######## block 1 ########
===== config.mk =====
export PLATFORM = sky130hd
export DESIGN_NAME = div_sequencer
export DESIGN_NICKNAME = d
export VERILOG_FILES = /design/src/rtl/div_sequencer_pkg.sv /design/src/rtl/div_step.sv /design/src/rtl/div_sequencer.sv
export SDC_FILE = /design/constraint.sdc
export NUM_CORES = 1
export LEC_CHECK = 0
export CELL_PAD_IN_SITES_DETAIL_PLACEMENT = 1
export CELL_PAD_IN_SITES_GLOBAL_PLACEMENT = 1
export CORE_MARGIN = 2
export CORE_UTILIZATION = 28
export DETAILED_ROUTE_END_ITERATION = 7
export PLACE_DENSITY_LB_ADDON = 0.1
export SETUP_SLACK_MARGIN = 0.3
export SLEW_MARGIN = 20
export SYNTH_ARGS = -nofsm -noshare
export SYNTH_HDL_FRONTEND = slang
export SYNTH_SLANG_ARGS = --single-unit
export TNS_END_PERCENT = 1

===== constraint.sdc =====
create_clock -name clk -period 6.7 [get_ports clk]
set_input_delay 1.34 -clock clk [delete_from_list [all_inputs] [get_ports clk]]
set_output_delay 1.34 -clock clk [all_outputs]
set_load 0.005 [all_outputs]

===== src/rtl/div_sequencer_pkg.sv =====
// ----------------------------------------------------------------------------
// div_sequencer_pkg
//   Shared definitions for the RV32IM divide sequencer:
//   - default operand width
//   - funct3 codes of the four divide ops
//   - 2-bit FSM state encoding
//   - small decode helpers on funct3
// ----------------------------------------------------------------------------
package div_sequencer_pkg;

    localparam int DEF_XLEN = 32;

    // funct3 codes; bit 2 marks a divide op, bit 1 selects the remainder,
    // bit 0 selects unsigned operation.
    localparam logic [2:0] F3_DIV  = 3'b100;
    localparam logic [2:0] F3_DIVU = 3'b101;
    localparam logic [2:0] F3_REM  = 3'b110;
    localparam logic [2:0] F3_REMU = 3'b111;

    typedef enum logic [1:0] {
        ST_IDLE = 2'b00,
        ST_CALC = 2'b01,
        ST_FIN  = 2'b10
    } state_t;

    function automatic logic is_div_op(input logic [2:0] f3);
        return f3[2];
    endfunction

    function automatic logic is_rem_op(input logic [2:0] f3);
        return f3[1];
    endfunction

    function automatic logic is_signed_op(input logic [2:0] f3);
        return ~f3[0];
    endfunction

endpackage


===== src/rtl/div_step.sv =====
// ----------------------------------------------------------------------------
// div_step
//   One combinational restoring-division iteration.
//   The MSB of the quotient/dividend register is shifted into the partial
//   remainder, the divisor is trial-subtracted, and the resulting quotient bit
//   enters at the LSB of the quotient register.
// Ports
//   rem_in   [XLEN:0]    partial remainder before the step
//   quo_in   [XLEN-1:0]  dividend bits not yet consumed / quotient so far
//   divisor  [XLEN-1:0]  unsigned divisor
//   rem_out  [XLEN:0]    partial remainder after the step
//   quo_out  [XLEN-1:0]  shifted quotient with the new bit in the LSB
// ----------------------------------------------------------------------------
module div_step #(
    parameter int XLEN = 32
) (
    input  logic [XLEN:0]   rem_in,
    input  logic [XLEN-1:0] quo_in,
    input  logic [XLEN-1:0] divisor,
    output logic [XLEN:0]   rem_out,
    output logic [XLEN-1:0] quo_out
);

    logic [XLEN+1:0] shifted;
    logic [XLEN+1:0] trial;
    logic            borrow;

    // One extra bit above the remainder so the trial subtraction's sign is
    // unambiguous for every remainder/divisor combination.
    assign shifted = {rem_in, quo_in[XLEN-1]};
    assign trial   = shifted - {2'b00, divisor};
    assign borrow  = trial[XLEN+1];

    always_comb begin
        rem_out = borrow ? shifted[XLEN:0] : trial[XLEN:0];
        quo_out = {quo_in[XLEN-2:0], ~borrow};
    end

endmodule


===== src/rtl/div_sequencer.sv =====
// ----------------------------------------------------------------------------
// div_sequencer
//   Multi-cycle DIV/DIVU/REM/REMU unit beside the EX-stage ALU.
//   An accepted op runs XLEN restoring iterations (CALC), then presents the
//   sign-corrected result for one cycle (FIN). Divide-by-zero and signed
//   overflow bypass CALC and go straight to FIN with the RISC-V defined result.
// Ports
//   clk        clock, all state updates on the rising edge
//   rst        synchronous active-low reset
//   start      ID/EX holds a valid op for this unit
//   funct3     100 DIV, 101 DIVU, 110 REM, 111 REMU
//   operand_a  dividend (rs1)
//   operand_b  divisor (rs2)
//   rd_in      destination register tag
//   flush      kill of the in-flight op
//   stall      combinational freeze of IF/ID/EX and PC
//   busy       registered, state != IDLE
//   done       registered one-cycle result-valid pulse
//   result     final quotient or remainder
//   rd_out     tag of the op that produced result
// ----------------------------------------------------------------------------
module div_sequencer
    import div_sequencer_pkg::*;
#(
    parameter int XLEN = DEF_XLEN
) (
    input  logic            clk,
    input  logic            rst,
    input  logic            start,
    input  logic [2:0]      funct3,
    input  logic [XLEN-1:0] operand_a,
    input  logic [XLEN-1:0] operand_b,
    input  logic [4:0]      rd_in,
    input  logic            flush,
    output logic            stall,
    output logic            busy,
    output logic            done,
    output logic [XLEN-1:0] result,
    output logic [4:0]      rd_out
);

    localparam int CNT_W = $clog2(XLEN);
    localparam logic [CNT_W-1:0] LAST_CNT = CNT_W'(XLEN - 1);
    localparam logic [XLEN-1:0]  MIN_NEG  = {1'b1, {(XLEN-1){1'b0}}};

    state_t state_reg, state_next;

    logic [CNT_W-1:0] cnt_reg;
    logic [XLEN:0]    rem_reg;
    logic [XLEN-1:0]  quo_reg;
    logic [XLEN-1:0]  divisor_reg;
    logic             neg_q_reg;
    logic             neg_r_reg;
    logic             is_rem_reg;
    logic [4:0]       rd_tag_reg;
    logic             done_reg;
    logic             busy_reg;
    logic [XLEN-1:0]  result_reg;
    logic [4:0]       rd_out_reg;

    // ------------------------------------------------------------------
    // Operand decode at the accept edge
    // ------------------------------------------------------------------
    logic            op_signed;
    logic            a_neg, b_neg;
    logic [XLEN-1:0] a_abs, b_abs;
    logic            div_by_zero, overflow, special;
    logic [XLEN-1:0] special_result;

    assign op_signed   = is_signed_op(funct3);
    assign a_neg       = op_signed & operand_a[XLEN-1];
    assign b_neg       = op_signed & operand_b[XLEN-1];
    assign a_abs       = a_neg ? -operand_a : operand_a;
    assign b_abs       = b_neg ? -operand_b : operand_b;
    assign div_by_zero = (operand_b == '0);
    assign overflow    = op_signed & (operand_a == MIN_NEG) & (operand_b == '1);
    assign special     = div_by_zero | overflow;

    always_comb begin
        special_result = '0;
        if (div_by_zero) begin
            special_result = is_rem_op(funct3) ? operand_a : '1;
        end else begin
            // Signed overflow: quotient is the dividend itself, remainder 0.
            special_result = is_rem_op(funct3) ? '0 : operand_a;
        end
    end

    // ------------------------------------------------------------------
    // Iteration datapath and final sign fix-up
    // ------------------------------------------------------------------
    logic [XLEN:0]   rem_step;
    logic [XLEN-1:0] quo_step;
    logic [XLEN-1:0] final_q, final_r;
    logic            last_step;

    div_step #(
        .XLEN (XLEN)
    ) u_step (
        .rem_in  (rem_reg),
        .quo_in  (quo_reg),
        .divisor (divisor_reg),
        .rem_out (rem_step),
        .quo_out (quo_step)
    );

    assign last_step = (cnt_reg == LAST_CNT);
    // Results are taken straight from the last step's outputs so they are
    // loaded on the same edge the FSM enters FIN.
    assign final_q   = neg_q_reg ? -quo_step : quo_step;
    assign final_r   = neg_r_reg ? -rem_step[XLEN-1:0] : rem_step[XLEN-1:0];

    // ------------------------------------------------------------------
    // FSM next-state and control
    // ------------------------------------------------------------------
    logic accept;
    logic calc_step;

    always_comb begin
        state_next = state_reg;
        accept     = 1'b0;
        calc_step  = 1'b0;
        stall      = 1'b0;
        case (state_reg)
            ST_IDLE: begin
                stall  = start & is_div_op(funct3);
                accept = start & is_div_op(funct3) & ~flush;
                if (accept) begin
                    state_next = special ? ST_FIN : ST_CALC;
                end
            end
            ST_CALC: begin
                stall = 1'b1;
                if (flush) begin
                    state_next = ST_IDLE;
                end else begin
                    calc_step = 1'b1;
                    if (last_step) begin
                        state_next = ST_FIN;
                    end
                end
            end
            ST_FIN: begin
                // The held op leaves ID/EX on this edge; start is ignored.
                state_next = ST_IDLE;
            end
            default: begin
                state_next = ST_IDLE;
            end
        endcase
    end

    // ------------------------------------------------------------------
    // State and datapath registers
    // ------------------------------------------------------------------
    always_ff @(posedge clk) begin
        if (!rst) begin
            state_reg   <= ST_IDLE;
            cnt_reg     <= '0;
            rem_reg     <= '0;
            quo_reg     <= '0;
            divisor_reg <= '0;
            neg_q_reg   <= 1'b0;
            neg_r_reg   <= 1'b0;
            is_rem_reg  <= 1'b0;
            rd_tag_reg  <= '0;
            done_reg    <= 1'b0;
            busy_reg    <= 1'b0;
            result_reg  <= '0;
            rd_out_reg  <= '0;
        end else begin
            state_reg <= state_next;
            busy_reg  <= (state_next != ST_IDLE);
            done_reg  <= (state_next == ST_FIN);

            if (accept) begin
                cnt_reg     <= '0;
                rem_reg     <= '0;
                quo_reg     <= a_abs;
                divisor_reg <= b_abs;
                neg_q_reg   <= a_neg ^ b_neg;
                neg_r_reg   <= a_neg;
                is_rem_reg  <= is_rem_op(funct3);
                rd_tag_reg  <= rd_in;
                if (special) begin
                    result_reg <= special_result;
                    rd_out_reg <= rd_in;
                end
            end

            if (calc_step) begin
                rem_reg <= rem_step;
                quo_reg <= quo_step;
                cnt_reg <= cnt_reg + CNT_W'(1);
                if (last_step) begin
                    result_reg <= is_rem_reg ? final_r : final_q;
                    rd_out_reg <= rd_tag_reg;
                end
            end
        end
    end

    assign busy   = busy_reg;
    assign done   = done_reg;
    assign result = result_reg;
    assign rd_out = rd_out_reg;

endmodule


######## block 2 ########
--- config.mk ---
export PLATFORM = sky130hd
export DESIGN_NAME = uart_tx_arbiter
export DESIGN_NICKNAME = d
export VERILOG_FILES = /design/src/rtl/uart_tx_arbiter.sv
export SDC_FILE = /design/constraint.sdc
export NUM_CORES = 1
export LEC_CHECK = 0
export CAP_MARGIN = 20
export CORE_MARGIN = 4
export CORE_UTILIZATION = 50
export CTS_BUF_LIST = sky130_fd_sc_hd__clkbuf_8
export DETAILED_ROUTE_END_ITERATION = 8
export PLACE_DENSITY = 0.92
export SLEW_MARGIN = 25
export SYNTH_ARGS = -nofsm -noshare
export SYNTH_HDL_FRONTEND = slang
export SYNTH_SLANG_ARGS = --single-unit
--- constraint.sdc ---
create_clock -name clk -period 2.6 [get_ports clk]
set_input_delay 0.52 -clock clk [delete_from_list [all_inputs] [get_ports clk]]
set_output_delay 0.52 -clock clk [all_outputs]
set_load 0.1 [all_outputs]
--- src/rtl/uart_tx_arbiter.sv ---
// uart_tx_arbiter: round-robin sharing of one uart transmitter among NUM_REQ byte producers
module uart_tx_arbiter #(
  parameter int NUM_REQ        = 4,
  parameter int DATA_BITS      = 8,
  parameter int BURST_LEN      = 4,
  parameter int ACCEPT_TIMEOUT = 16
) (
  input  logic                           clk,
  input  logic                           rst,
  input  logic [NUM_REQ-1:0]             req,
  input  logic [NUM_REQ*DATA_BITS-1:0]   req_data,
  output logic [NUM_REQ-1:0]             req_ack,
  output logic [NUM_REQ-1:0]             grant,
  output logic                           busy,
  output logic                           err_timeout,
  output logic                           uart_enable,
  output logic [DATA_BITS-1:0]           uart_tx_input,
  output logic                           uart_new_data,
  input  logic                           uart_ready
);
  localparam int IW = NUM_REQ > 1 ? $clog2(NUM_REQ) : 1;
  localparam int TW = $clog2(ACCEPT_TIMEOUT) + 1;
  localparam int BW = $clog2(BURST_LEN) + 1;
  localparam logic [1:0] IDLE = 2'd0, SEND = 2'd1, WAIT_DONE = 2'd2;
  logic [1:0] state;
  logic [IW-1:0] rr_ptr, owner, pick, owner_next;
  logic [BW-1:0] burst_cnt;
  logic [TW-1:0] timer;
  logic [NUM_REQ-1:0] pick_oh;
  // first active requester at or after rr_ptr; descending scan so the nearest one wins
  always_comb begin
    pick = rr_ptr;
    for (int k = NUM_REQ - 1; k >= 0; k--)
      if (req[(int'(rr_ptr) + k) % NUM_REQ]) pick = IW'((int'(rr_ptr) + k) % NUM_REQ);
    pick_oh = NUM_REQ'(1) << pick;
    owner_next = (owner == IW'(NUM_REQ - 1)) ? '0 : owner + 1'b1;
  end
  // arbitration and uart handshake sequencing
  always_ff @(posedge clk or posedge rst) begin
    if (rst) begin
      state         <= IDLE;
      rr_ptr        <= '0;
      owner         <= '0;
      burst_cnt     <= '0;
      timer         <= '0;
      req_ack       <= '0;
      grant         <= '0;
      busy          <= 1'b0;
      err_timeout   <= 1'b0;
      uart_enable   <= 1'b0;
      uart_tx_input <= '0;
      uart_new_data <= 1'b0;
    end else begin
      uart_enable <= 1'b1;
      req_ack     <= '0;
      err_timeout <= 1'b0;
      case (state)
        IDLE: if (|req && uart_ready) begin
          owner         <= pick;
          grant         <= pick_oh;
          req_ack       <= pick_oh;
          uart_tx_input <= req_data[int'(pick)*DATA_BITS +: DATA_BITS];
          uart_new_data <= 1'b1;
          burst_cnt     <= '0;
          timer         <= '0;
          busy          <= 1'b1;
          state         <= SEND;
        end
        SEND: if (!uart_ready) begin
          uart_new_data <= 1'b0;
          state         <= WAIT_DONE;
        end else if (timer == TW'(ACCEPT_TIMEOUT - 1)) begin
          err_timeout   <= 1'b1;
          uart_new_data <= 1'b0;
          grant         <= '0;
          rr_ptr        <= owner_next;
          busy          <= 1'b0;
          state         <= IDLE;
        end else begin
          timer <= timer + 1'b1;
        end
        WAIT_DONE: if (uart_ready) begin
          if (req[owner] && burst_cnt < BW'(BURST_LEN - 1)) begin
            req_ack       <= NUM_REQ'(1) << owner;
            uart_tx_input <= req_data[int'(owner)*DATA_BITS +: DATA_BITS];
            uart_new_data <= 1'b1;
            burst_cnt     <= burst_cnt + 1'b1;
            timer         <= '0;
            state         <= SEND;
          end else begin
            grant     <= '0;
            rr_ptr    <= owner_next;
            burst_cnt <= '0;
            busy      <= 1'b0;
            state     <= IDLE;
          end
        end
        default: begin
          busy  <= 1'b0;
          state <= IDLE;
        end
      endcase
    end
  end
endmodule

block_1/flops_by_reg.png
Scale bar: 50 µm. Other sequential cells in the stronger gray, the rest of the logic in the fainter gray.
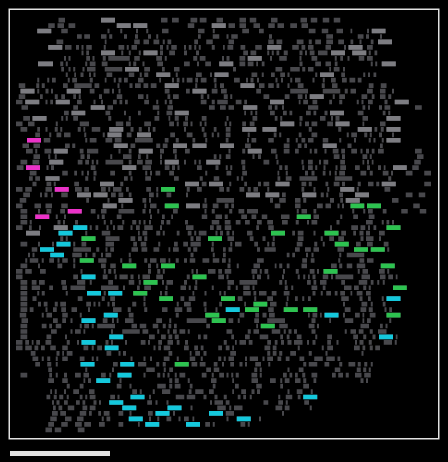
[divisor_reg] cyan | sequential cells: 32
[rem_reg] green | sequential cells: 33
[rd_out] magenta | sequential cells: 5 | where: middle left

==> summary.txt, block 1 <==
Figures from the flow reports.

Outcome:
- The flow ran to the end, and the final reports show no timing, DRC or antenna violations.

Synthesis:
- Per the synthesis report, the simple-gate share of the synthesized area is 22.31%.
- The run puts the per-instance average area after synthesis at 7.176 µm².
- In the synthesized netlist, mux cells make up 3.720% of the area.

Place:
- The run gives the final weighted congestion in routability-driven placement as 0.8548.
- The run puts the area after detailed placement at 13,840 µm².

Critical path:
- The run puts the buffering stage count on the worst path with inverters included at 0.
- In this run the worst path has a maximum fanout of 7.

Layout:
- The run puts the synthesis-to-finish area growth at 17.66%.
- The register with the most flip-flops in the layout has 33 of them.
- In the final layout, clock buffers and inverters account for 3.935% of the cell area.

Route:
- The run gives the iteration count of the initial detailed-routing pass as 5.
- After detailed routing, the number of remaining DRC violations is 0.

Timing:
- The run gives the setup TNS as 0 ns.
- After layout, the minimum clock period comes to 5.584 ns.
- The run puts the number of hold-slack violations in the final timing report at 0.
- The run gives the final hold slack as 0.4519 ns.

Clocking:
- For this design, the CTS-stage hold fixing added 0 buffers.

Floorplan:
- The run gives the number of tap instances as 585.
## block 1: power by group
part           leakage [nW]  internal (mW)  switching [mW]
Combinational          3.64          0.303           0.553
Clock                 0.268          0.540           0.445
Sequential             1.22          0.920          0.0244
Total                  5.13           1.76            1.02
## block 1: per-layer routing
layer	GRT usage [%]	share of wire, %	up-vias
met5	0	0	-
met4	5.522	1.5	0
met3	2.206	2.8	37
met2	38.08	47	221
met1	31.68	49	6335
li1	-	-	6236
block_2/flops_by_reg.png
Scale bar: 20 µm. Other sequential cells in the stronger gray, the rest of the logic in the fainter gray.
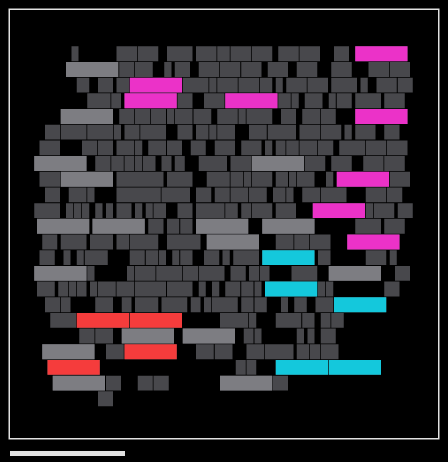
[timer] cyan | sequential cells: 5
[grant] red | sequential cells: 4 | where: lower left
[uart_tx_input] magenta | sequential cells: 8

==> summary.txt, block 2 <==
Figures from the flow reports.

Outcome:
- The run finished with clean final reports.

Timing:
- The run gives the maximum operating frequency as 408.3 MHz.
- Checking max transition, the worst relative margin is 56.18%.
- The run puts the total of endpoints with negative setup slack in the final report at 0.

GRT:
- The run puts the largest net degree at the start of global routing at 35.
- The first global-routing pass estimated 9066 µm of wire.

Layout:
- Leaving out the clock tree, the finished layout contains a buffer count of 74.
- The run puts the synthesis-to-finish area growth at 34.00%.
- The run puts the diode insertion count for antenna repair at 0.
- In the layout the commonest cells are 38 x sky130_fd_sc_hd__clkdlybuf4s50_1, 36 x sky130_fd_sc_hd__buf_4, 34 x sky130_fd_sc_hd__dfrtp_1.

Synthesis:
- The run gives the async set-or-reset flop fraction in the synthesized netlist as 100.0%.
- Sorting the Yosys area breakdown by cell type puts at the top sky130_fd_sc_hd__dfrtp_1.
- The run puts the gate count after technology mapping at 217.
- The synthesis run identifies the leading combinational cell family as AND-OR/OR-AND gates.

Critical path:
- The run gives the kind of cell with the highest combined delay on the critical path as buffers and inverters.
- The run gives the type of destination of the critical path as a register.
- The run gives the buffering stage count on the worst path with inverters included as 3.
- The most critical setup path has its startpoint at req[1].

Floorplan:
- According to the tapcell log, the count of inserted taps is 50.
- The run gives the vertical die size as 74.23 µm.

Route:
- The run puts the total wire length after detailed routing at 5677 µm.
[block 2: power breakdown]
group | total, mW | internal (mW) | switching, mW
sequential | 0.850 | 0.705 | 0.145
clock | 0.416 | 0.213 | 0.204
combinational | 2.33 | 0.754 | 1.57
total | 3.59 | 1.67 | 1.92
[block 2: sequential cells by signal (all words and copies together), names as in the netlist]
register / count
burst_cnt: 3
busy: 1
err_timeout: 1
grant: 4
owner: 2
req_ack: 4
rr_ptr: 2
state: 2
timer: 5
uart_enable: 1
uart_new_data: 1
uart_tx_input: 8

######## block 3 ########
block_3/flops_by_reg.png
Scale bar: 50 µm. Other sequential cells in the stronger gray, the rest of the logic in the fainter gray.
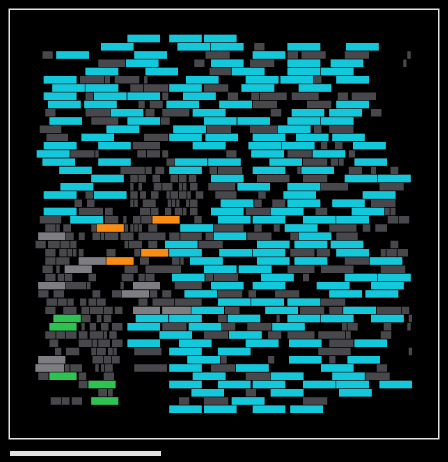

### src/rtl/coax_rx_buffer.sv
// rtl/coax_rx_buffer.sv - frame-aware receive FIFO for a coax word receiver
// Tags received words and error codes into 16-bit entries and queues them first-word-fall-through.
module coax_rx_buffer #(
  parameter int DEPTH = 16
) (
  input  logic                     clk,
  input  logic                     reset_n,
  input  logic                     rx_active,
  input  logic                     rx_error,
  input  logic [9:0]               rx_data,
  input  logic                     rx_strobe,
  input  logic                     read_strobe,
  output logic [15:0]              read_data,
  output logic                     empty,
  output logic                     full,
  output logic [$clog2(DEPTH):0]   count,
  output logic                     overflow,
  input  logic                     clear_overflow,
  output logic                     frame_done
);

  localparam int AW = $clog2(DEPTH);

  typedef enum logic [1:0] {IDLE, RECEIVE, ERROR_HOLD, DISCARD} state_t;

  state_t          state;
  logic [15:0]     mem [DEPTH];
  logic [AW-1:0]   wr_ptr;
  logic [AW-1:0]   rd_ptr;
  logic            push_req;
  logic [15:0]     push_entry;
  logic            push_drop;
  logic            push_ok;
  logic            pop_ok;
  logic [AW:0]     count_next;

  // An error code is stored exactly once, on the cycle the error is first seen.
  always_comb begin
    push_req   = 1'b0;
    push_entry = {1'b0, 5'b0, rx_data};
    if (state == IDLE || state == RECEIVE) begin
      if (rx_error) begin
        push_req   = 1'b1;
        push_entry = {1'b1, 5'b0, rx_data};
      end else if (state == RECEIVE && rx_active && rx_strobe) begin
        push_req = 1'b1;
      end
    end
  end

  // A simultaneous pop frees a slot, so a push while full only drops without read_strobe.
  assign push_drop = push_req && full && !read_strobe;
  assign push_ok   = push_req && !push_drop;
  assign pop_ok    = read_strobe && !empty;
  assign read_data = mem[rd_ptr];

  always_comb begin
    count_next = count;
    case ({push_ok, pop_ok})
      2'b10:   count_next = count + (AW+1)'(1);
      2'b01:   count_next = count - (AW+1)'(1);
      default: count_next = count;
    endcase
  end

  always_ff @(posedge clk or negedge reset_n) begin
    if (!reset_n) begin
      state      <= IDLE;
      frame_done <= 1'b0;
    end else begin
      frame_done <= 1'b0;
      case (state)
        IDLE: begin
          if (rx_error)       state <= push_drop ? DISCARD : ERROR_HOLD;
          else if (rx_active) state <= RECEIVE;
        end
        RECEIVE: begin
          if (rx_error) begin
            state <= push_drop ? DISCARD : ERROR_HOLD;
          end else if (!rx_active) begin
            frame_done <= 1'b1;
            state      <= IDLE;
          end else if (push_drop) begin
            state <= DISCARD;
          end
        end
        default: begin
          if (!rx_error && !rx_active) state <= IDLE;
        end
      endcase
    end
  end

  always_ff @(posedge clk or negedge reset_n) begin
    if (!reset_n) begin
      wr_ptr   <= '0;
      rd_ptr   <= '0;
      count    <= '0;
      empty    <= 1'b1;
      full     <= 1'b0;
      overflow <= 1'b0;
    end else begin
      if (push_ok) wr_ptr <= wr_ptr + AW'(1);
      if (pop_ok)  rd_ptr <= rd_ptr + AW'(1);
      count <= count_next;
      empty <= (count_next == '0);
      full  <= (count_next == (AW+1)'(DEPTH));
      if (push_drop)           overflow <= 1'b1;
      else if (clear_overflow) overflow <= 1'b0;
    end
  end

  always_ff @(posedge clk) begin
    if (push_ok) mem[wr_ptr] <= push_entry;
  end

endmodule

### config.mk
export PLATFORM = sky130hd
export DESIGN_NAME = coax_rx_buffer
export DESIGN_NICKNAME = d
export VERILOG_FILES = /design/src/rtl/coax_rx_buffer.sv
export SDC_FILE = /design/constraint.sdc
export NUM_CORES = 1
export LEC_CHECK = 0
export CORE_MARGIN = 8
export CORE_UTILIZATION = 50
export DETAILED_ROUTE_END_ITERATION = 6
export MAX_ROUTING_LAYER = met4
export PLACE_DENSITY_LB_ADDON = 0.12
export SLEW_MARGIN = 5
export SYNTH_ARGS = -nofsm -noshare
export SYNTH_HDL_FRONTEND = slang
export SYNTH_SLANG_ARGS = --single-unit
### constraint.sdc
create_clock -name clk -period 3.22 [get_ports clk]
set_input_delay 0.966 -clock clk [delete_from_list [all_inputs] [get_ports clk]]
set_output_delay 0.966 -clock clk [all_outputs]
set_load 0.03 [all_outputs]
######## block 4 ########
**config.mk**
```make
export PLATFORM = sky130hd
export DESIGN_NAME = e_md_iter
export DESIGN_NICKNAME = d
export VERILOG_FILES = /design/src/rtl/e_md_iter.sv
export SDC_FILE = /design/constraint.sdc
export NUM_CORES = 1
export LEC_CHECK = 0
export CORE_MARGIN = 10
export CORE_UTILIZATION = 35
export CTS_CLUSTER_DIAMETER = 30
export DETAILED_ROUTE_END_ITERATION = 12
export GPL_ROUTABILITY_DRIVEN = 0
export PLACE_DENSITY = 0.57
export SYNTH_ARGS = -nofsm -noshare
export SYNTH_HDL_FRONTEND = slang
export SYNTH_SLANG_ARGS = --single-unit
```
**constraint.sdc**
```tcl
create_clock -name clk -period 5.2 [get_ports clk]
set_input_delay 0.78 -clock clk [delete_from_list [all_inputs] [get_ports clk]]
set_output_delay 0.78 -clock clk [all_outputs]
set_load 0.1 [all_outputs]
```
**src/rtl/e_md_iter.sv**
```systemverilog
// rtl/e_md_iter.sv - iterative mult/div unit holding HI/LO for the E stage
// Optional multiply-accumulate (madd/maddu) is compiled in with MD_ACCUM_EN.
module e_md_iter #(
    parameter int WIDTH    = 32,
    parameter int MUL_BITS = 1
) (
    input  logic             clk,
    input  logic             reset,
    input  logic [3:0]       E_MDControl,
    input  logic [WIDTH-1:0] E_D1,
    input  logic [WIDTH-1:0] E_D2,
    output logic             Start,
    output logic             Busy,
    output logic [WIDTH-1:0] E_RDHI,
    output logic [WIDTH-1:0] E_RDLO
);
    localparam int CW = $clog2(WIDTH + 1);
    localparam int MW = WIDTH + MUL_BITS;
    localparam logic [CW-1:0] MUL_ITER = CW'(WIDTH / MUL_BITS);
    localparam logic [CW-1:0] DIV_ITER = CW'(WIDTH);

    localparam logic [3:0] OP_MULT  = 4'd1;
    localparam logic [3:0] OP_MULTU = 4'd2;
    localparam logic [3:0] OP_DIV   = 4'd3;
    localparam logic [3:0] OP_DIVU  = 4'd4;
    localparam logic [3:0] OP_MTLO  = 4'd5;
    localparam logic [3:0] OP_MTHI  = 4'd6;
`ifdef MD_ACCUM_EN
    localparam logic [3:0] OP_MADD  = 4'd7;
    localparam logic [3:0] OP_MADDU = 4'd8;
`endif

    typedef enum logic [1:0] {IDLE, MUL, DIV, FIX} state_t;

    state_t             state;
    logic [CW-1:0]      cnt;
    logic [WIDTH-1:0]   opa;
    logic [2*WIDTH-1:0] prod;
    logic               sgn_a;
    logic               sgn_b;
    logic               is_div;
    logic               div_zero;
    logic               acc_r;

    logic               op_mul;
    logic               op_div;
    logic               op_acc;
    logic               op_signed;
    logic               neg1;
    logic               neg2;
    logic [WIDTH-1:0]   mag1;
    logic [WIDTH-1:0]   mag2;

    always_comb begin
        op_mul    = (E_MDControl == OP_MULT) || (E_MDControl == OP_MULTU);
        op_div    = (E_MDControl == OP_DIV) || (E_MDControl == OP_DIVU);
        op_signed = (E_MDControl == OP_MULT) || (E_MDControl == OP_DIV);
`ifdef MD_ACCUM_EN
        op_acc    = (E_MDControl == OP_MADD) || (E_MDControl == OP_MADDU);
        op_signed = op_signed || (E_MDControl == OP_MADD);
`else
        op_acc    = 1'b0;
`endif
    end

    assign Busy  = (state != IDLE);
    assign Start = (op_mul || op_div || op_acc) && !Busy;

    assign neg1 = op_signed && E_D1[WIDTH-1];
    assign neg2 = op_signed && E_D2[WIDTH-1];
    assign mag1 = neg1 ? -E_D1 : E_D1;
    assign mag2 = neg2 ? -E_D2 : E_D2;

    // Shift-add step: prod holds {running upper half, unretired multiplier bits}
    logic [MW-1:0]      partial;
    logic [MW-1:0]      mul_sum;
    logic [2*WIDTH-1:0] mul_next;

    always_comb begin
        partial = '0;
        for (int i = 0; i < MUL_BITS; i++) begin
            if (prod[i]) begin
                partial = partial + (MW'(opa) << i);
            end
        end
        mul_sum  = MW'(prod[2*WIDTH-1:WIDTH]) + partial;
        mul_next = {mul_sum, prod[WIDTH-1:MUL_BITS]};
    end

    // Restoring step: prod holds {partial remainder, dividend/quotient bits}
    logic [WIDTH:0]     div_shift;
    logic               div_ge;
    logic [WIDTH-1:0]   div_sub;
    logic [2*WIDTH-1:0] div_next;

    always_comb begin
        div_shift = {prod[2*WIDTH-1:WIDTH], prod[WIDTH-1]};
        div_ge    = (div_shift >= {1'b0, opa});
        div_sub   = div_shift[WIDTH-1:0] - opa;
        div_next  = {(div_ge ? div_sub : div_shift[WIDTH-1:0]), prod[WIDTH-2:0], div_ge};
    end

    // Divide-by-zero leaves quotient all ones and remainder = |dividend|, so
    // the usual remainder sign fix reproduces E_D1; only the quotient fix is skipped.
    logic [2*WIDTH-1:0] prod_fix;
    logic [2*WIDTH-1:0] acc_sum;
    logic [WIDTH-1:0]   quo_fix;
    logic [WIDTH-1:0]   rem_fix;

    always_comb begin
        prod_fix = (sgn_a ^ sgn_b) ? -prod : prod;
        acc_sum  = {E_RDHI, E_RDLO} + prod_fix;
        quo_fix  = ((sgn_a ^ sgn_b) && !div_zero) ? -prod[WIDTH-1:0] : prod[WIDTH-1:0];
        rem_fix  = sgn_a ? -prod[2*WIDTH-1:WIDTH] : prod[2*WIDTH-1:WIDTH];
    end

    always_ff @(posedge clk) begin
        if (reset) begin
            state    <= IDLE;
            cnt      <= '0;
            opa      <= '0;
            prod     <= '0;
            sgn_a    <= 1'b0;
            sgn_b    <= 1'b0;
            is_div   <= 1'b0;
            div_zero <= 1'b0;
            acc_r    <= 1'b0;
            E_RDHI   <= '0;
            E_RDLO   <= '0;
        end else begin
            case (state)
                IDLE: begin
                    if (op_mul || op_acc) begin
                        opa      <= mag1;
                        prod     <= {{WIDTH{1'b0}}, mag2};
                        sgn_a    <= neg1;
                        sgn_b    <= neg2;
                        is_div   <= 1'b0;
                        div_zero <= 1'b0;
                        acc_r    <= op_acc;
                        cnt      <= MUL_ITER;
                        state    <= MUL;
                    end else if (op_div) begin
                        opa      <= mag2;
                        prod     <= {{WIDTH{1'b0}}, mag1};
                        sgn_a    <= neg1;
                        sgn_b    <= neg2;
                        is_div   <= 1'b1;
                        div_zero <= (E_D2 == '0);
                        acc_r    <= 1'b0;
                        cnt      <= DIV_ITER;
                        state    <= DIV;
                    end else if (E_MDControl == OP_MTLO) begin
                        E_RDLO <= E_D1;
                    end else if (E_MDControl == OP_MTHI) begin
                        E_RDHI <= E_D1;
                    end
                end
                MUL: begin
                    prod <= mul_next;
                    cnt  <= cnt - CW'(1);
                    if (cnt == CW'(1)) begin
                        state <= FIX;
                    end
                end
                DIV: begin
                    prod <= div_next;
                    cnt  <= cnt - CW'(1);
                    if (cnt == CW'(1)) begin
                        state <= FIX;
                    end
                end
                FIX: begin
                    if (is_div) begin
                        E_RDLO <= quo_fix;
                        E_RDHI <= rem_fix;
                    end else if (acc_r) begin
                        {E_RDHI, E_RDLO} <= acc_sum;
                    end else begin
                        {E_RDHI, E_RDLO} <= prod_fix;
                    end
                    state <= IDLE;
                end
                default: state <= IDLE;
            endcase
        end
    end
endmodule

```
######## block 5 ########
[src/rtl/sort_if.sv]
// Host-side port bundle of the sort engine: load/read port, start/order control and status.
interface sort_if #(
    parameter int WIDTH = 8,
    parameter int DEPTH = 8
);
    localparam int AW = $clog2(DEPTH);

    logic             start;
    logic             descending;
    logic             wr;
    logic [AW-1:0]    addr;
    logic [WIDTH-1:0] datain;
    logic [WIDTH-1:0] dataout;
    logic             ready;
    logic             done;
    logic [AW-1:0]    swap_count;

    modport master (
        output start, descending, wr, addr, datain,
        input  dataout, ready, done, swap_count
    );

    modport slave (
        input  start, descending, wr, addr, datain,
        output dataout, ready, done, swap_count
    );
endinterface

[src/rtl/sort_engine.sv]
// In-place selection sort over a private DEPTH x WIDTH register file.
// The host loads and reads words while idle; a start pulse sorts ascending or descending.
module sort_engine #(
    parameter int WIDTH = 8,
    parameter int DEPTH = 8
) (
    input  logic   clk,
    input  logic   nrst,
    sort_if.slave  bus
);
    localparam int AW = $clog2(DEPTH);
    localparam logic [AW-1:0] A_ZERO = {AW{1'b0}};
    localparam logic [AW-1:0] A_ONE  = AW'(1);
    localparam logic [AW-1:0] LAST_J = AW'(DEPTH - 1);
    localparam logic [AW-1:0] LAST_I = AW'(DEPTH - 2);

    typedef enum logic [2:0] {
        S_IDLE   = 3'd0,
        S_LOAD_I = 3'd1,
        S_SCAN   = 3'd2,
        S_DECIDE = 3'd3,
        S_SWAP_A = 3'd4,
        S_SWAP_B = 3'd5,
        S_NEXT   = 3'd6
    } state_t;

    state_t           r_state;
    state_t           w_state_nx;
    logic [WIDTH-1:0] r_mem [DEPTH];
    logic [AW-1:0]    r_i;
    logic [AW-1:0]    r_j;
    logic [AW-1:0]    r_mi;
    logic [WIDTH-1:0] r_m;
    logic [WIDTH-1:0] r_old;
    logic             r_desc;
    logic             r_ready;
    logic             r_done;
    logic [WIDTH-1:0] r_dataout;
    logic [AW-1:0]    r_swap_count;
    logic             w_ready_nx;
    logic             w_done_nx;
    logic             w_start_acc;
    logic             w_host_wr;
    logic [WIDTH-1:0] w_cand;
    logic             w_better;

    // Host-side qualifiers and scan comparator
    always_comb begin
        w_start_acc = (r_state == S_IDLE) && bus.start;
        w_host_wr   = (r_state == S_IDLE) && !bus.start && bus.wr;
        w_cand      = r_mem[r_j];
        if (r_desc) begin
            w_better = (w_cand > r_m);
        end else begin
            w_better = (w_cand < r_m);
        end
    end

    // State register
    always_ff @(posedge clk or negedge nrst) begin
        if (!nrst) begin
            r_state <= S_IDLE;
        end else begin
            r_state <= w_state_nx;
        end
    end

    // Next-state logic
    always_comb begin
        w_state_nx = r_state;
        case (r_state)
            S_IDLE: begin
                if (w_start_acc) w_state_nx = S_LOAD_I;
                else             w_state_nx = S_IDLE;
            end
            S_LOAD_I: w_state_nx = S_SCAN;
            S_SCAN: begin
                if (r_j == LAST_J) w_state_nx = S_DECIDE;
                else               w_state_nx = S_SCAN;
            end
            S_DECIDE: begin
                if (r_mi == r_i) w_state_nx = S_NEXT;
                else             w_state_nx = S_SWAP_A;
            end
            S_SWAP_A: w_state_nx = S_SWAP_B;
            S_SWAP_B: w_state_nx = S_NEXT;
            S_NEXT: begin
                if (r_i == LAST_I) w_state_nx = S_IDLE;
                else               w_state_nx = S_LOAD_I;
            end
            default: w_state_nx = S_IDLE;
        endcase
    end

    // Status outputs decoded from the transition, registered below
    always_comb begin
        w_ready_nx = (w_state_nx == S_IDLE);
        w_done_nx  = (r_state == S_NEXT) && (w_state_nx == S_IDLE);
    end

    // Register file: host writes while idle, the two halves of a swap while sorting
    always_ff @(posedge clk) begin
        if (w_host_wr) begin
            r_mem[bus.addr] <= bus.datain;
        end else if (r_state == S_SWAP_A) begin
            r_mem[r_mi] <= r_old;
        end else if (r_state == S_SWAP_B) begin
            r_mem[r_i] <= r_m;
        end
    end

    // Sort datapath, host read register and status registers
    always_ff @(posedge clk or negedge nrst) begin
        if (!nrst) begin
            r_i          <= A_ZERO;
            r_j          <= A_ZERO;
            r_mi         <= A_ZERO;
            r_m          <= {WIDTH{1'b0}};
            r_old        <= {WIDTH{1'b0}};
            r_desc       <= 1'b0;
            r_ready      <= 1'b1;
            r_done       <= 1'b0;
            r_dataout    <= {WIDTH{1'b0}};
            r_swap_count <= A_ZERO;
        end else begin
            r_ready <= w_ready_nx;
            r_done  <= w_done_nx;
            case (r_state)
                S_IDLE: begin
                    if (w_start_acc) begin
                        r_i          <= A_ZERO;
                        r_desc       <= bus.descending;
                        r_swap_count <= A_ZERO;
                    end
                    if (!bus.wr) begin
                        r_dataout <= r_mem[bus.addr];
                    end
                end
                S_LOAD_I: begin
                    r_m   <= r_mem[r_i];
                    r_old <= r_mem[r_i];
                    r_mi  <= r_i;
                    r_j   <= r_i + A_ONE;
                end
                S_SCAN: begin
                    // Strict compare: on ties the earlier index keeps the extreme
                    if (w_better) begin
                        r_m  <= w_cand;
                        r_mi <= r_j;
                    end
                    if (r_j != LAST_J) begin
                        r_j <= r_j + A_ONE;
                    end
                end
                S_SWAP_B: begin
                    r_swap_count <= r_swap_count + A_ONE;
                end
                S_NEXT: begin
                    if (r_i != LAST_I) begin
                        r_i <= r_i + A_ONE;
                    end
                end
                default: begin
                    r_i <= r_i;
                end
            endcase
        end
    end

    assign bus.dataout    = r_dataout;
    assign bus.ready      = r_ready;
    assign bus.done       = r_done;
    assign bus.swap_count = r_swap_count;
endmodule

[src/flat_wrapper.sv]
// flat-port wrapper written by rule: the top's interface ports become plain ports
module sort_engine_flat 
#(
    parameter int WIDTH = 8,
    parameter int DEPTH = 8
)
  (clk, nrst, bus_start, bus_descending, bus_wr, bus_addr, bus_datain, bus_dataout, bus_ready, bus_done, bus_swap_count);
  sort_if #(.WIDTH(WIDTH), .DEPTH(DEPTH)) bus_i ();
  input  logic clk;
  input  logic nrst;
  input wire logic [$bits(bus_i.start)-1:0] bus_start;
  input wire logic [$bits(bus_i.descending)-1:0] bus_descending;
  input wire logic [$bits(bus_i.wr)-1:0] bus_wr;
  input wire logic [$bits(bus_i.addr)-1:0] bus_addr;
  input wire logic [$bits(bus_i.datain)-1:0] bus_datain;
  output wire logic [$bits(bus_i.dataout)-1:0] bus_dataout;
  output wire logic [$bits(bus_i.ready)-1:0] bus_ready;
  output wire logic [$bits(bus_i.done)-1:0] bus_done;
  output wire logic [$bits(bus_i.swap_count)-1:0] bus_swap_count;
  assign bus_i.start = bus_start;
  assign bus_i.descending = bus_descending;
  assign bus_i.wr = bus_wr;
  assign bus_i.addr = bus_addr;
  assign bus_i.datain = bus_datain;
  assign bus_dataout = bus_i.dataout;
  assign bus_ready = bus_i.ready;
  assign bus_done = bus_i.done;
  assign bus_swap_count = bus_i.swap_count;
  sort_engine #(.WIDTH(WIDTH), .DEPTH(DEPTH)) u_core (.clk(clk), .nrst(nrst), .bus(bus_i));
endmodule
[config.mk]
export PLATFORM = sky130hd
export DESIGN_NAME = sort_engine_flat
export DESIGN_NICKNAME = d
export VERILOG_FILES = /design/src/rtl/sort_if.sv /design/src/rtl/sort_engine.sv /design/src/flat_wrapper.sv
export SDC_FILE = /design/constraint.sdc
export NUM_CORES = 1
export LEC_CHECK = 0
export CORE_MARGIN = 2
export CORE_UTILIZATION = 60
export DETAILED_ROUTE_END_ITERATION = 10
export HOLD_SLACK_MARGIN = 0.02
export PLACE_DENSITY = 0.86
export SETUP_SLACK_MARGIN = 0.5
export SYNTH_ARGS = -nofsm -noshare
export SYNTH_HDL_FRONTEND = slang
export SYNTH_SLANG_ARGS = --single-unit
[constraint.sdc]
create_clock -name clk -period 3.7 [get_ports clk]
set_input_delay 0.74 -clock clk [delete_from_list [all_inputs] [get_ports clk]]
set_output_delay 0.74 -clock clk [all_outputs]
set_load 0.1 [all_outputs]
block_4/wires.png
Scale bar: 50 µm. Only two layers are drawn.
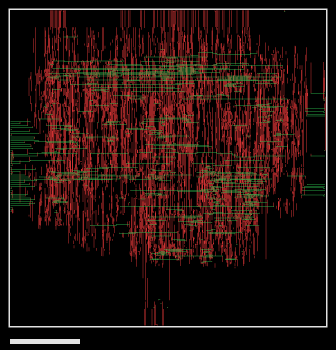
[metal 2] red | wire length: 26.8 mm
[metal 3] green | wire length: 5,560 µm
total global-route track usage: 23.10%
average wire per standard cell: 23.09 µm
overall routed net length: 61,040 µm
total number of vias: 16,253

==> summary.txt, block 4 <==
Figures from the flow reports.

Route:
- Dividing the detail-routed via count by the number of cells gives 6.149.
- Signal nets in the final route climb as high as met4.
- The run gives the wire length on met2 as 26,840 µm.

Critical path:
- The run gives the nature of the critical path startpoint as a register.
- The run puts the number of cells on the critical path at 13.

GRT:
- The run gives the global-route met1 utilization as 30.20%.

Place:
- The run gives the instance count after placement with tap cells included as 2,611.

Floorplan:
- The run gives the number of I/O pins as 136.
- The run gives the initial cell density of the core as 35.39%.

Synthesis:
- The run gives the cell type with the largest total area after synthesis as sky130_fd_sc_hd__dfxtp_1.
- The run gives the synthesized-area fraction occupied by adder cells as 6.605%.
- The synthesis run shows multiplexers occupying 2.754% of the cell area.

Layout:
- In this run the layout overhead on the synthesized area is reported as 16.18%.

Job:
- The run puts the number of max-cap violations at 0.

Outcome:
- The run finished with clean final reports.

Timing:
- The run puts the worst setup skew after layout at 0.01864 ns.

Clocking:
- Post-CTS timing repair inserted 0 buffers for setup.

Power:
- The run puts the areal power density over the cells at 516.2 nW/µm².
block 4: where the power goes:
| group | switching, mW | internal (mW) |
|---|---|---|
| clock network | 0.608 | 0.738 |
| logic | 3.53 | 1.99 |
| registers | 0.456 | 1.57 |
| total | 4.59 | 4.29 |
block 4: state kept, by name, indices dropped and copies added (netlist names):
| signal | flops |
|---|---|
| opa | 32 |
| state | 2 |
| cnt | 6 |
| E_RDHI | 32 |
| E_RDLO | 32 |
| prod | 64 |
| sgn_b | 1 |
| div_zero | 1 |
| is_div | 1 |
| sgn_a | 1 |
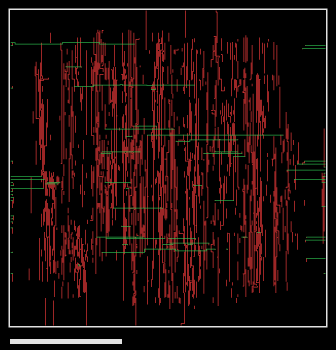
block_3/wires.png
Scale bar: 50 µm. Only two layers are drawn.
[metal 3] green | wire length: 669 µm
[metal 2] red | wire length: 8,050 µm

## Picture notes: block_3/flops_by_reg.png
[count] green | sequential cells: 5 | where: lower left
[wr_ptr] orange | sequential cells: 4
[mem] cyan | sequential cells: 176
not colored: 10
share of cell area taken by flip-flops and latches: 59.71%
sequential cell area: 5763 µm²

==> summary.txt, block 3 <==
Figures from the flow reports.

Critical path:
- The timing report shows that the slowest cell on the worst path is sky130_fd_sc_hd__mux4_2.
- The run gives the launching point of the worst reg2reg path as state[0]$_DFFE_PN0P_.
- Looking at the critical path, the highest net fanout was 9.
- The most critical setup path has its endpoint at read_data[2].
- STA classifies the critical path endpoint as an output port.
- The critical path is of the register to output port type.

Layout:
- The run puts the total area of multi-input combinational cells at 2064 µm².
- The run puts the number of clock buffers in the layout at 19.
- In the final layout, non-clock buffers account for 9.710% of the cell area.
- The run gives the non-clock inverter count in the final layout as 6.
- The run gives the synthesis-to-finish area growth as 22.83%.
- The run gives the combinational share of cell area as 21.39%.
- The run gives the summed area of non-filler cells in the final layout as 9652 µm².
- After the flow finishes, the layout carries non-filler instances totaling 724.
- Non-clock buffers in the final layout number 96.

Synthesis:
- The run gives the async set-or-reset flop fraction in the synthesized netlist as 9.744%.
- The cell-mix breakdown from Yosys lists the compound-gate area share as 3.137%.
- The run puts the gate count after technology mapping at 405.
- The run gives the per-instance average area after synthesis as 19.40 µm².
- The run puts the area fraction in mux cells at 14.55%.
- The run puts the proportion of synthesized chip area in sequential cells at 73.33%.
- The run puts the chip area in the Yosys report at 7858 µm².
- The run gives the leading cell type by number of instances after synthesis as sky130_fd_sc_hd__edfxtp_1.

Timing:
- The run puts the transition time at the pin with the least slew margin at 0.5449 ns.
- The run gives the minimum period implied by the final worst setup slack as 3.236 ns.
- The final report lists the setup-violating endpoint count as 3.
- Measured against its own limit, the worst slew margin works out to 63.56%.
- The final max-slew violation count recorded for this run is 0.
- Once routing completed, OpenROAD measured the worst setup slack at -0.01555 ns.

GRT:
- The run gives the overflow left after global routing as 0.
- The first global-routing pass estimated 25,030 µm of wire.
- Global routing used 4.032% of the available met3 tracks.

Power:
- The run gives the areal power density over the cells as 886.5 nW/µm².
- The run puts the power in combinational cells at 3.25 mW.
- The largest part of the power goes to combinational cells.
- The run gives the fraction of power spent switching nets as 31.52%.

Floorplan:
- The run gives the floorplan core area as 15,600 µm².
- Measured along the x axis, the die boundary spans 141.4 µm.
- The run gives the vertical die size as 141.4 µm.

Route:
- After detailed routing, the wire length on met1 is 7348 µm.
- The run gives the average routed wire per standard cell as 22.35 µm.
- The run puts the detailed-route via count at 3,986.
- The run gives the number of vias per cell after detailed routing as 5.506.

Outcome:
- The flow ran to the end, but the final reports show violations.
- The checks that failed: setup timing.

Place:
- Per the placement log, port buffering inserted 36 buffers.
==> block 3: repair_timing <==
action	4_1_cts	5_1_grt
gates resized	19	27
pin swaps	0	10
gates cloned	1	0
endpoints found under the setup margin	11	12
hold endpoints to repair	0	0
setup buffers	6	4
==> block 3: flip-flops by register name, summed over array words and instances, names as in the netlist <==
| name | count |
|---|---|
| wr_ptr | 4 |
| full | 1 |
| mem | 176 |
| state | 2 |
| rd_ptr | 4 |
| count | 5 |
| overflow | 1 |
| empty | 1 |
| frame_done | 1 |
block_5/cell_density.png
10 x 10 tiles, from black (low) to pale yellow (high), 0 to 100% covered.
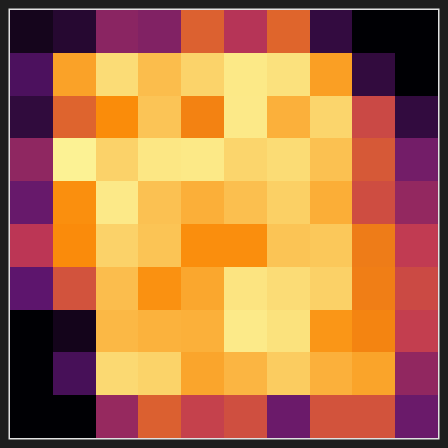
tiles over 75% full: 51%
fullest tile: 97%
nearly empty tiles: 7.0%
mean over tiles: 62%

==> summary.txt, block 5 <==
Figures from the flow reports.

Outcome:
- The run finished with clean final reports.

Layout:
- The post-route netlist has 27.65% of its cells at a drive strength greater than 1.
- At the end of the flow, the number of nets in the layout was 487.
- The final layout report lists a clock buffer count of 10.
- The run gives the count of fill cells added during filler insertion as 578.
- The run gives the area of all sequential standard cells as 2975 µm².

Floorplan:
- From bottom edge to top edge, the die measures 101.5 µm.
- The run gives the total number of placement rows as 35.

Critical path:
- The run puts the worst-case register-to-register setup slack at 0.49 ns.
- The critical path goes through buf_12 > buf_12 > mux4_2 > mux2_4 > ha_4 > nor2b_2 > o211ai_1 > a21oi_1 > o211ai_2 > buf_6 > mux2_4.
- The run gives the launching point of the worst reg2reg path as u_core.r_j[0]$_DFFE_PN0P_.
- The run gives the kind of cell with the highest combined delay on the critical path as multiplexers.

Synthesis:
- The run puts the synthesized-area fraction occupied by adder cells at 2.854%.
- For reference, the top cells by area after synthesis are sky130_fd_sc_hd__edfxtp_1 34%, sky130_fd_sc_hd__mux4_2 18%, sky130_fd_sc_hd__dfrtp_1 18%, sky130_fd_sc_hd__mux2i_1 3.7%, sky130_fd_sc_hd__mux2_2 3.4%.
- For this run, the number of Yosys warnings is 0.

Route:
- The routed layout has 4,178 vias.
- TritonRoute output was used to compute an average wire per cell of 26.04 µm.
- The run gives the sum of met3 wire segment lengths after detailed routing as 1656 µm.

Place:
- STA on the placed design reports a worst setup slack of 0.5217 ns.

Timing:
- The run gives the number of max-slew violations in the final report as 0.

Clocking:
- TritonCTS built the clock tree.
- The skew report gives the latency at the later pin of the worst-skew pair as 0.39 ns.

GRT:
- The run gives the global-route track usage on met2 as 46.31%.
- The run gives the global-route met1 utilization as 40.00%.

Power:
- The run puts the peak supply drop at 0.4942 mV.
- The run gives the power drawn by the clock network as 0.743 mW.
- The run puts the fraction of power spent switching nets at 42.77%.
- The run gives the power in combinational cells as 3.20 mW.
==> block 5: sequential cells by signal, summed over array words and instances, names as in the netlist <==
signal                 flops
u_core.r_j                 3
u_core.r_mi                3
u_core.r_desc              1
u_core.r_i                 3
u_core.r_state             3
u_core.bus.dataout         8
u_core.bus.done            1
u_core.bus.ready           1
u_core.bus.swap_count      3
u_core.r_mem              64
u_core.r_m                 8
u_core.r_old               8

######## block 6 ########
block_6/flops_by_reg.png
Scale bar: 100 µm. Other sequential cells in the stronger gray, the rest of the logic in the fainter gray.
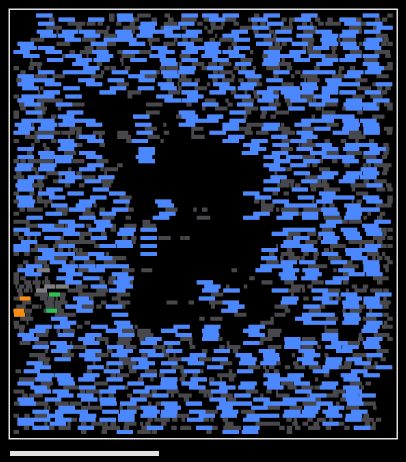

===== src/rtl/issue_div_fifo_pkg.sv =====
// Shared issue/commit pack types and sizing constants used by the divider issue queue.
package issue_div_fifo_pkg;

    localparam int ISSUE_DIV_FIFO_SIZE = 4;
    localparam int DIV_UNIT_NUM        = 1;
    localparam int ROB_ID_WIDTH        = 7;
    localparam int PHY_REG_ID_WIDTH    = 6;

    typedef enum logic [4:0] {
        DIV_OP_DIV  = 5'd0,
        DIV_OP_DIVU = 5'd1,
        DIV_OP_REM  = 5'd2,
        DIV_OP_REMU = 5'd3
    } div_op_t;

    typedef union packed {
        div_op_t    div;
        logic [4:0] raw_data;
    } sub_op_t;

    typedef struct packed {
        logic                        enable;
        logic                        valid;
        logic [31:0]                 pc;
        logic [31:0]                 value;
        logic                        has_exception;
        logic [3:0]                  exception_id;
        logic [31:0]                 exception_value;
        logic [ROB_ID_WIDTH-1:0]     rob_id;
        logic                        rd_enable;
        logic [PHY_REG_ID_WIDTH-1:0] rd_phy;
        logic [31:0]                 src1_value;
        logic [31:0]                 src2_value;
        sub_op_t                     sub_op;
    } issue_execute_pack_t;

    typedef struct packed {
        logic                    enable;
        logic                    flush;
        logic [ROB_ID_WIDTH-1:0] next_handle_rob_id;
        logic                    has_exception;
        logic [31:0]             exception_pc;
    } commit_feedback_pack_t;

endpackage


===== src/rtl/issue_div_fifo.sv =====
// Per-divider issue queue: show-ahead head, 1-cycle push/pop latency, no bypass when empty.
// Push while full is dropped (producer must watch full); commit flush empties the queue at the edge.
module issue_div_fifo
    import issue_div_fifo_pkg::*;
#(
    parameter int DEPTH = ISSUE_DIV_FIFO_SIZE,
    parameter int CNT_W = $clog2(DEPTH + 1)
) (
    input  logic                  clk,
    input  logic                  rst,
    input  issue_execute_pack_t   issue_div_fifo_data_in,
    input  logic                  issue_div_fifo_push,
    output logic                  issue_div_fifo_full,
    output logic                  issue_div_fifo_empty,
    output logic [CNT_W-1:0]      issue_div_fifo_count,
    output issue_execute_pack_t   issue_div_fifo_data_out,
    output logic                  issue_div_fifo_data_out_valid,
    input  logic                  issue_div_fifo_pop,
    input  commit_feedback_pack_t commit_feedback_pack
);

    localparam int PTR_W = $clog2(DEPTH);

    issue_execute_pack_t mem_q [DEPTH];
    logic [PTR_W-1:0]    wptr_q, wptr_d;
    logic [PTR_W-1:0]    rptr_q, rptr_d;
    logic [CNT_W-1:0]    count_q, count_d;

    logic flush;
    logic push_acc;
    logic pop_acc;
    logic cf_unused;

    assign cf_unused = ^{commit_feedback_pack.next_handle_rob_id,
                         commit_feedback_pack.has_exception,
                         commit_feedback_pack.exception_pc};

    assign flush    = commit_feedback_pack.enable && commit_feedback_pack.flush;
    assign issue_div_fifo_full  = (count_q == CNT_W'(DEPTH));
    assign issue_div_fifo_empty = (count_q == '0);
    // Full is judged on the registered count, so a pop cannot make room for a same-cycle push.
    assign push_acc = issue_div_fifo_push && !issue_div_fifo_full;
    assign pop_acc  = issue_div_fifo_pop && !issue_div_fifo_empty;

    always_comb begin
        wptr_d  = wptr_q;
        rptr_d  = rptr_q;
        count_d = count_q;
        if (flush) begin
            wptr_d  = '0;
            rptr_d  = '0;
            count_d = '0;
        end else begin
            if (push_acc) wptr_d = wptr_q + PTR_W'(1);
            if (pop_acc)  rptr_d = rptr_q + PTR_W'(1);
            case ({push_acc, pop_acc})
                2'b10:   count_d = count_q + CNT_W'(1);
                2'b01:   count_d = count_q - CNT_W'(1);
                default: count_d = count_q;
            endcase
        end
    end

    always_ff @(posedge clk) begin
        if (rst) begin
            wptr_q  <= '0;
            rptr_q  <= '0;
            count_q <= '0;
        end else begin
            wptr_q  <= wptr_d;
            rptr_q  <= rptr_d;
            count_q <= count_d;
        end
    end

    // Storage needs no reset: nothing is visible until count says so.
    always_ff @(posedge clk) begin
        if (!rst && !flush && push_acc) begin
            mem_q[wptr_q] <= issue_div_fifo_data_in;
        end
    end

    assign issue_div_fifo_count          = count_q;
    assign issue_div_fifo_data_out_valid = !issue_div_fifo_empty;
    assign issue_div_fifo_data_out       = issue_div_fifo_empty ? '0 : mem_q[rptr_q];

endmodule


===== config.mk =====
export PLATFORM = sky130hd
export DESIGN_NAME = issue_div_fifo
export DESIGN_NICKNAME = d
export VERILOG_FILES = /design/src/rtl/issue_div_fifo_pkg.sv /design/src/rtl/issue_div_fifo.sv
export SDC_FILE = /design/constraint.sdc
export NUM_CORES = 1
export LEC_CHECK = 0
export CAP_MARGIN = 15
export CORE_AREA = 2 2 258 286
export DETAILED_ROUTE_END_ITERATION = 7
export DIE_AREA = 0 0 260 288
export PLACE_DENSITY_LB_ADDON = 0.2
export SLEW_MARGIN = 20
export SYNTH_ARGS = -nofsm -noshare
export SYNTH_HDL_FRONTEND = slang
export SYNTH_SLANG_ARGS = --single-unit
export TNS_END_PERCENT = 30

===== constraint.sdc =====
create_clock -name clk -period 7.9 [get_ports clk]
set_input_delay 1.58 -clock clk [delete_from_list [all_inputs] [get_ports clk]]
set_output_delay 1.58 -clock clk [all_outputs]
set_load 0.005 [all_outputs]

######## block 7 ########
### src/rtl/throw_sequencer.sv
// ---------------------------------------------------------------------------
// throw_sequencer
//
// Turn/throw controller in the clk40MHz domain. It sits between the player
// selection logic, the mouse path and the throw datapath:
//   * holds play until both players report ready,
//   * decides whose turn it is from turn[0] versus the local player id,
//   * on a local turn charges a power value while the left button is held
//     and fires a single throw pulse on release,
//   * on a remote turn waits for the remote throw edge,
//   * waits for the throw to finish (or time out), then advances the shared
//     turn counter.
//
// Parameters
//   CHARGE_DIV      clk cycles per power step (min 1)
//   FLIGHT_TIMEOUT  clk cycles spent in FLIGHT before a forced advance (min 1)
//
// Build option
//   THROW_PINGPONG_EN  when defined, power ramps 0..31..0..31 (triangle) while
//                      the button is held instead of saturating at 31.
//
// Ports
//   clk40MHz          in   system clock
//   rst               in   asynchronous, active-high reset
//   in_player1_ready  in   player 1 ready (level)
//   in_player2_ready  in   player 2 ready (level)
//   current_player    in   local player id: 0 = P1, 1 = P2
//   left              in   mouse left button from the 100 MHz domain
//   in_throw_flag     in   remote player's throw; rising edge is used
//   end_throw         in   throw datapath finished (1-cycle pulse)
//   throw_flag        out  local throw fire, exactly one cycle wide
//   power             out  charged power 0..31, held through FLIGHT
//   turn              out  turn counter, wraps 7 -> 0
//   my_turn           out  local player's turn while aiming/charging
//   seq_state         out  encoded FSM state (debug/LED)
// ---------------------------------------------------------------------------
module throw_sequencer #(
  parameter int unsigned CHARGE_DIV     = 1_000_000,
  parameter int unsigned FLIGHT_TIMEOUT = 200_000_000
) (
  input  logic       clk40MHz,
  input  logic       rst,
  input  logic       in_player1_ready,
  input  logic       in_player2_ready,
  input  logic       current_player,
  input  logic       left,
  input  logic       in_throw_flag,
  input  logic       end_throw,
  output logic       throw_flag,
  output logic [4:0] power,
  output logic [2:0] turn,
  output logic       my_turn,
  output logic [2:0] seq_state
);

  // Counter widths; a divider of 1 still needs a 1-bit register.
  localparam int PW = (CHARGE_DIV     > 1) ? $clog2(CHARGE_DIV)     : 1;
  localparam int TW = (FLIGHT_TIMEOUT > 1) ? $clog2(FLIGHT_TIMEOUT) : 1;

  localparam logic [PW-1:0] PRESC_LAST = PW'(CHARGE_DIV - 1);
  localparam logic [TW-1:0] TMO_LAST   = TW'(FLIGHT_TIMEOUT - 1);

  localparam logic [4:0] POWER_MAX = 5'd31;

  typedef enum logic [2:0] {
    WAIT_READY = 3'd0,
    ARM        = 3'd1,
    AIM        = 3'd2,
    CHARGE     = 3'd3,
    FLIGHT     = 3'd4,
    ADVANCE    = 3'd5
  } state_t;

  state_t        state;
  logic [PW-1:0] presc;
  logic [TW-1:0] tmo;

`ifdef THROW_PINGPONG_EN
  logic          ramp_up;
`endif

  // -------------------------------------------------------------------------
  // Input conditioning: 2-FF synchroniser on the mouse button (it comes from
  // the 100 MHz domain) and one history register per edge-detected input.
  // -------------------------------------------------------------------------
  logic left_meta;
  logic left_s;
  logic left_d;
  logic thr_d;

  // NOTE: sequential state is always assigned with <=, so every register in
  // this block samples the pre-edge value of its source; blocking '=' here
  // would collapse the synchroniser chain into a single flop.
  always_ff @(posedge clk40MHz or posedge rst) begin
    if (rst) begin
      left_meta <= 1'b0;
      left_s    <= 1'b0;
      left_d    <= 1'b0;
      thr_d     <= 1'b0;
    end else begin
      left_meta <= left;
      left_s    <= left_meta;
      left_d    <= left_s;
      thr_d     <= in_throw_flag;
    end
  end

  logic left_rise;
  logic left_fall;
  logic thr_rise;
  logic both_ready;
  logic local_turn;

  assign left_rise  =  left_s & ~left_d;
  assign left_fall  = ~left_s &  left_d;
  assign thr_rise   =  in_throw_flag & ~thr_d;
  assign both_ready =  in_player1_ready & in_player2_ready;
  assign local_turn = (turn[0] == current_player);

  // Decoded from registered state/turn, so it tracks the FSM without lag.
  assign my_turn   = ((state == AIM) || (state == CHARGE)) && local_turn;
  assign seq_state = state;

  // -------------------------------------------------------------------------
  // Turn/throw FSM
  // -------------------------------------------------------------------------
  always_ff @(posedge clk40MHz or posedge rst) begin
    if (rst) begin
      state      <= WAIT_READY;
      power      <= '0;
      turn       <= '0;
      throw_flag <= 1'b0;
      presc      <= '0;
      tmo        <= '0;
`ifdef THROW_PINGPONG_EN
      ramp_up    <= 1'b1;
`endif
    end else begin
      // Fire pulse is one cycle wide unless re-asserted below.
      throw_flag <= 1'b0;

      if (!both_ready && (state != WAIT_READY)) begin
        // A player dropped out: abandon the turn but keep the turn count.
        state <= WAIT_READY;
        power <= '0;
      end else begin
        case (state)
          WAIT_READY: begin
            if (both_ready) begin
              state <= ARM;
            end
          end

          ARM: begin
            power <= '0;
            // A local player must let go of the button first, so a button
            // still held from the previous turn can never start a charge.
            if (!local_turn || !left_s) begin
              state <= AIM;
            end
          end

          AIM: begin
            if (local_turn) begin
              if (left_rise) begin
                state   <= CHARGE;
                presc   <= '0;
`ifdef THROW_PINGPONG_EN
                ramp_up <= 1'b1;
`endif
              end
            end else if (thr_rise) begin
              state <= FLIGHT;
              tmo   <= '0;
            end
          end

          CHARGE: begin
            if (left_fall) begin
              // Release takes priority over a coincident power step, so the
              // fired power is the value the player saw when letting go.
              if (power != 5'd0) begin
                throw_flag <= 1'b1;
                state      <= FLIGHT;
                tmo        <= '0;
              end else begin
                state <= AIM;
              end
            end else if (presc == PRESC_LAST) begin
              presc <= '0;
`ifdef THROW_PINGPONG_EN
              if (ramp_up) begin
                if (power == POWER_MAX) begin
                  ramp_up <= 1'b0;
                  power   <= power - 5'd1;
                end else begin
                  power   <= power + 5'd1;
                end
              end else begin
                if (power == 5'd0) begin
                  ramp_up <= 1'b1;
                  power   <= power + 5'd1;
                end else begin
                  power   <= power - 5'd1;
                end
              end
`else
              if (power != POWER_MAX) begin
                power <= power + 5'd1;
              end
`endif
            end else begin
              presc <= presc + 1'b1;
            end
          end

          FLIGHT: begin
            // end_throw and timeout in the same cycle give one advance.
            if (end_throw || (tmo == TMO_LAST)) begin
              state <= ADVANCE;
            end else begin
              tmo <= tmo + 1'b1;
            end
          end

          ADVANCE: begin
            turn  <= turn + 3'd1;
            power <= '0;
            state <= ARM;
          end

          default: begin
            state <= WAIT_READY;
            power <= '0;
          end
        endcase
      end
    end
  end

endmodule

### config.mk
export PLATFORM = sky130hd
export DESIGN_NAME = throw_sequencer
export DESIGN_NICKNAME = d
export VERILOG_FILES = /design/src/rtl/throw_sequencer.sv
export SDC_FILE = /design/constraint.sdc
export NUM_CORES = 1
export LEC_CHECK = 0
export CORE_MARGIN = 2
export CORE_UTILIZATION = 55
export CTS_CLUSTER_DIAMETER = 200
export CTS_CLUSTER_SIZE = 14
export DETAILED_ROUTE_END_ITERATION = 16
export PLACE_DENSITY = 0.71
export SETUP_SLACK_MARGIN = 0.02
export SYNTH_ARGS = -nofsm -noshare
export SYNTH_HDL_FRONTEND = slang
export SYNTH_SLANG_ARGS = --single-unit
export TNS_END_PERCENT = 20
### constraint.sdc
create_clock -name clk40MHz -period 3.4 [get_ports clk40MHz]
set_input_delay 0.51 -clock clk40MHz [delete_from_list [all_inputs] [get_ports clk40MHz]]
set_output_delay 0.51 -clock clk40MHz [all_outputs]
set_load 0.01 [all_outputs]
######## block 8 ########
### src/rtl/if_id_pipeline_ctrl.sv
// if_id_pipeline_ctrl: front-end controller owning the PC and the IF/ID register.
// Applies EX-stage redirects (highest priority) and load-use stalls, requests
// ID/EX bubbles, and keeps saturating stall/flush performance counters.
module if_id_pipeline_ctrl #(
    parameter int unsigned    XLEN      = 32,
    parameter logic [XLEN-1:0] RESET_PC = '0,
    parameter logic [31:0]    NOP_INSTR = 32'h0000_0013,
    parameter int unsigned    CNT_WIDTH = 16
) (
    input  logic                 clk,
    input  logic                 reset,
    input  logic                 is_stall,
    input  logic                 branch_taken,
    input  logic [XLEN-1:0]      branch_target,
    input  logic [31:0]          imem_instr,
    output logic [XLEN-1:0]      pc,
    output logic [XLEN-1:0]      if_id_pc,
    output logic [31:0]          if_id_instr,
    output logic                 if_id_valid,
    output logic                 id_ex_bubble,
    output logic [CNT_WIDTH-1:0] stall_count,
    output logic [CNT_WIDTH-1:0] flush_count
);

    typedef enum logic [1:0] {
        BOOT  = 2'd0,
        RUN   = 2'd1,
        STALL = 2'd2,
        FLUSH = 2'd3
    } state_e;

    state_e               state_q, state_d;
    logic [XLEN-1:0]      pc_q, pc_d;
    logic [XLEN-1:0]      if_id_pc_q, if_id_pc_d;
    logic [31:0]          if_id_instr_q, if_id_instr_d;
    logic                 if_id_valid_q, if_id_valid_d;
    logic [CNT_WIDTH-1:0] stall_cnt_q, stall_cnt_d;
    logic [CNT_WIDTH-1:0] flush_cnt_q, flush_cnt_d;

    // Redirect wins over stall, so a stall only takes effect without a branch.
    logic stall_apply;
    assign stall_apply = is_stall & ~branch_taken;

    // ID/EX must capture a NOP whenever the front end is redirected or stalled.
    assign id_ex_bubble = branch_taken | is_stall;

    // Next-state controller: every state follows the same redirect > stall > fetch priority.
    always_comb begin
        state_d = RUN;
        unique case (state_q)
            BOOT, RUN: state_d = branch_taken ? FLUSH : (is_stall ? STALL : RUN);
            STALL:     state_d = branch_taken ? FLUSH : (is_stall ? STALL : RUN);
            FLUSH:     state_d = branch_taken ? FLUSH : (is_stall ? STALL : RUN);
            default:   state_d = RUN;
        endcase
    end

    // Datapath next values for PC, IF/ID register and counters.
    always_comb begin
        pc_d          = pc_q;
        if_id_pc_d    = if_id_pc_q;
        if_id_instr_d = if_id_instr_q;
        if_id_valid_d = if_id_valid_q;
        stall_cnt_d   = stall_cnt_q;
        flush_cnt_d   = flush_cnt_q;

        if (branch_taken) begin
            pc_d          = {branch_target[XLEN-1:2], 2'b00};
            if_id_pc_d    = pc_q;
            if_id_instr_d = NOP_INSTR;
            if_id_valid_d = 1'b0;
            if (flush_cnt_q != '1) begin
                flush_cnt_d = flush_cnt_q + CNT_WIDTH'(1);
            end
        end else if (stall_apply) begin
            if (stall_cnt_q != '1) begin
                stall_cnt_d = stall_cnt_q + CNT_WIDTH'(1);
            end
        end else begin
            pc_d          = pc_q + XLEN'(4);
            if_id_pc_d    = pc_q;
            if_id_instr_d = imem_instr;
            if_id_valid_d = 1'b1;
        end
    end

    // State and output registers with asynchronous active-high reset.
    always_ff @(posedge clk or posedge reset) begin
        if (reset) begin
            state_q       <= BOOT;
            pc_q          <= RESET_PC;
            if_id_pc_q    <= '0;
            if_id_instr_q <= NOP_INSTR;
            if_id_valid_q <= 1'b0;
            stall_cnt_q   <= '0;
            flush_cnt_q   <= '0;
        end else begin
            state_q       <= state_d;
            pc_q          <= pc_d;
            if_id_pc_q    <= if_id_pc_d;
            if_id_instr_q <= if_id_instr_d;
            if_id_valid_q <= if_id_valid_d;
            stall_cnt_q   <= stall_cnt_d;
            flush_cnt_q   <= flush_cnt_d;
        end
    end

    assign pc          = pc_q;
    assign if_id_pc    = if_id_pc_q;
    assign if_id_instr = if_id_instr_q;
    assign if_id_valid = if_id_valid_q;
    assign stall_count = stall_cnt_q;
    assign flush_count = flush_cnt_q;

endmodule

### config.mk
export PLATFORM = sky130hd
export DESIGN_NAME = if_id_pipeline_ctrl
export DESIGN_NICKNAME = d
export VERILOG_FILES = /design/src/rtl/if_id_pipeline_ctrl.sv
export SDC_FILE = /design/constraint.sdc
export NUM_CORES = 1
export LEC_CHECK = 0
export CELL_PAD_IN_SITES_DETAIL_PLACEMENT = 0
export CELL_PAD_IN_SITES_GLOBAL_PLACEMENT = 1
export CORE_ASPECT_RATIO = 0.75
export CORE_MARGIN = 2
export CORE_UTILIZATION = 49
export CTS_CLUSTER_DIAMETER = 40
export CTS_CLUSTER_SIZE = 14
export DETAILED_ROUTE_END_ITERATION = 12
export DONT_BUFFER_PORTS = 1
export GPL_ROUTABILITY_DRIVEN = 0
export PLACE_DENSITY_LB_ADDON = 0.08
export SLEW_MARGIN = 20
export SYNTH_ARGS = -nofsm -noshare
export SYNTH_HDL_FRONTEND = slang
export SYNTH_SLANG_ARGS = --single-unit
### constraint.sdc
create_clock -name clk -period 6.2 [get_ports clk]
set_clock_uncertainty 0.15 [all_clocks]
set_input_delay 1.24 -clock clk [delete_from_list [all_inputs] [get_ports clk]]
set_output_delay 1.24 -clock clk [all_outputs]
set_load 0.005 [all_outputs]
######## block 9 ########
## config.mk

```make
export PLATFORM = sky130hd
export DESIGN_NAME = mul32_seq_ctrl
export DESIGN_NICKNAME = d
export VERILOG_FILES = /design/src/rtl/mul32_seq_ctrl.sv
export SDC_FILE = /design/constraint.sdc
export NUM_CORES = 1
export LEC_CHECK = 0
export CORE_MARGIN = 1.5
export CORE_UTILIZATION = 60
export CTS_CLUSTER_DIAMETER = 40
export CTS_CLUSTER_SIZE = 40
export DETAILED_ROUTE_END_ITERATION = 6
export PLACE_DENSITY_LB_ADDON = 0.08
export RECOVER_POWER = 25
export SLEW_MARGIN = 30
export SYNTH_ARGS = -nofsm -noshare
export SYNTH_HDL_FRONTEND = slang
export SYNTH_SLANG_ARGS = --single-unit
```

## constraint.sdc

```tcl
create_clock -name clk -period 12.2 [get_ports clk]
set_input_delay 3.05 -clock clk [delete_from_list [all_inputs] [get_ports clk]]
set_output_delay 3.05 -clock clk [all_outputs]
set_load 0.02 [all_outputs]
```

## src/rtl/mul32_seq_ctrl.sv

```systemverilog
// ---------------------------------------------------------------------------
// mul32_seq_ctrl
//   Folded DW x DW multiplier. A single half-width multiplier (wallace16) is
//   time-shared over four steps. The partial products are shifted and summed
//   in a 2*DW accumulator. Ready/valid handshakes are used on both sides.
//
//   Optional feature: define MUL32_SIGNED_EN to add the sgn port. With
//   sgn=1 the operands are treated as two's complement. The build without the
//   macro is unsigned only and has no negation logic.
//
// Ports
//   clk, rst_n          clock, asynchronous active-low reset
//   clr                 synchronous abort back to IDLE; acc is kept
//   in_valid/in_ready   operand handshake (a, b, and sgn when enabled)
//   out_valid/out_ready product handshake; out is held while waiting
//   out                 2*DW product, registered
//   busy                operation in flight (MUL or DONE)
// ---------------------------------------------------------------------------

// Shared half-width multiplier. The compressor tree is left to synthesis.
module wallace16 #(
  parameter int W = 16
) (
  input  logic [W-1:0]   x,
  input  logic [W-1:0]   y,
  output logic [2*W-1:0] p
);
  assign p = x * y;
endmodule

module mul32_seq_ctrl #(
  parameter int DW = 32
) (
  input  logic            clk,
  input  logic            rst_n,
  input  logic            clr,
  input  logic            in_valid,
  output logic            in_ready,
  input  logic [DW-1:0]   a,
  input  logic [DW-1:0]   b,
`ifdef MUL32_SIGNED_EN
  input  logic            sgn,
`endif
  output logic            out_valid,
  input  logic            out_ready,
  output logic [2*DW-1:0] out,
  output logic            busy
);

  localparam int HW = DW / 2;

  typedef enum logic [1:0] {S_IDLE, S_MUL, S_DONE} state_e;

  state_e          state_q, state_d;
  logic [1:0]      step_q, step_d;
  logic [2*DW-1:0] acc_q, acc_d;
  logic [2*DW-1:0] out_q, out_d;
  logic [DW-1:0]   a_q, a_d;
  logic [DW-1:0]   b_q, b_d;
`ifdef MUL32_SIGNED_EN
  logic            neg_q, neg_d;
  logic [DW-1:0]   a_mag, b_mag;
`endif

  logic [HW-1:0]   mx, my;
  logic [DW-1:0]   pp;
  logic [2*DW-1:0] pp_sh;
  logic [2*DW-1:0] acc_sum;
  logic [2*DW-1:0] final_val;
  logic            accept;

  wallace16 #(.W(HW)) u_mul (.x(mx), .y(my), .p(pp));

  assign in_ready  = (state_q == S_IDLE) | ((state_q == S_DONE) & out_ready);
  assign out_valid = (state_q == S_DONE);
  assign busy      = (state_q != S_IDLE);
  assign out       = out_q;
  // clr wins over any accept, including one in IDLE.
  assign accept    = in_valid & in_ready & ~clr;

`ifdef MUL32_SIGNED_EN
  // Unsigned negation gives the magnitude; -2^(DW-1) maps onto 2^(DW-1).
  assign a_mag = (sgn & a[DW-1]) ? (~a + 1'b1) : a;
  assign b_mag = (sgn & b[DW-1]) ? (~b + 1'b1) : b;
`endif

  // Operand halves and shift selected by step: lo*lo, hi*lo, lo*hi, hi*hi.
  always_comb begin
    // NOTE: every always_comb output gets a default first so no path infers a latch.
    mx    = a_q[HW-1:0];
    my    = b_q[HW-1:0];
    pp_sh = {{DW{1'b0}}, pp};
    case (step_q)
      2'd1: begin
        mx    = a_q[DW-1:HW];
        pp_sh = {{DW{1'b0}}, pp} << HW;
      end
      2'd2: begin
        my    = b_q[DW-1:HW];
        pp_sh = {{DW{1'b0}}, pp} << HW;
      end
      2'd3: begin
        mx    = a_q[DW-1:HW];
        my    = b_q[DW-1:HW];
        pp_sh = {{DW{1'b0}}, pp} << DW;
      end
      default: ;
    endcase
    acc_sum = acc_q + pp_sh;
`ifdef MUL32_SIGNED_EN
    final_val = neg_q ? (~acc_sum + 1'b1) : acc_sum;
`else
    final_val = acc_sum;
`endif
  end

  always_comb begin
    state_d = state_q;
    step_d  = step_q;
    acc_d   = acc_q;
    out_d   = out_q;
    a_d     = a_q;
    b_d     = b_q;
`ifdef MUL32_SIGNED_EN
    neg_d   = neg_q;
`endif
    if (clr) begin
      state_d = S_IDLE;
      step_d  = 2'd0;
    end else begin
      case (state_q)
        S_MUL: begin
          acc_d  = acc_sum;
          step_d = step_q + 2'd1;
          if (step_q == 2'd3) begin
            state_d = S_DONE;
            out_d   = final_val;
          end
        end
        S_DONE: begin
          if (out_ready) state_d = S_IDLE;
        end
        default: ;
      endcase
      // Accept is legal from IDLE and from DONE on the output handshake edge.
      if (accept) begin
        state_d = S_MUL;
        step_d  = 2'd0;
        acc_d   = '0;
`ifdef MUL32_SIGNED_EN
        a_d     = a_mag;
        b_d     = b_mag;
        neg_d   = sgn & (a[DW-1] ^ b[DW-1]);
`else
        a_d     = a;
        b_d     = b;
`endif
      end
    end
  end

  // NOTE: sequential state uses non-blocking assignments only, so every flop samples pre-edge values.
  always_ff @(posedge clk or negedge rst_n) begin
    if (!rst_n) begin
      state_q <= S_IDLE;
      step_q  <= 2'd0;
      acc_q   <= '0;
      out_q   <= '0;
      a_q     <= '0;
      b_q     <= '0;
`ifdef MUL32_SIGNED_EN
      neg_q   <= 1'b0;
`endif
    end else begin
      state_q <= state_d;
      step_q  <= step_d;
      acc_q   <= acc_d;
      out_q   <= out_d;
      a_q     <= a_d;
      b_q     <= b_d;
`ifdef MUL32_SIGNED_EN
      neg_q   <= neg_d;
`endif
    end
  end

endmodule

```

block_7/wires.png
Scale bar: 20 µm. Only two layers are drawn.
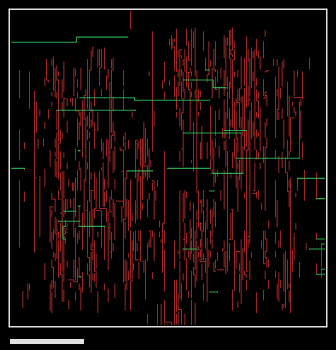
[metal 3] green | wire length: 220 µm
[metal 2] red | wire length: 3,460 µm

block_7/cell_density.png
9 x 9 tiles, from black (low) to pale yellow (high), 0 to 100% covered.
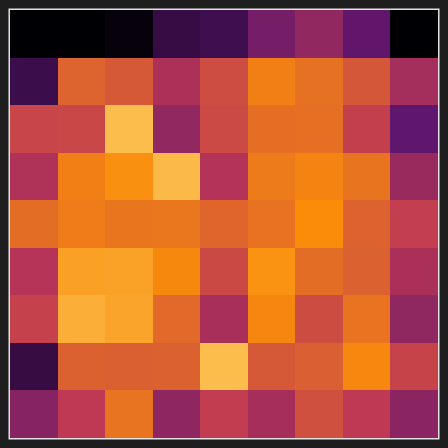
emptiest ninth of the die: upper left
tiles over 75% full: 11%
mean over tiles: 54%
fullest tile: 86%

==> summary.txt, block 7 <==
Figures from the flow reports.

Outcome:
- The flow ran to the end, and the final reports show no timing, DRC or antenna violations.

Floorplan:
- The run puts the overall die width at 85.18 µm.

Worst hold path:
- In this run the most critical hold path is launched from left_meta$_DFF_PP0_.

Critical path:
- The run gives the endpoint of the most critical register-to-register path as presc[17]$_DFFE_PP0P_.
- Counting both buffers and inverters, the worst setup path holds a total of 0.

Synthesis:
- In the synthesized netlist, the cells that appear most often are 64 x sky130_fd_sc_hd__dfrtp_1, 43 x sky130_fd_sc_hd__nand2_1, 29 x sky130_fd_sc_hd__o21ai_0.
- Counting every net in the synthesized netlist gives 401.
- Summing the areas of all fa, ha and maj instances in the mapped netlist gives 2.071% of the synthesized area.
- The run gives the area fraction in mux cells as 0.5868%.

GRT:
- The first global-routing pass estimated 12,930 µm of wire.

Job:
- The stage logs contain a warning count of 27.

Route:
- The run gives the number of design-rule violations left by the first detailed-router iteration as 199.

Clocking:
- The run gives the post-CTS repair timing setup buffer count as 0.
- For reference, the clock transition at the flip-flops on the worst setup and hold paths is 0.06 ns.

Layout:
- The run puts the count of fill cells added during filler insertion at 538.
- The run puts the fraction of area in registers at 39.67%.
-- block 7: registers in the layout, summed over array words and instances (netlist names) --
signal and count:
presc 20, throw_flag 1, power 5, seq_state 3, left_meta 1, left_s 1
left_d 1, thr_d 1, tmo 28, turn 3
-- block 7: stage by stage --
step	hold slack (ns)	util, %	area (µm²)	instances
floorplan	0.3312	-	3625	387
global placement	0.3353	61.36	3896	477
detailed placement	0.3363	61.36	3896	477
CTS	0.3587	63.59	4038	490
global route	0.3677	63.59	4038	490
finish	0.3566	63.59	4038	490
block_8/placement_by_type.png
Scale bar: 50 µm. Fill, decap, tap and diode cells in gray.
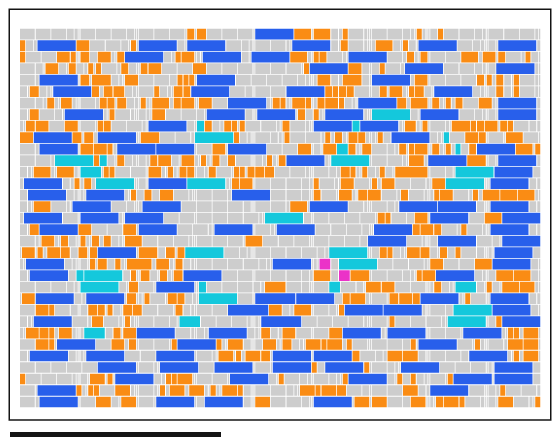
[clock drivers and dummy loads] cyan | cells: 30 | share of their area: 8.7%
[other buffers and delay cells] magenta | cells: 2 | share of their area: 0.25%
[flops] blue | cells: 125 | share of their area: 52%
[combinational and other logic] orange | cells: 366 | share of their area: 39%
site row count: 33
Core Footprint: 11,070 µm²

==> summary.txt, block 8 <==
Figures from the flow reports.

Timing:
- The run puts the number of max-slew violations in the final report at 0.
- The max-slew check reports its worst relative slack as 37.83%.

Clocking:
- In this run, post-CTS hold repair placed 0 buffers.
- The run puts the maximum clock insertion buffer count at 2.

Critical path:
- Together, buffers and inverters on the worst path number 0.
- By startpoint and endpoint, the worst setup path is classified as primary input to output port.

Synthesis:
- The most frequently used library cell after synthesis is sky130_fd_sc_hd__dfrtp_1.
- Looking at the cell usage after synthesis, the top flip-flop cell is sky130_fd_sc_hd__dfrtp_1.
- The synthesized design spends more area on one cell type than any other, namely sky130_fd_sc_hd__dfrtp_1.

Layout:
- Between the synthesized netlist and the finished layout, the area growth was recorded as 10.93%.
- The run puts the post-layout net count at 583.

Outcome:
- The run finished with clean final reports.

GRT:
- After global routing, the most crowded layer is met2.

Place:
- The count of buffers added on input and output ports is 0.

Floorplan:
- The run gives the vertical die size as 96.85 µm.

Job:
- The run puts the number of warnings the tools reported at 30.
-- block 8: final cells by class --
| class | instances | share of cell area (%) |
|---|---|---|
| flip-flops and latches | 125 | 50.13 |
| multi-input cells | 355 | 37.67 |
| clock buffers | 23 | 7.811 |
| well taps | 140 | 2.804 |
| inverters | 11 | 0.7010 |
| clock inverters | 7 | 0.6409 |
| repair buffers | 2 | 0.2403 |
-- block 8: sequential cells by signal (all words and copies together) (netlist names) --
name	cells
if_id_pc	30
if_id_instr	32
stall_count	16
flush_count	16
if_id_valid	1
pc	30
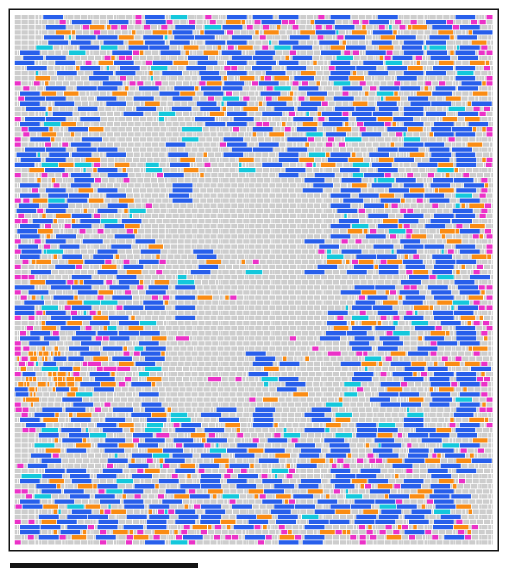
block_6/placement_by_type.png
Scale bar: 100 µm. Fill, decap, tap and diode cells in gray.
[clock drivers and dummy loads] cyan | cells: 142 | share of their area: 7.2%
[flops] blue | cells: 753 | share of their area: 65%
[combinational and other logic] orange | cells: 418 | share of their area: 16%
[other buffers and delay cells] magenta | cells: 397 | share of their area: 12%

## Picture notes: block_6/flops_by_reg.png
[mem_q] blue | sequential cells: 744 | where: all over the die
[wptr_q] green | sequential cells: 2
[issue_div_fifo_count] orange | sequential cells: 3

==> summary.txt, block 6 <==
Figures from the flow reports.

Clocking:
- After clock tree synthesis, the repair step resized 0 gates.
- The report puts the hold buffer count at CTS at 0.
- TritonCTS built the clock tree.

Synthesis:
- The run puts the area fraction in and, or, nand and nor cells after synthesis at 4.455%.
- The run gives the number of flops mapped to enable cells by yosys as 744.
- sky130_fd_sc_hd__edfxtp_1 is the most common cell in the netlist.
- The run puts the XOR/XNOR share of the synthesized area at 0.06133%.
- The run gives the synthesized net count as 1,472.
- The run puts the synthesized-area fraction occupied by ao, oa, aoi and oai cells at 0.2103%.

Floorplan:
- The run puts the number of I/O pins at 424.
- The run puts the chip area at 74,880 µm².
- The run puts the vertical die size at 288 µm.

Layout:
- The run gives the largest cell class by area as sequential cells.
- The run puts the area fraction of clock buffers and clock inverters at 6.931%.
- The run gives the post-layout net count as 1,887.

GRT:
- The run gives the layer with the highest usage after global routing as met2.

Timing:
- The run puts the worst relative slew slack at 22.77%.
- The run puts the final worst-path cycle share at 63.53%.
- Setup repair after global routing left no endpoint under its margin.
- The run gives the setup TNS as 0 ns.

Outcome:
- The run finished with clean final reports.

Critical path:
- The run gives the critical path required time as 6.32 ns.
- Walking the worst path, the cells encountered are buf_12 > mux4_2 > and2_1 > clkdlybuf4s50_1.
- The worst setup path is captured at an output port.

Route:
- The routed wirelength on the met1 layer is recorded as 24,680 µm.

Place:
- In the placement report, post-DP HPWL is listed as 34,230 µm.
## block 6: flip-flops by register name (all words and copies together), names as in the netlist, named ones only
| signal | flops |
|---|---|
| issue_div_fifo_count | 3 |
| mem_q | 744 |
| rptr_q | 2 |
| wptr_q | 2 |
## block 6: worst paths after layout
path,to,cells after the start,slack (ns)
min,register,2,0.49
max,issue_div_fifo_data_out[101],4,2.88
min reg2reg,register,2,0.49
max reg2reg,mem_q[3][175]$_DFFE_PP_,4,4.87
block_9/cell_density.png
19 x 19 tiles, from black (low) to pale yellow (high), 0 to 100% covered.
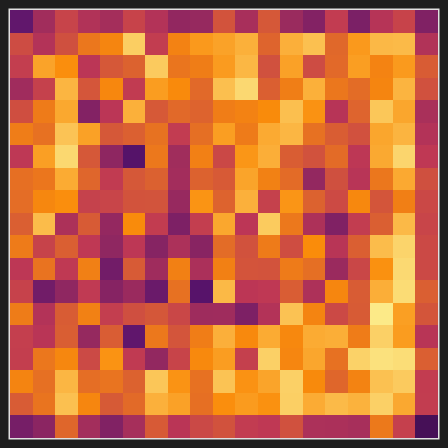
tiles over 75% full: 27%
mean over tiles: 64%
fullest tile: 95%

block_9/placement_by_type.png
Scale bar: 50 µm. Fill, decap, tap and diode cells in gray.
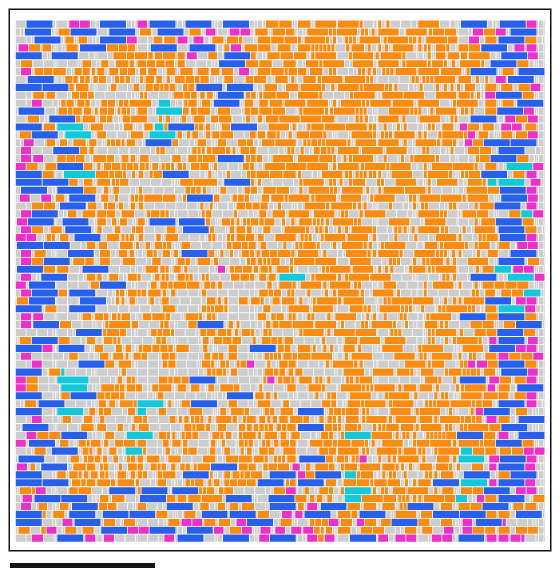
[other buffers and delay cells] magenta | cells: 155 | share of their area: 6.8%
[combinational and other logic] orange | cells: 1,817 | share of their area: 68%
[clock drivers and dummy loads] cyan | cells: 32 | share of their area: 2.9%
[flops] blue | cells: 196 | share of their area: 22%
share of cell area taken by flip-flops and latches: 21.84%
Final Util: 68.66%
site row count: 66
Core Footprint: 32,700 µm²

==> summary.txt, block 9 <==
Figures from the flow reports.

Layout:
- 1,559 cells are multi-input combinational gates.
- Per the layout report, the design carries 2,588 filler cells.
- The run puts the combinational share of cell area at 61.89%.

GRT:
- The run gives the met3 usage as 5.146%.
- In this run the most used layer during global routing was met2.

Critical path:
- By instance count, the cell type seen most on the critical path is sky130_fd_sc_hd__fa_1.
- The run gives the delay of the slowest cell on the worst path as 0.57 ns.
- Looking at the reg2reg group, the worst path starts from step_q[1]$_DFFE_PN0P_.

Clocking:
- The run gives the count of hold buffers inserted by post-cts repair as 0.
- The clock drives 196 sinks.

Job:
- The run puts the number of max-cap violations at 2.

Timing:
- For the pin with the worst max-slew slack, the measured transition is 3.492 ns.
- The final max-slew violation count recorded for this run is 119.
- The run puts the setup TNS at 0 ns.

Outcome:
- The checks that failed: capacitance limit, slew limit.
- The flow ran to the end, but the final reports show violations.

Place:
- STA on the placed design reports a worst setup slack of 1.044 ns.

Synthesis:
- The commonest cells after synthesis are 258 x sky130_fd_sc_hd__inv_1, 225 x sky130_fd_sc_hd__nand2_1, 196 x sky130_fd_sc_hd__dfrtp_1.
==> block 9: critical path: cells and delay by family (launching register included) <==
kind	cells	cell delay (ns)
buffers and inverters	5	0.52
XOR/XNOR	2	0.33
AND/OR/NAND/NOR	6	1.99
flip-flops	1	0.43
adder cells (fa/ha/maj)	9	4.24
multiplexers	2	0.82
AND-OR/OR-AND	12	2.97
==> block 9: registers in the layout (all words and copies together), names as in the netlist <==
name     flops
out         64
step_q       2
b_q         32
acc_q       64
state_q      2
a_q         32


==> layout pictures side by side <==
Congestion heat map.
(a)
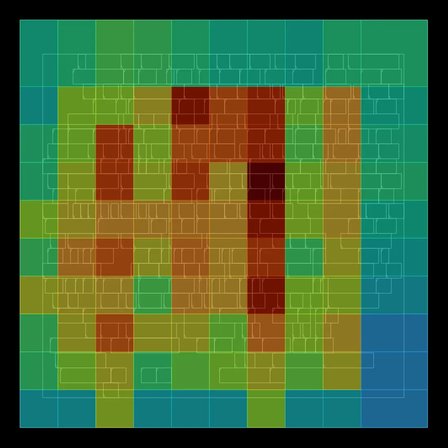
(b)
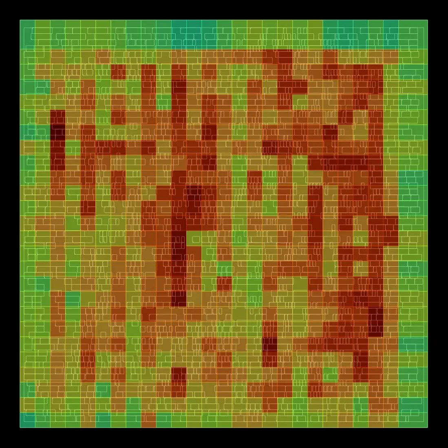
(c)
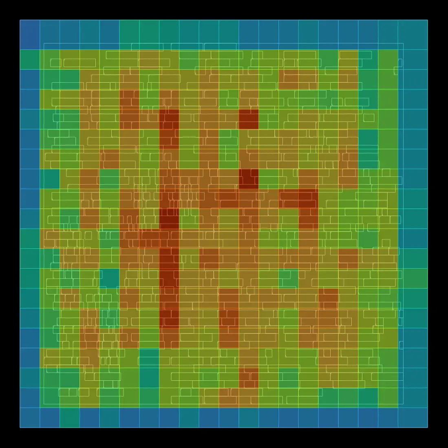
(d)
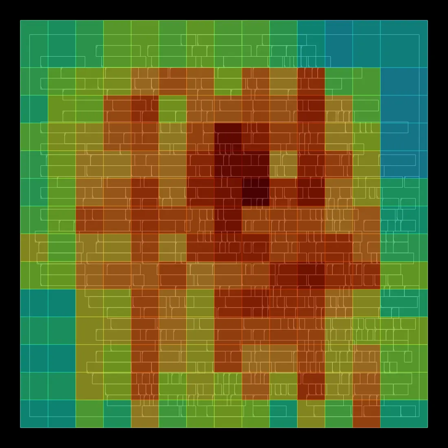
(e)
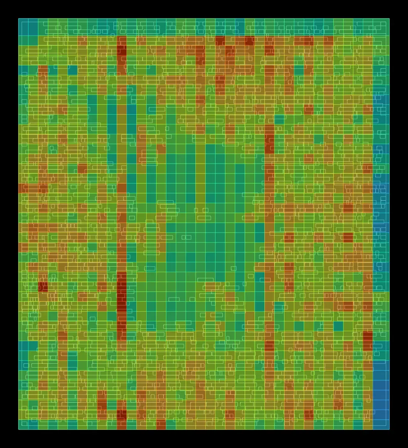
(f)
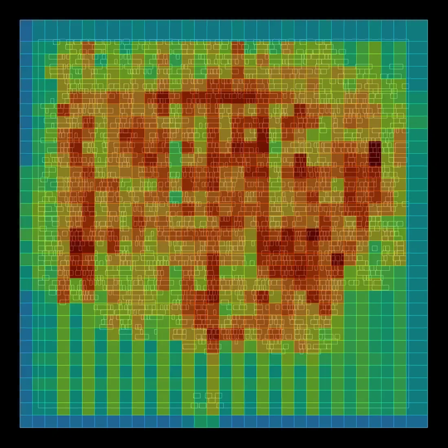
- (d) = block 5
- (e) = block 6
- (a) = block 2
- (b) = block 9
- (c) = block 3
- (f) = block 4
The one with the least wire per cell is (a).
The one with the lowest utilization is (f).


==> layout pictures side by side <==
Sequential cells colored by netlist name.
Plate I
Scale bar: 20 µm. Other sequential cells in the stronger gray, the rest of the logic in the fainter gray.
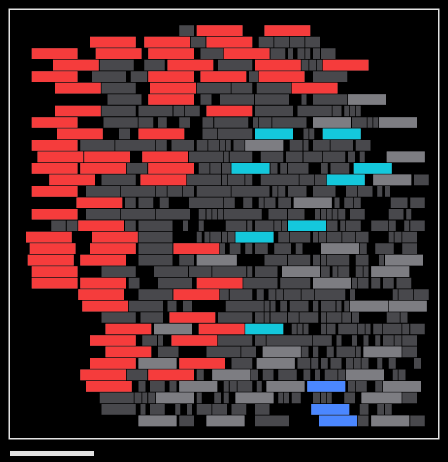
Plate II
Scale bar: 50 µm. Other sequential cells in the stronger gray, the rest of the logic in the fainter gray.
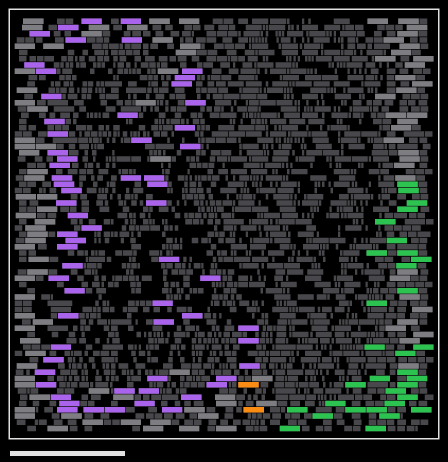
Plate III
Scale bar: 20 µm. Other sequential cells in the stronger gray, the rest of the logic in the fainter gray.
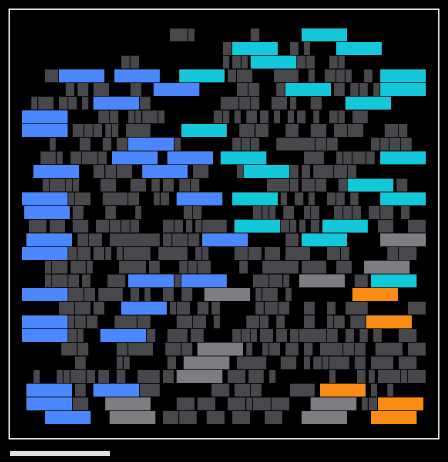
Plate IV
Scale bar: 50 µm. Other sequential cells in the stronger gray, the rest of the logic in the fainter gray.
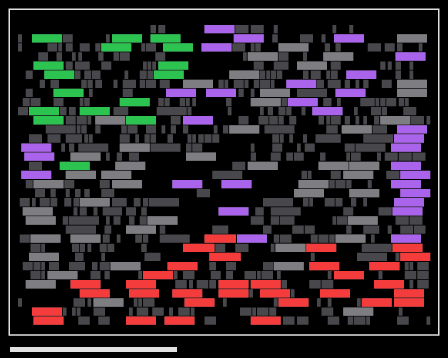
Plate V
Scale bar: 50 µm. Other sequential cells in the stronger gray, the rest of the logic in the fainter gray.
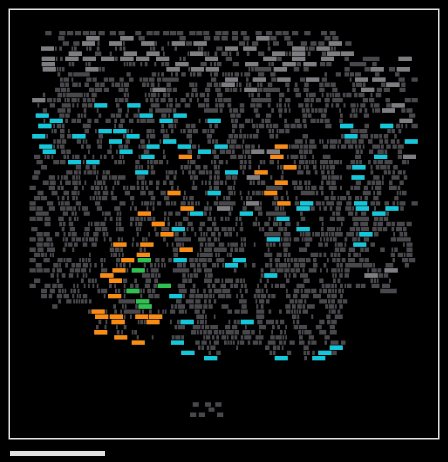
- fewest cells: Plate III
- largest die: Plate V
For block 8, see Plate IV.
For block 7, see Plate III.
For block 4, see Plate V.
For block 9, see Plate II.
For block 5, see Plate I.

Key to Plate III:
[tmo] blue | sequential cells: 28
[presc] cyan | sequential cells: 20

Power is estimated from default activity; no workload was simulated.
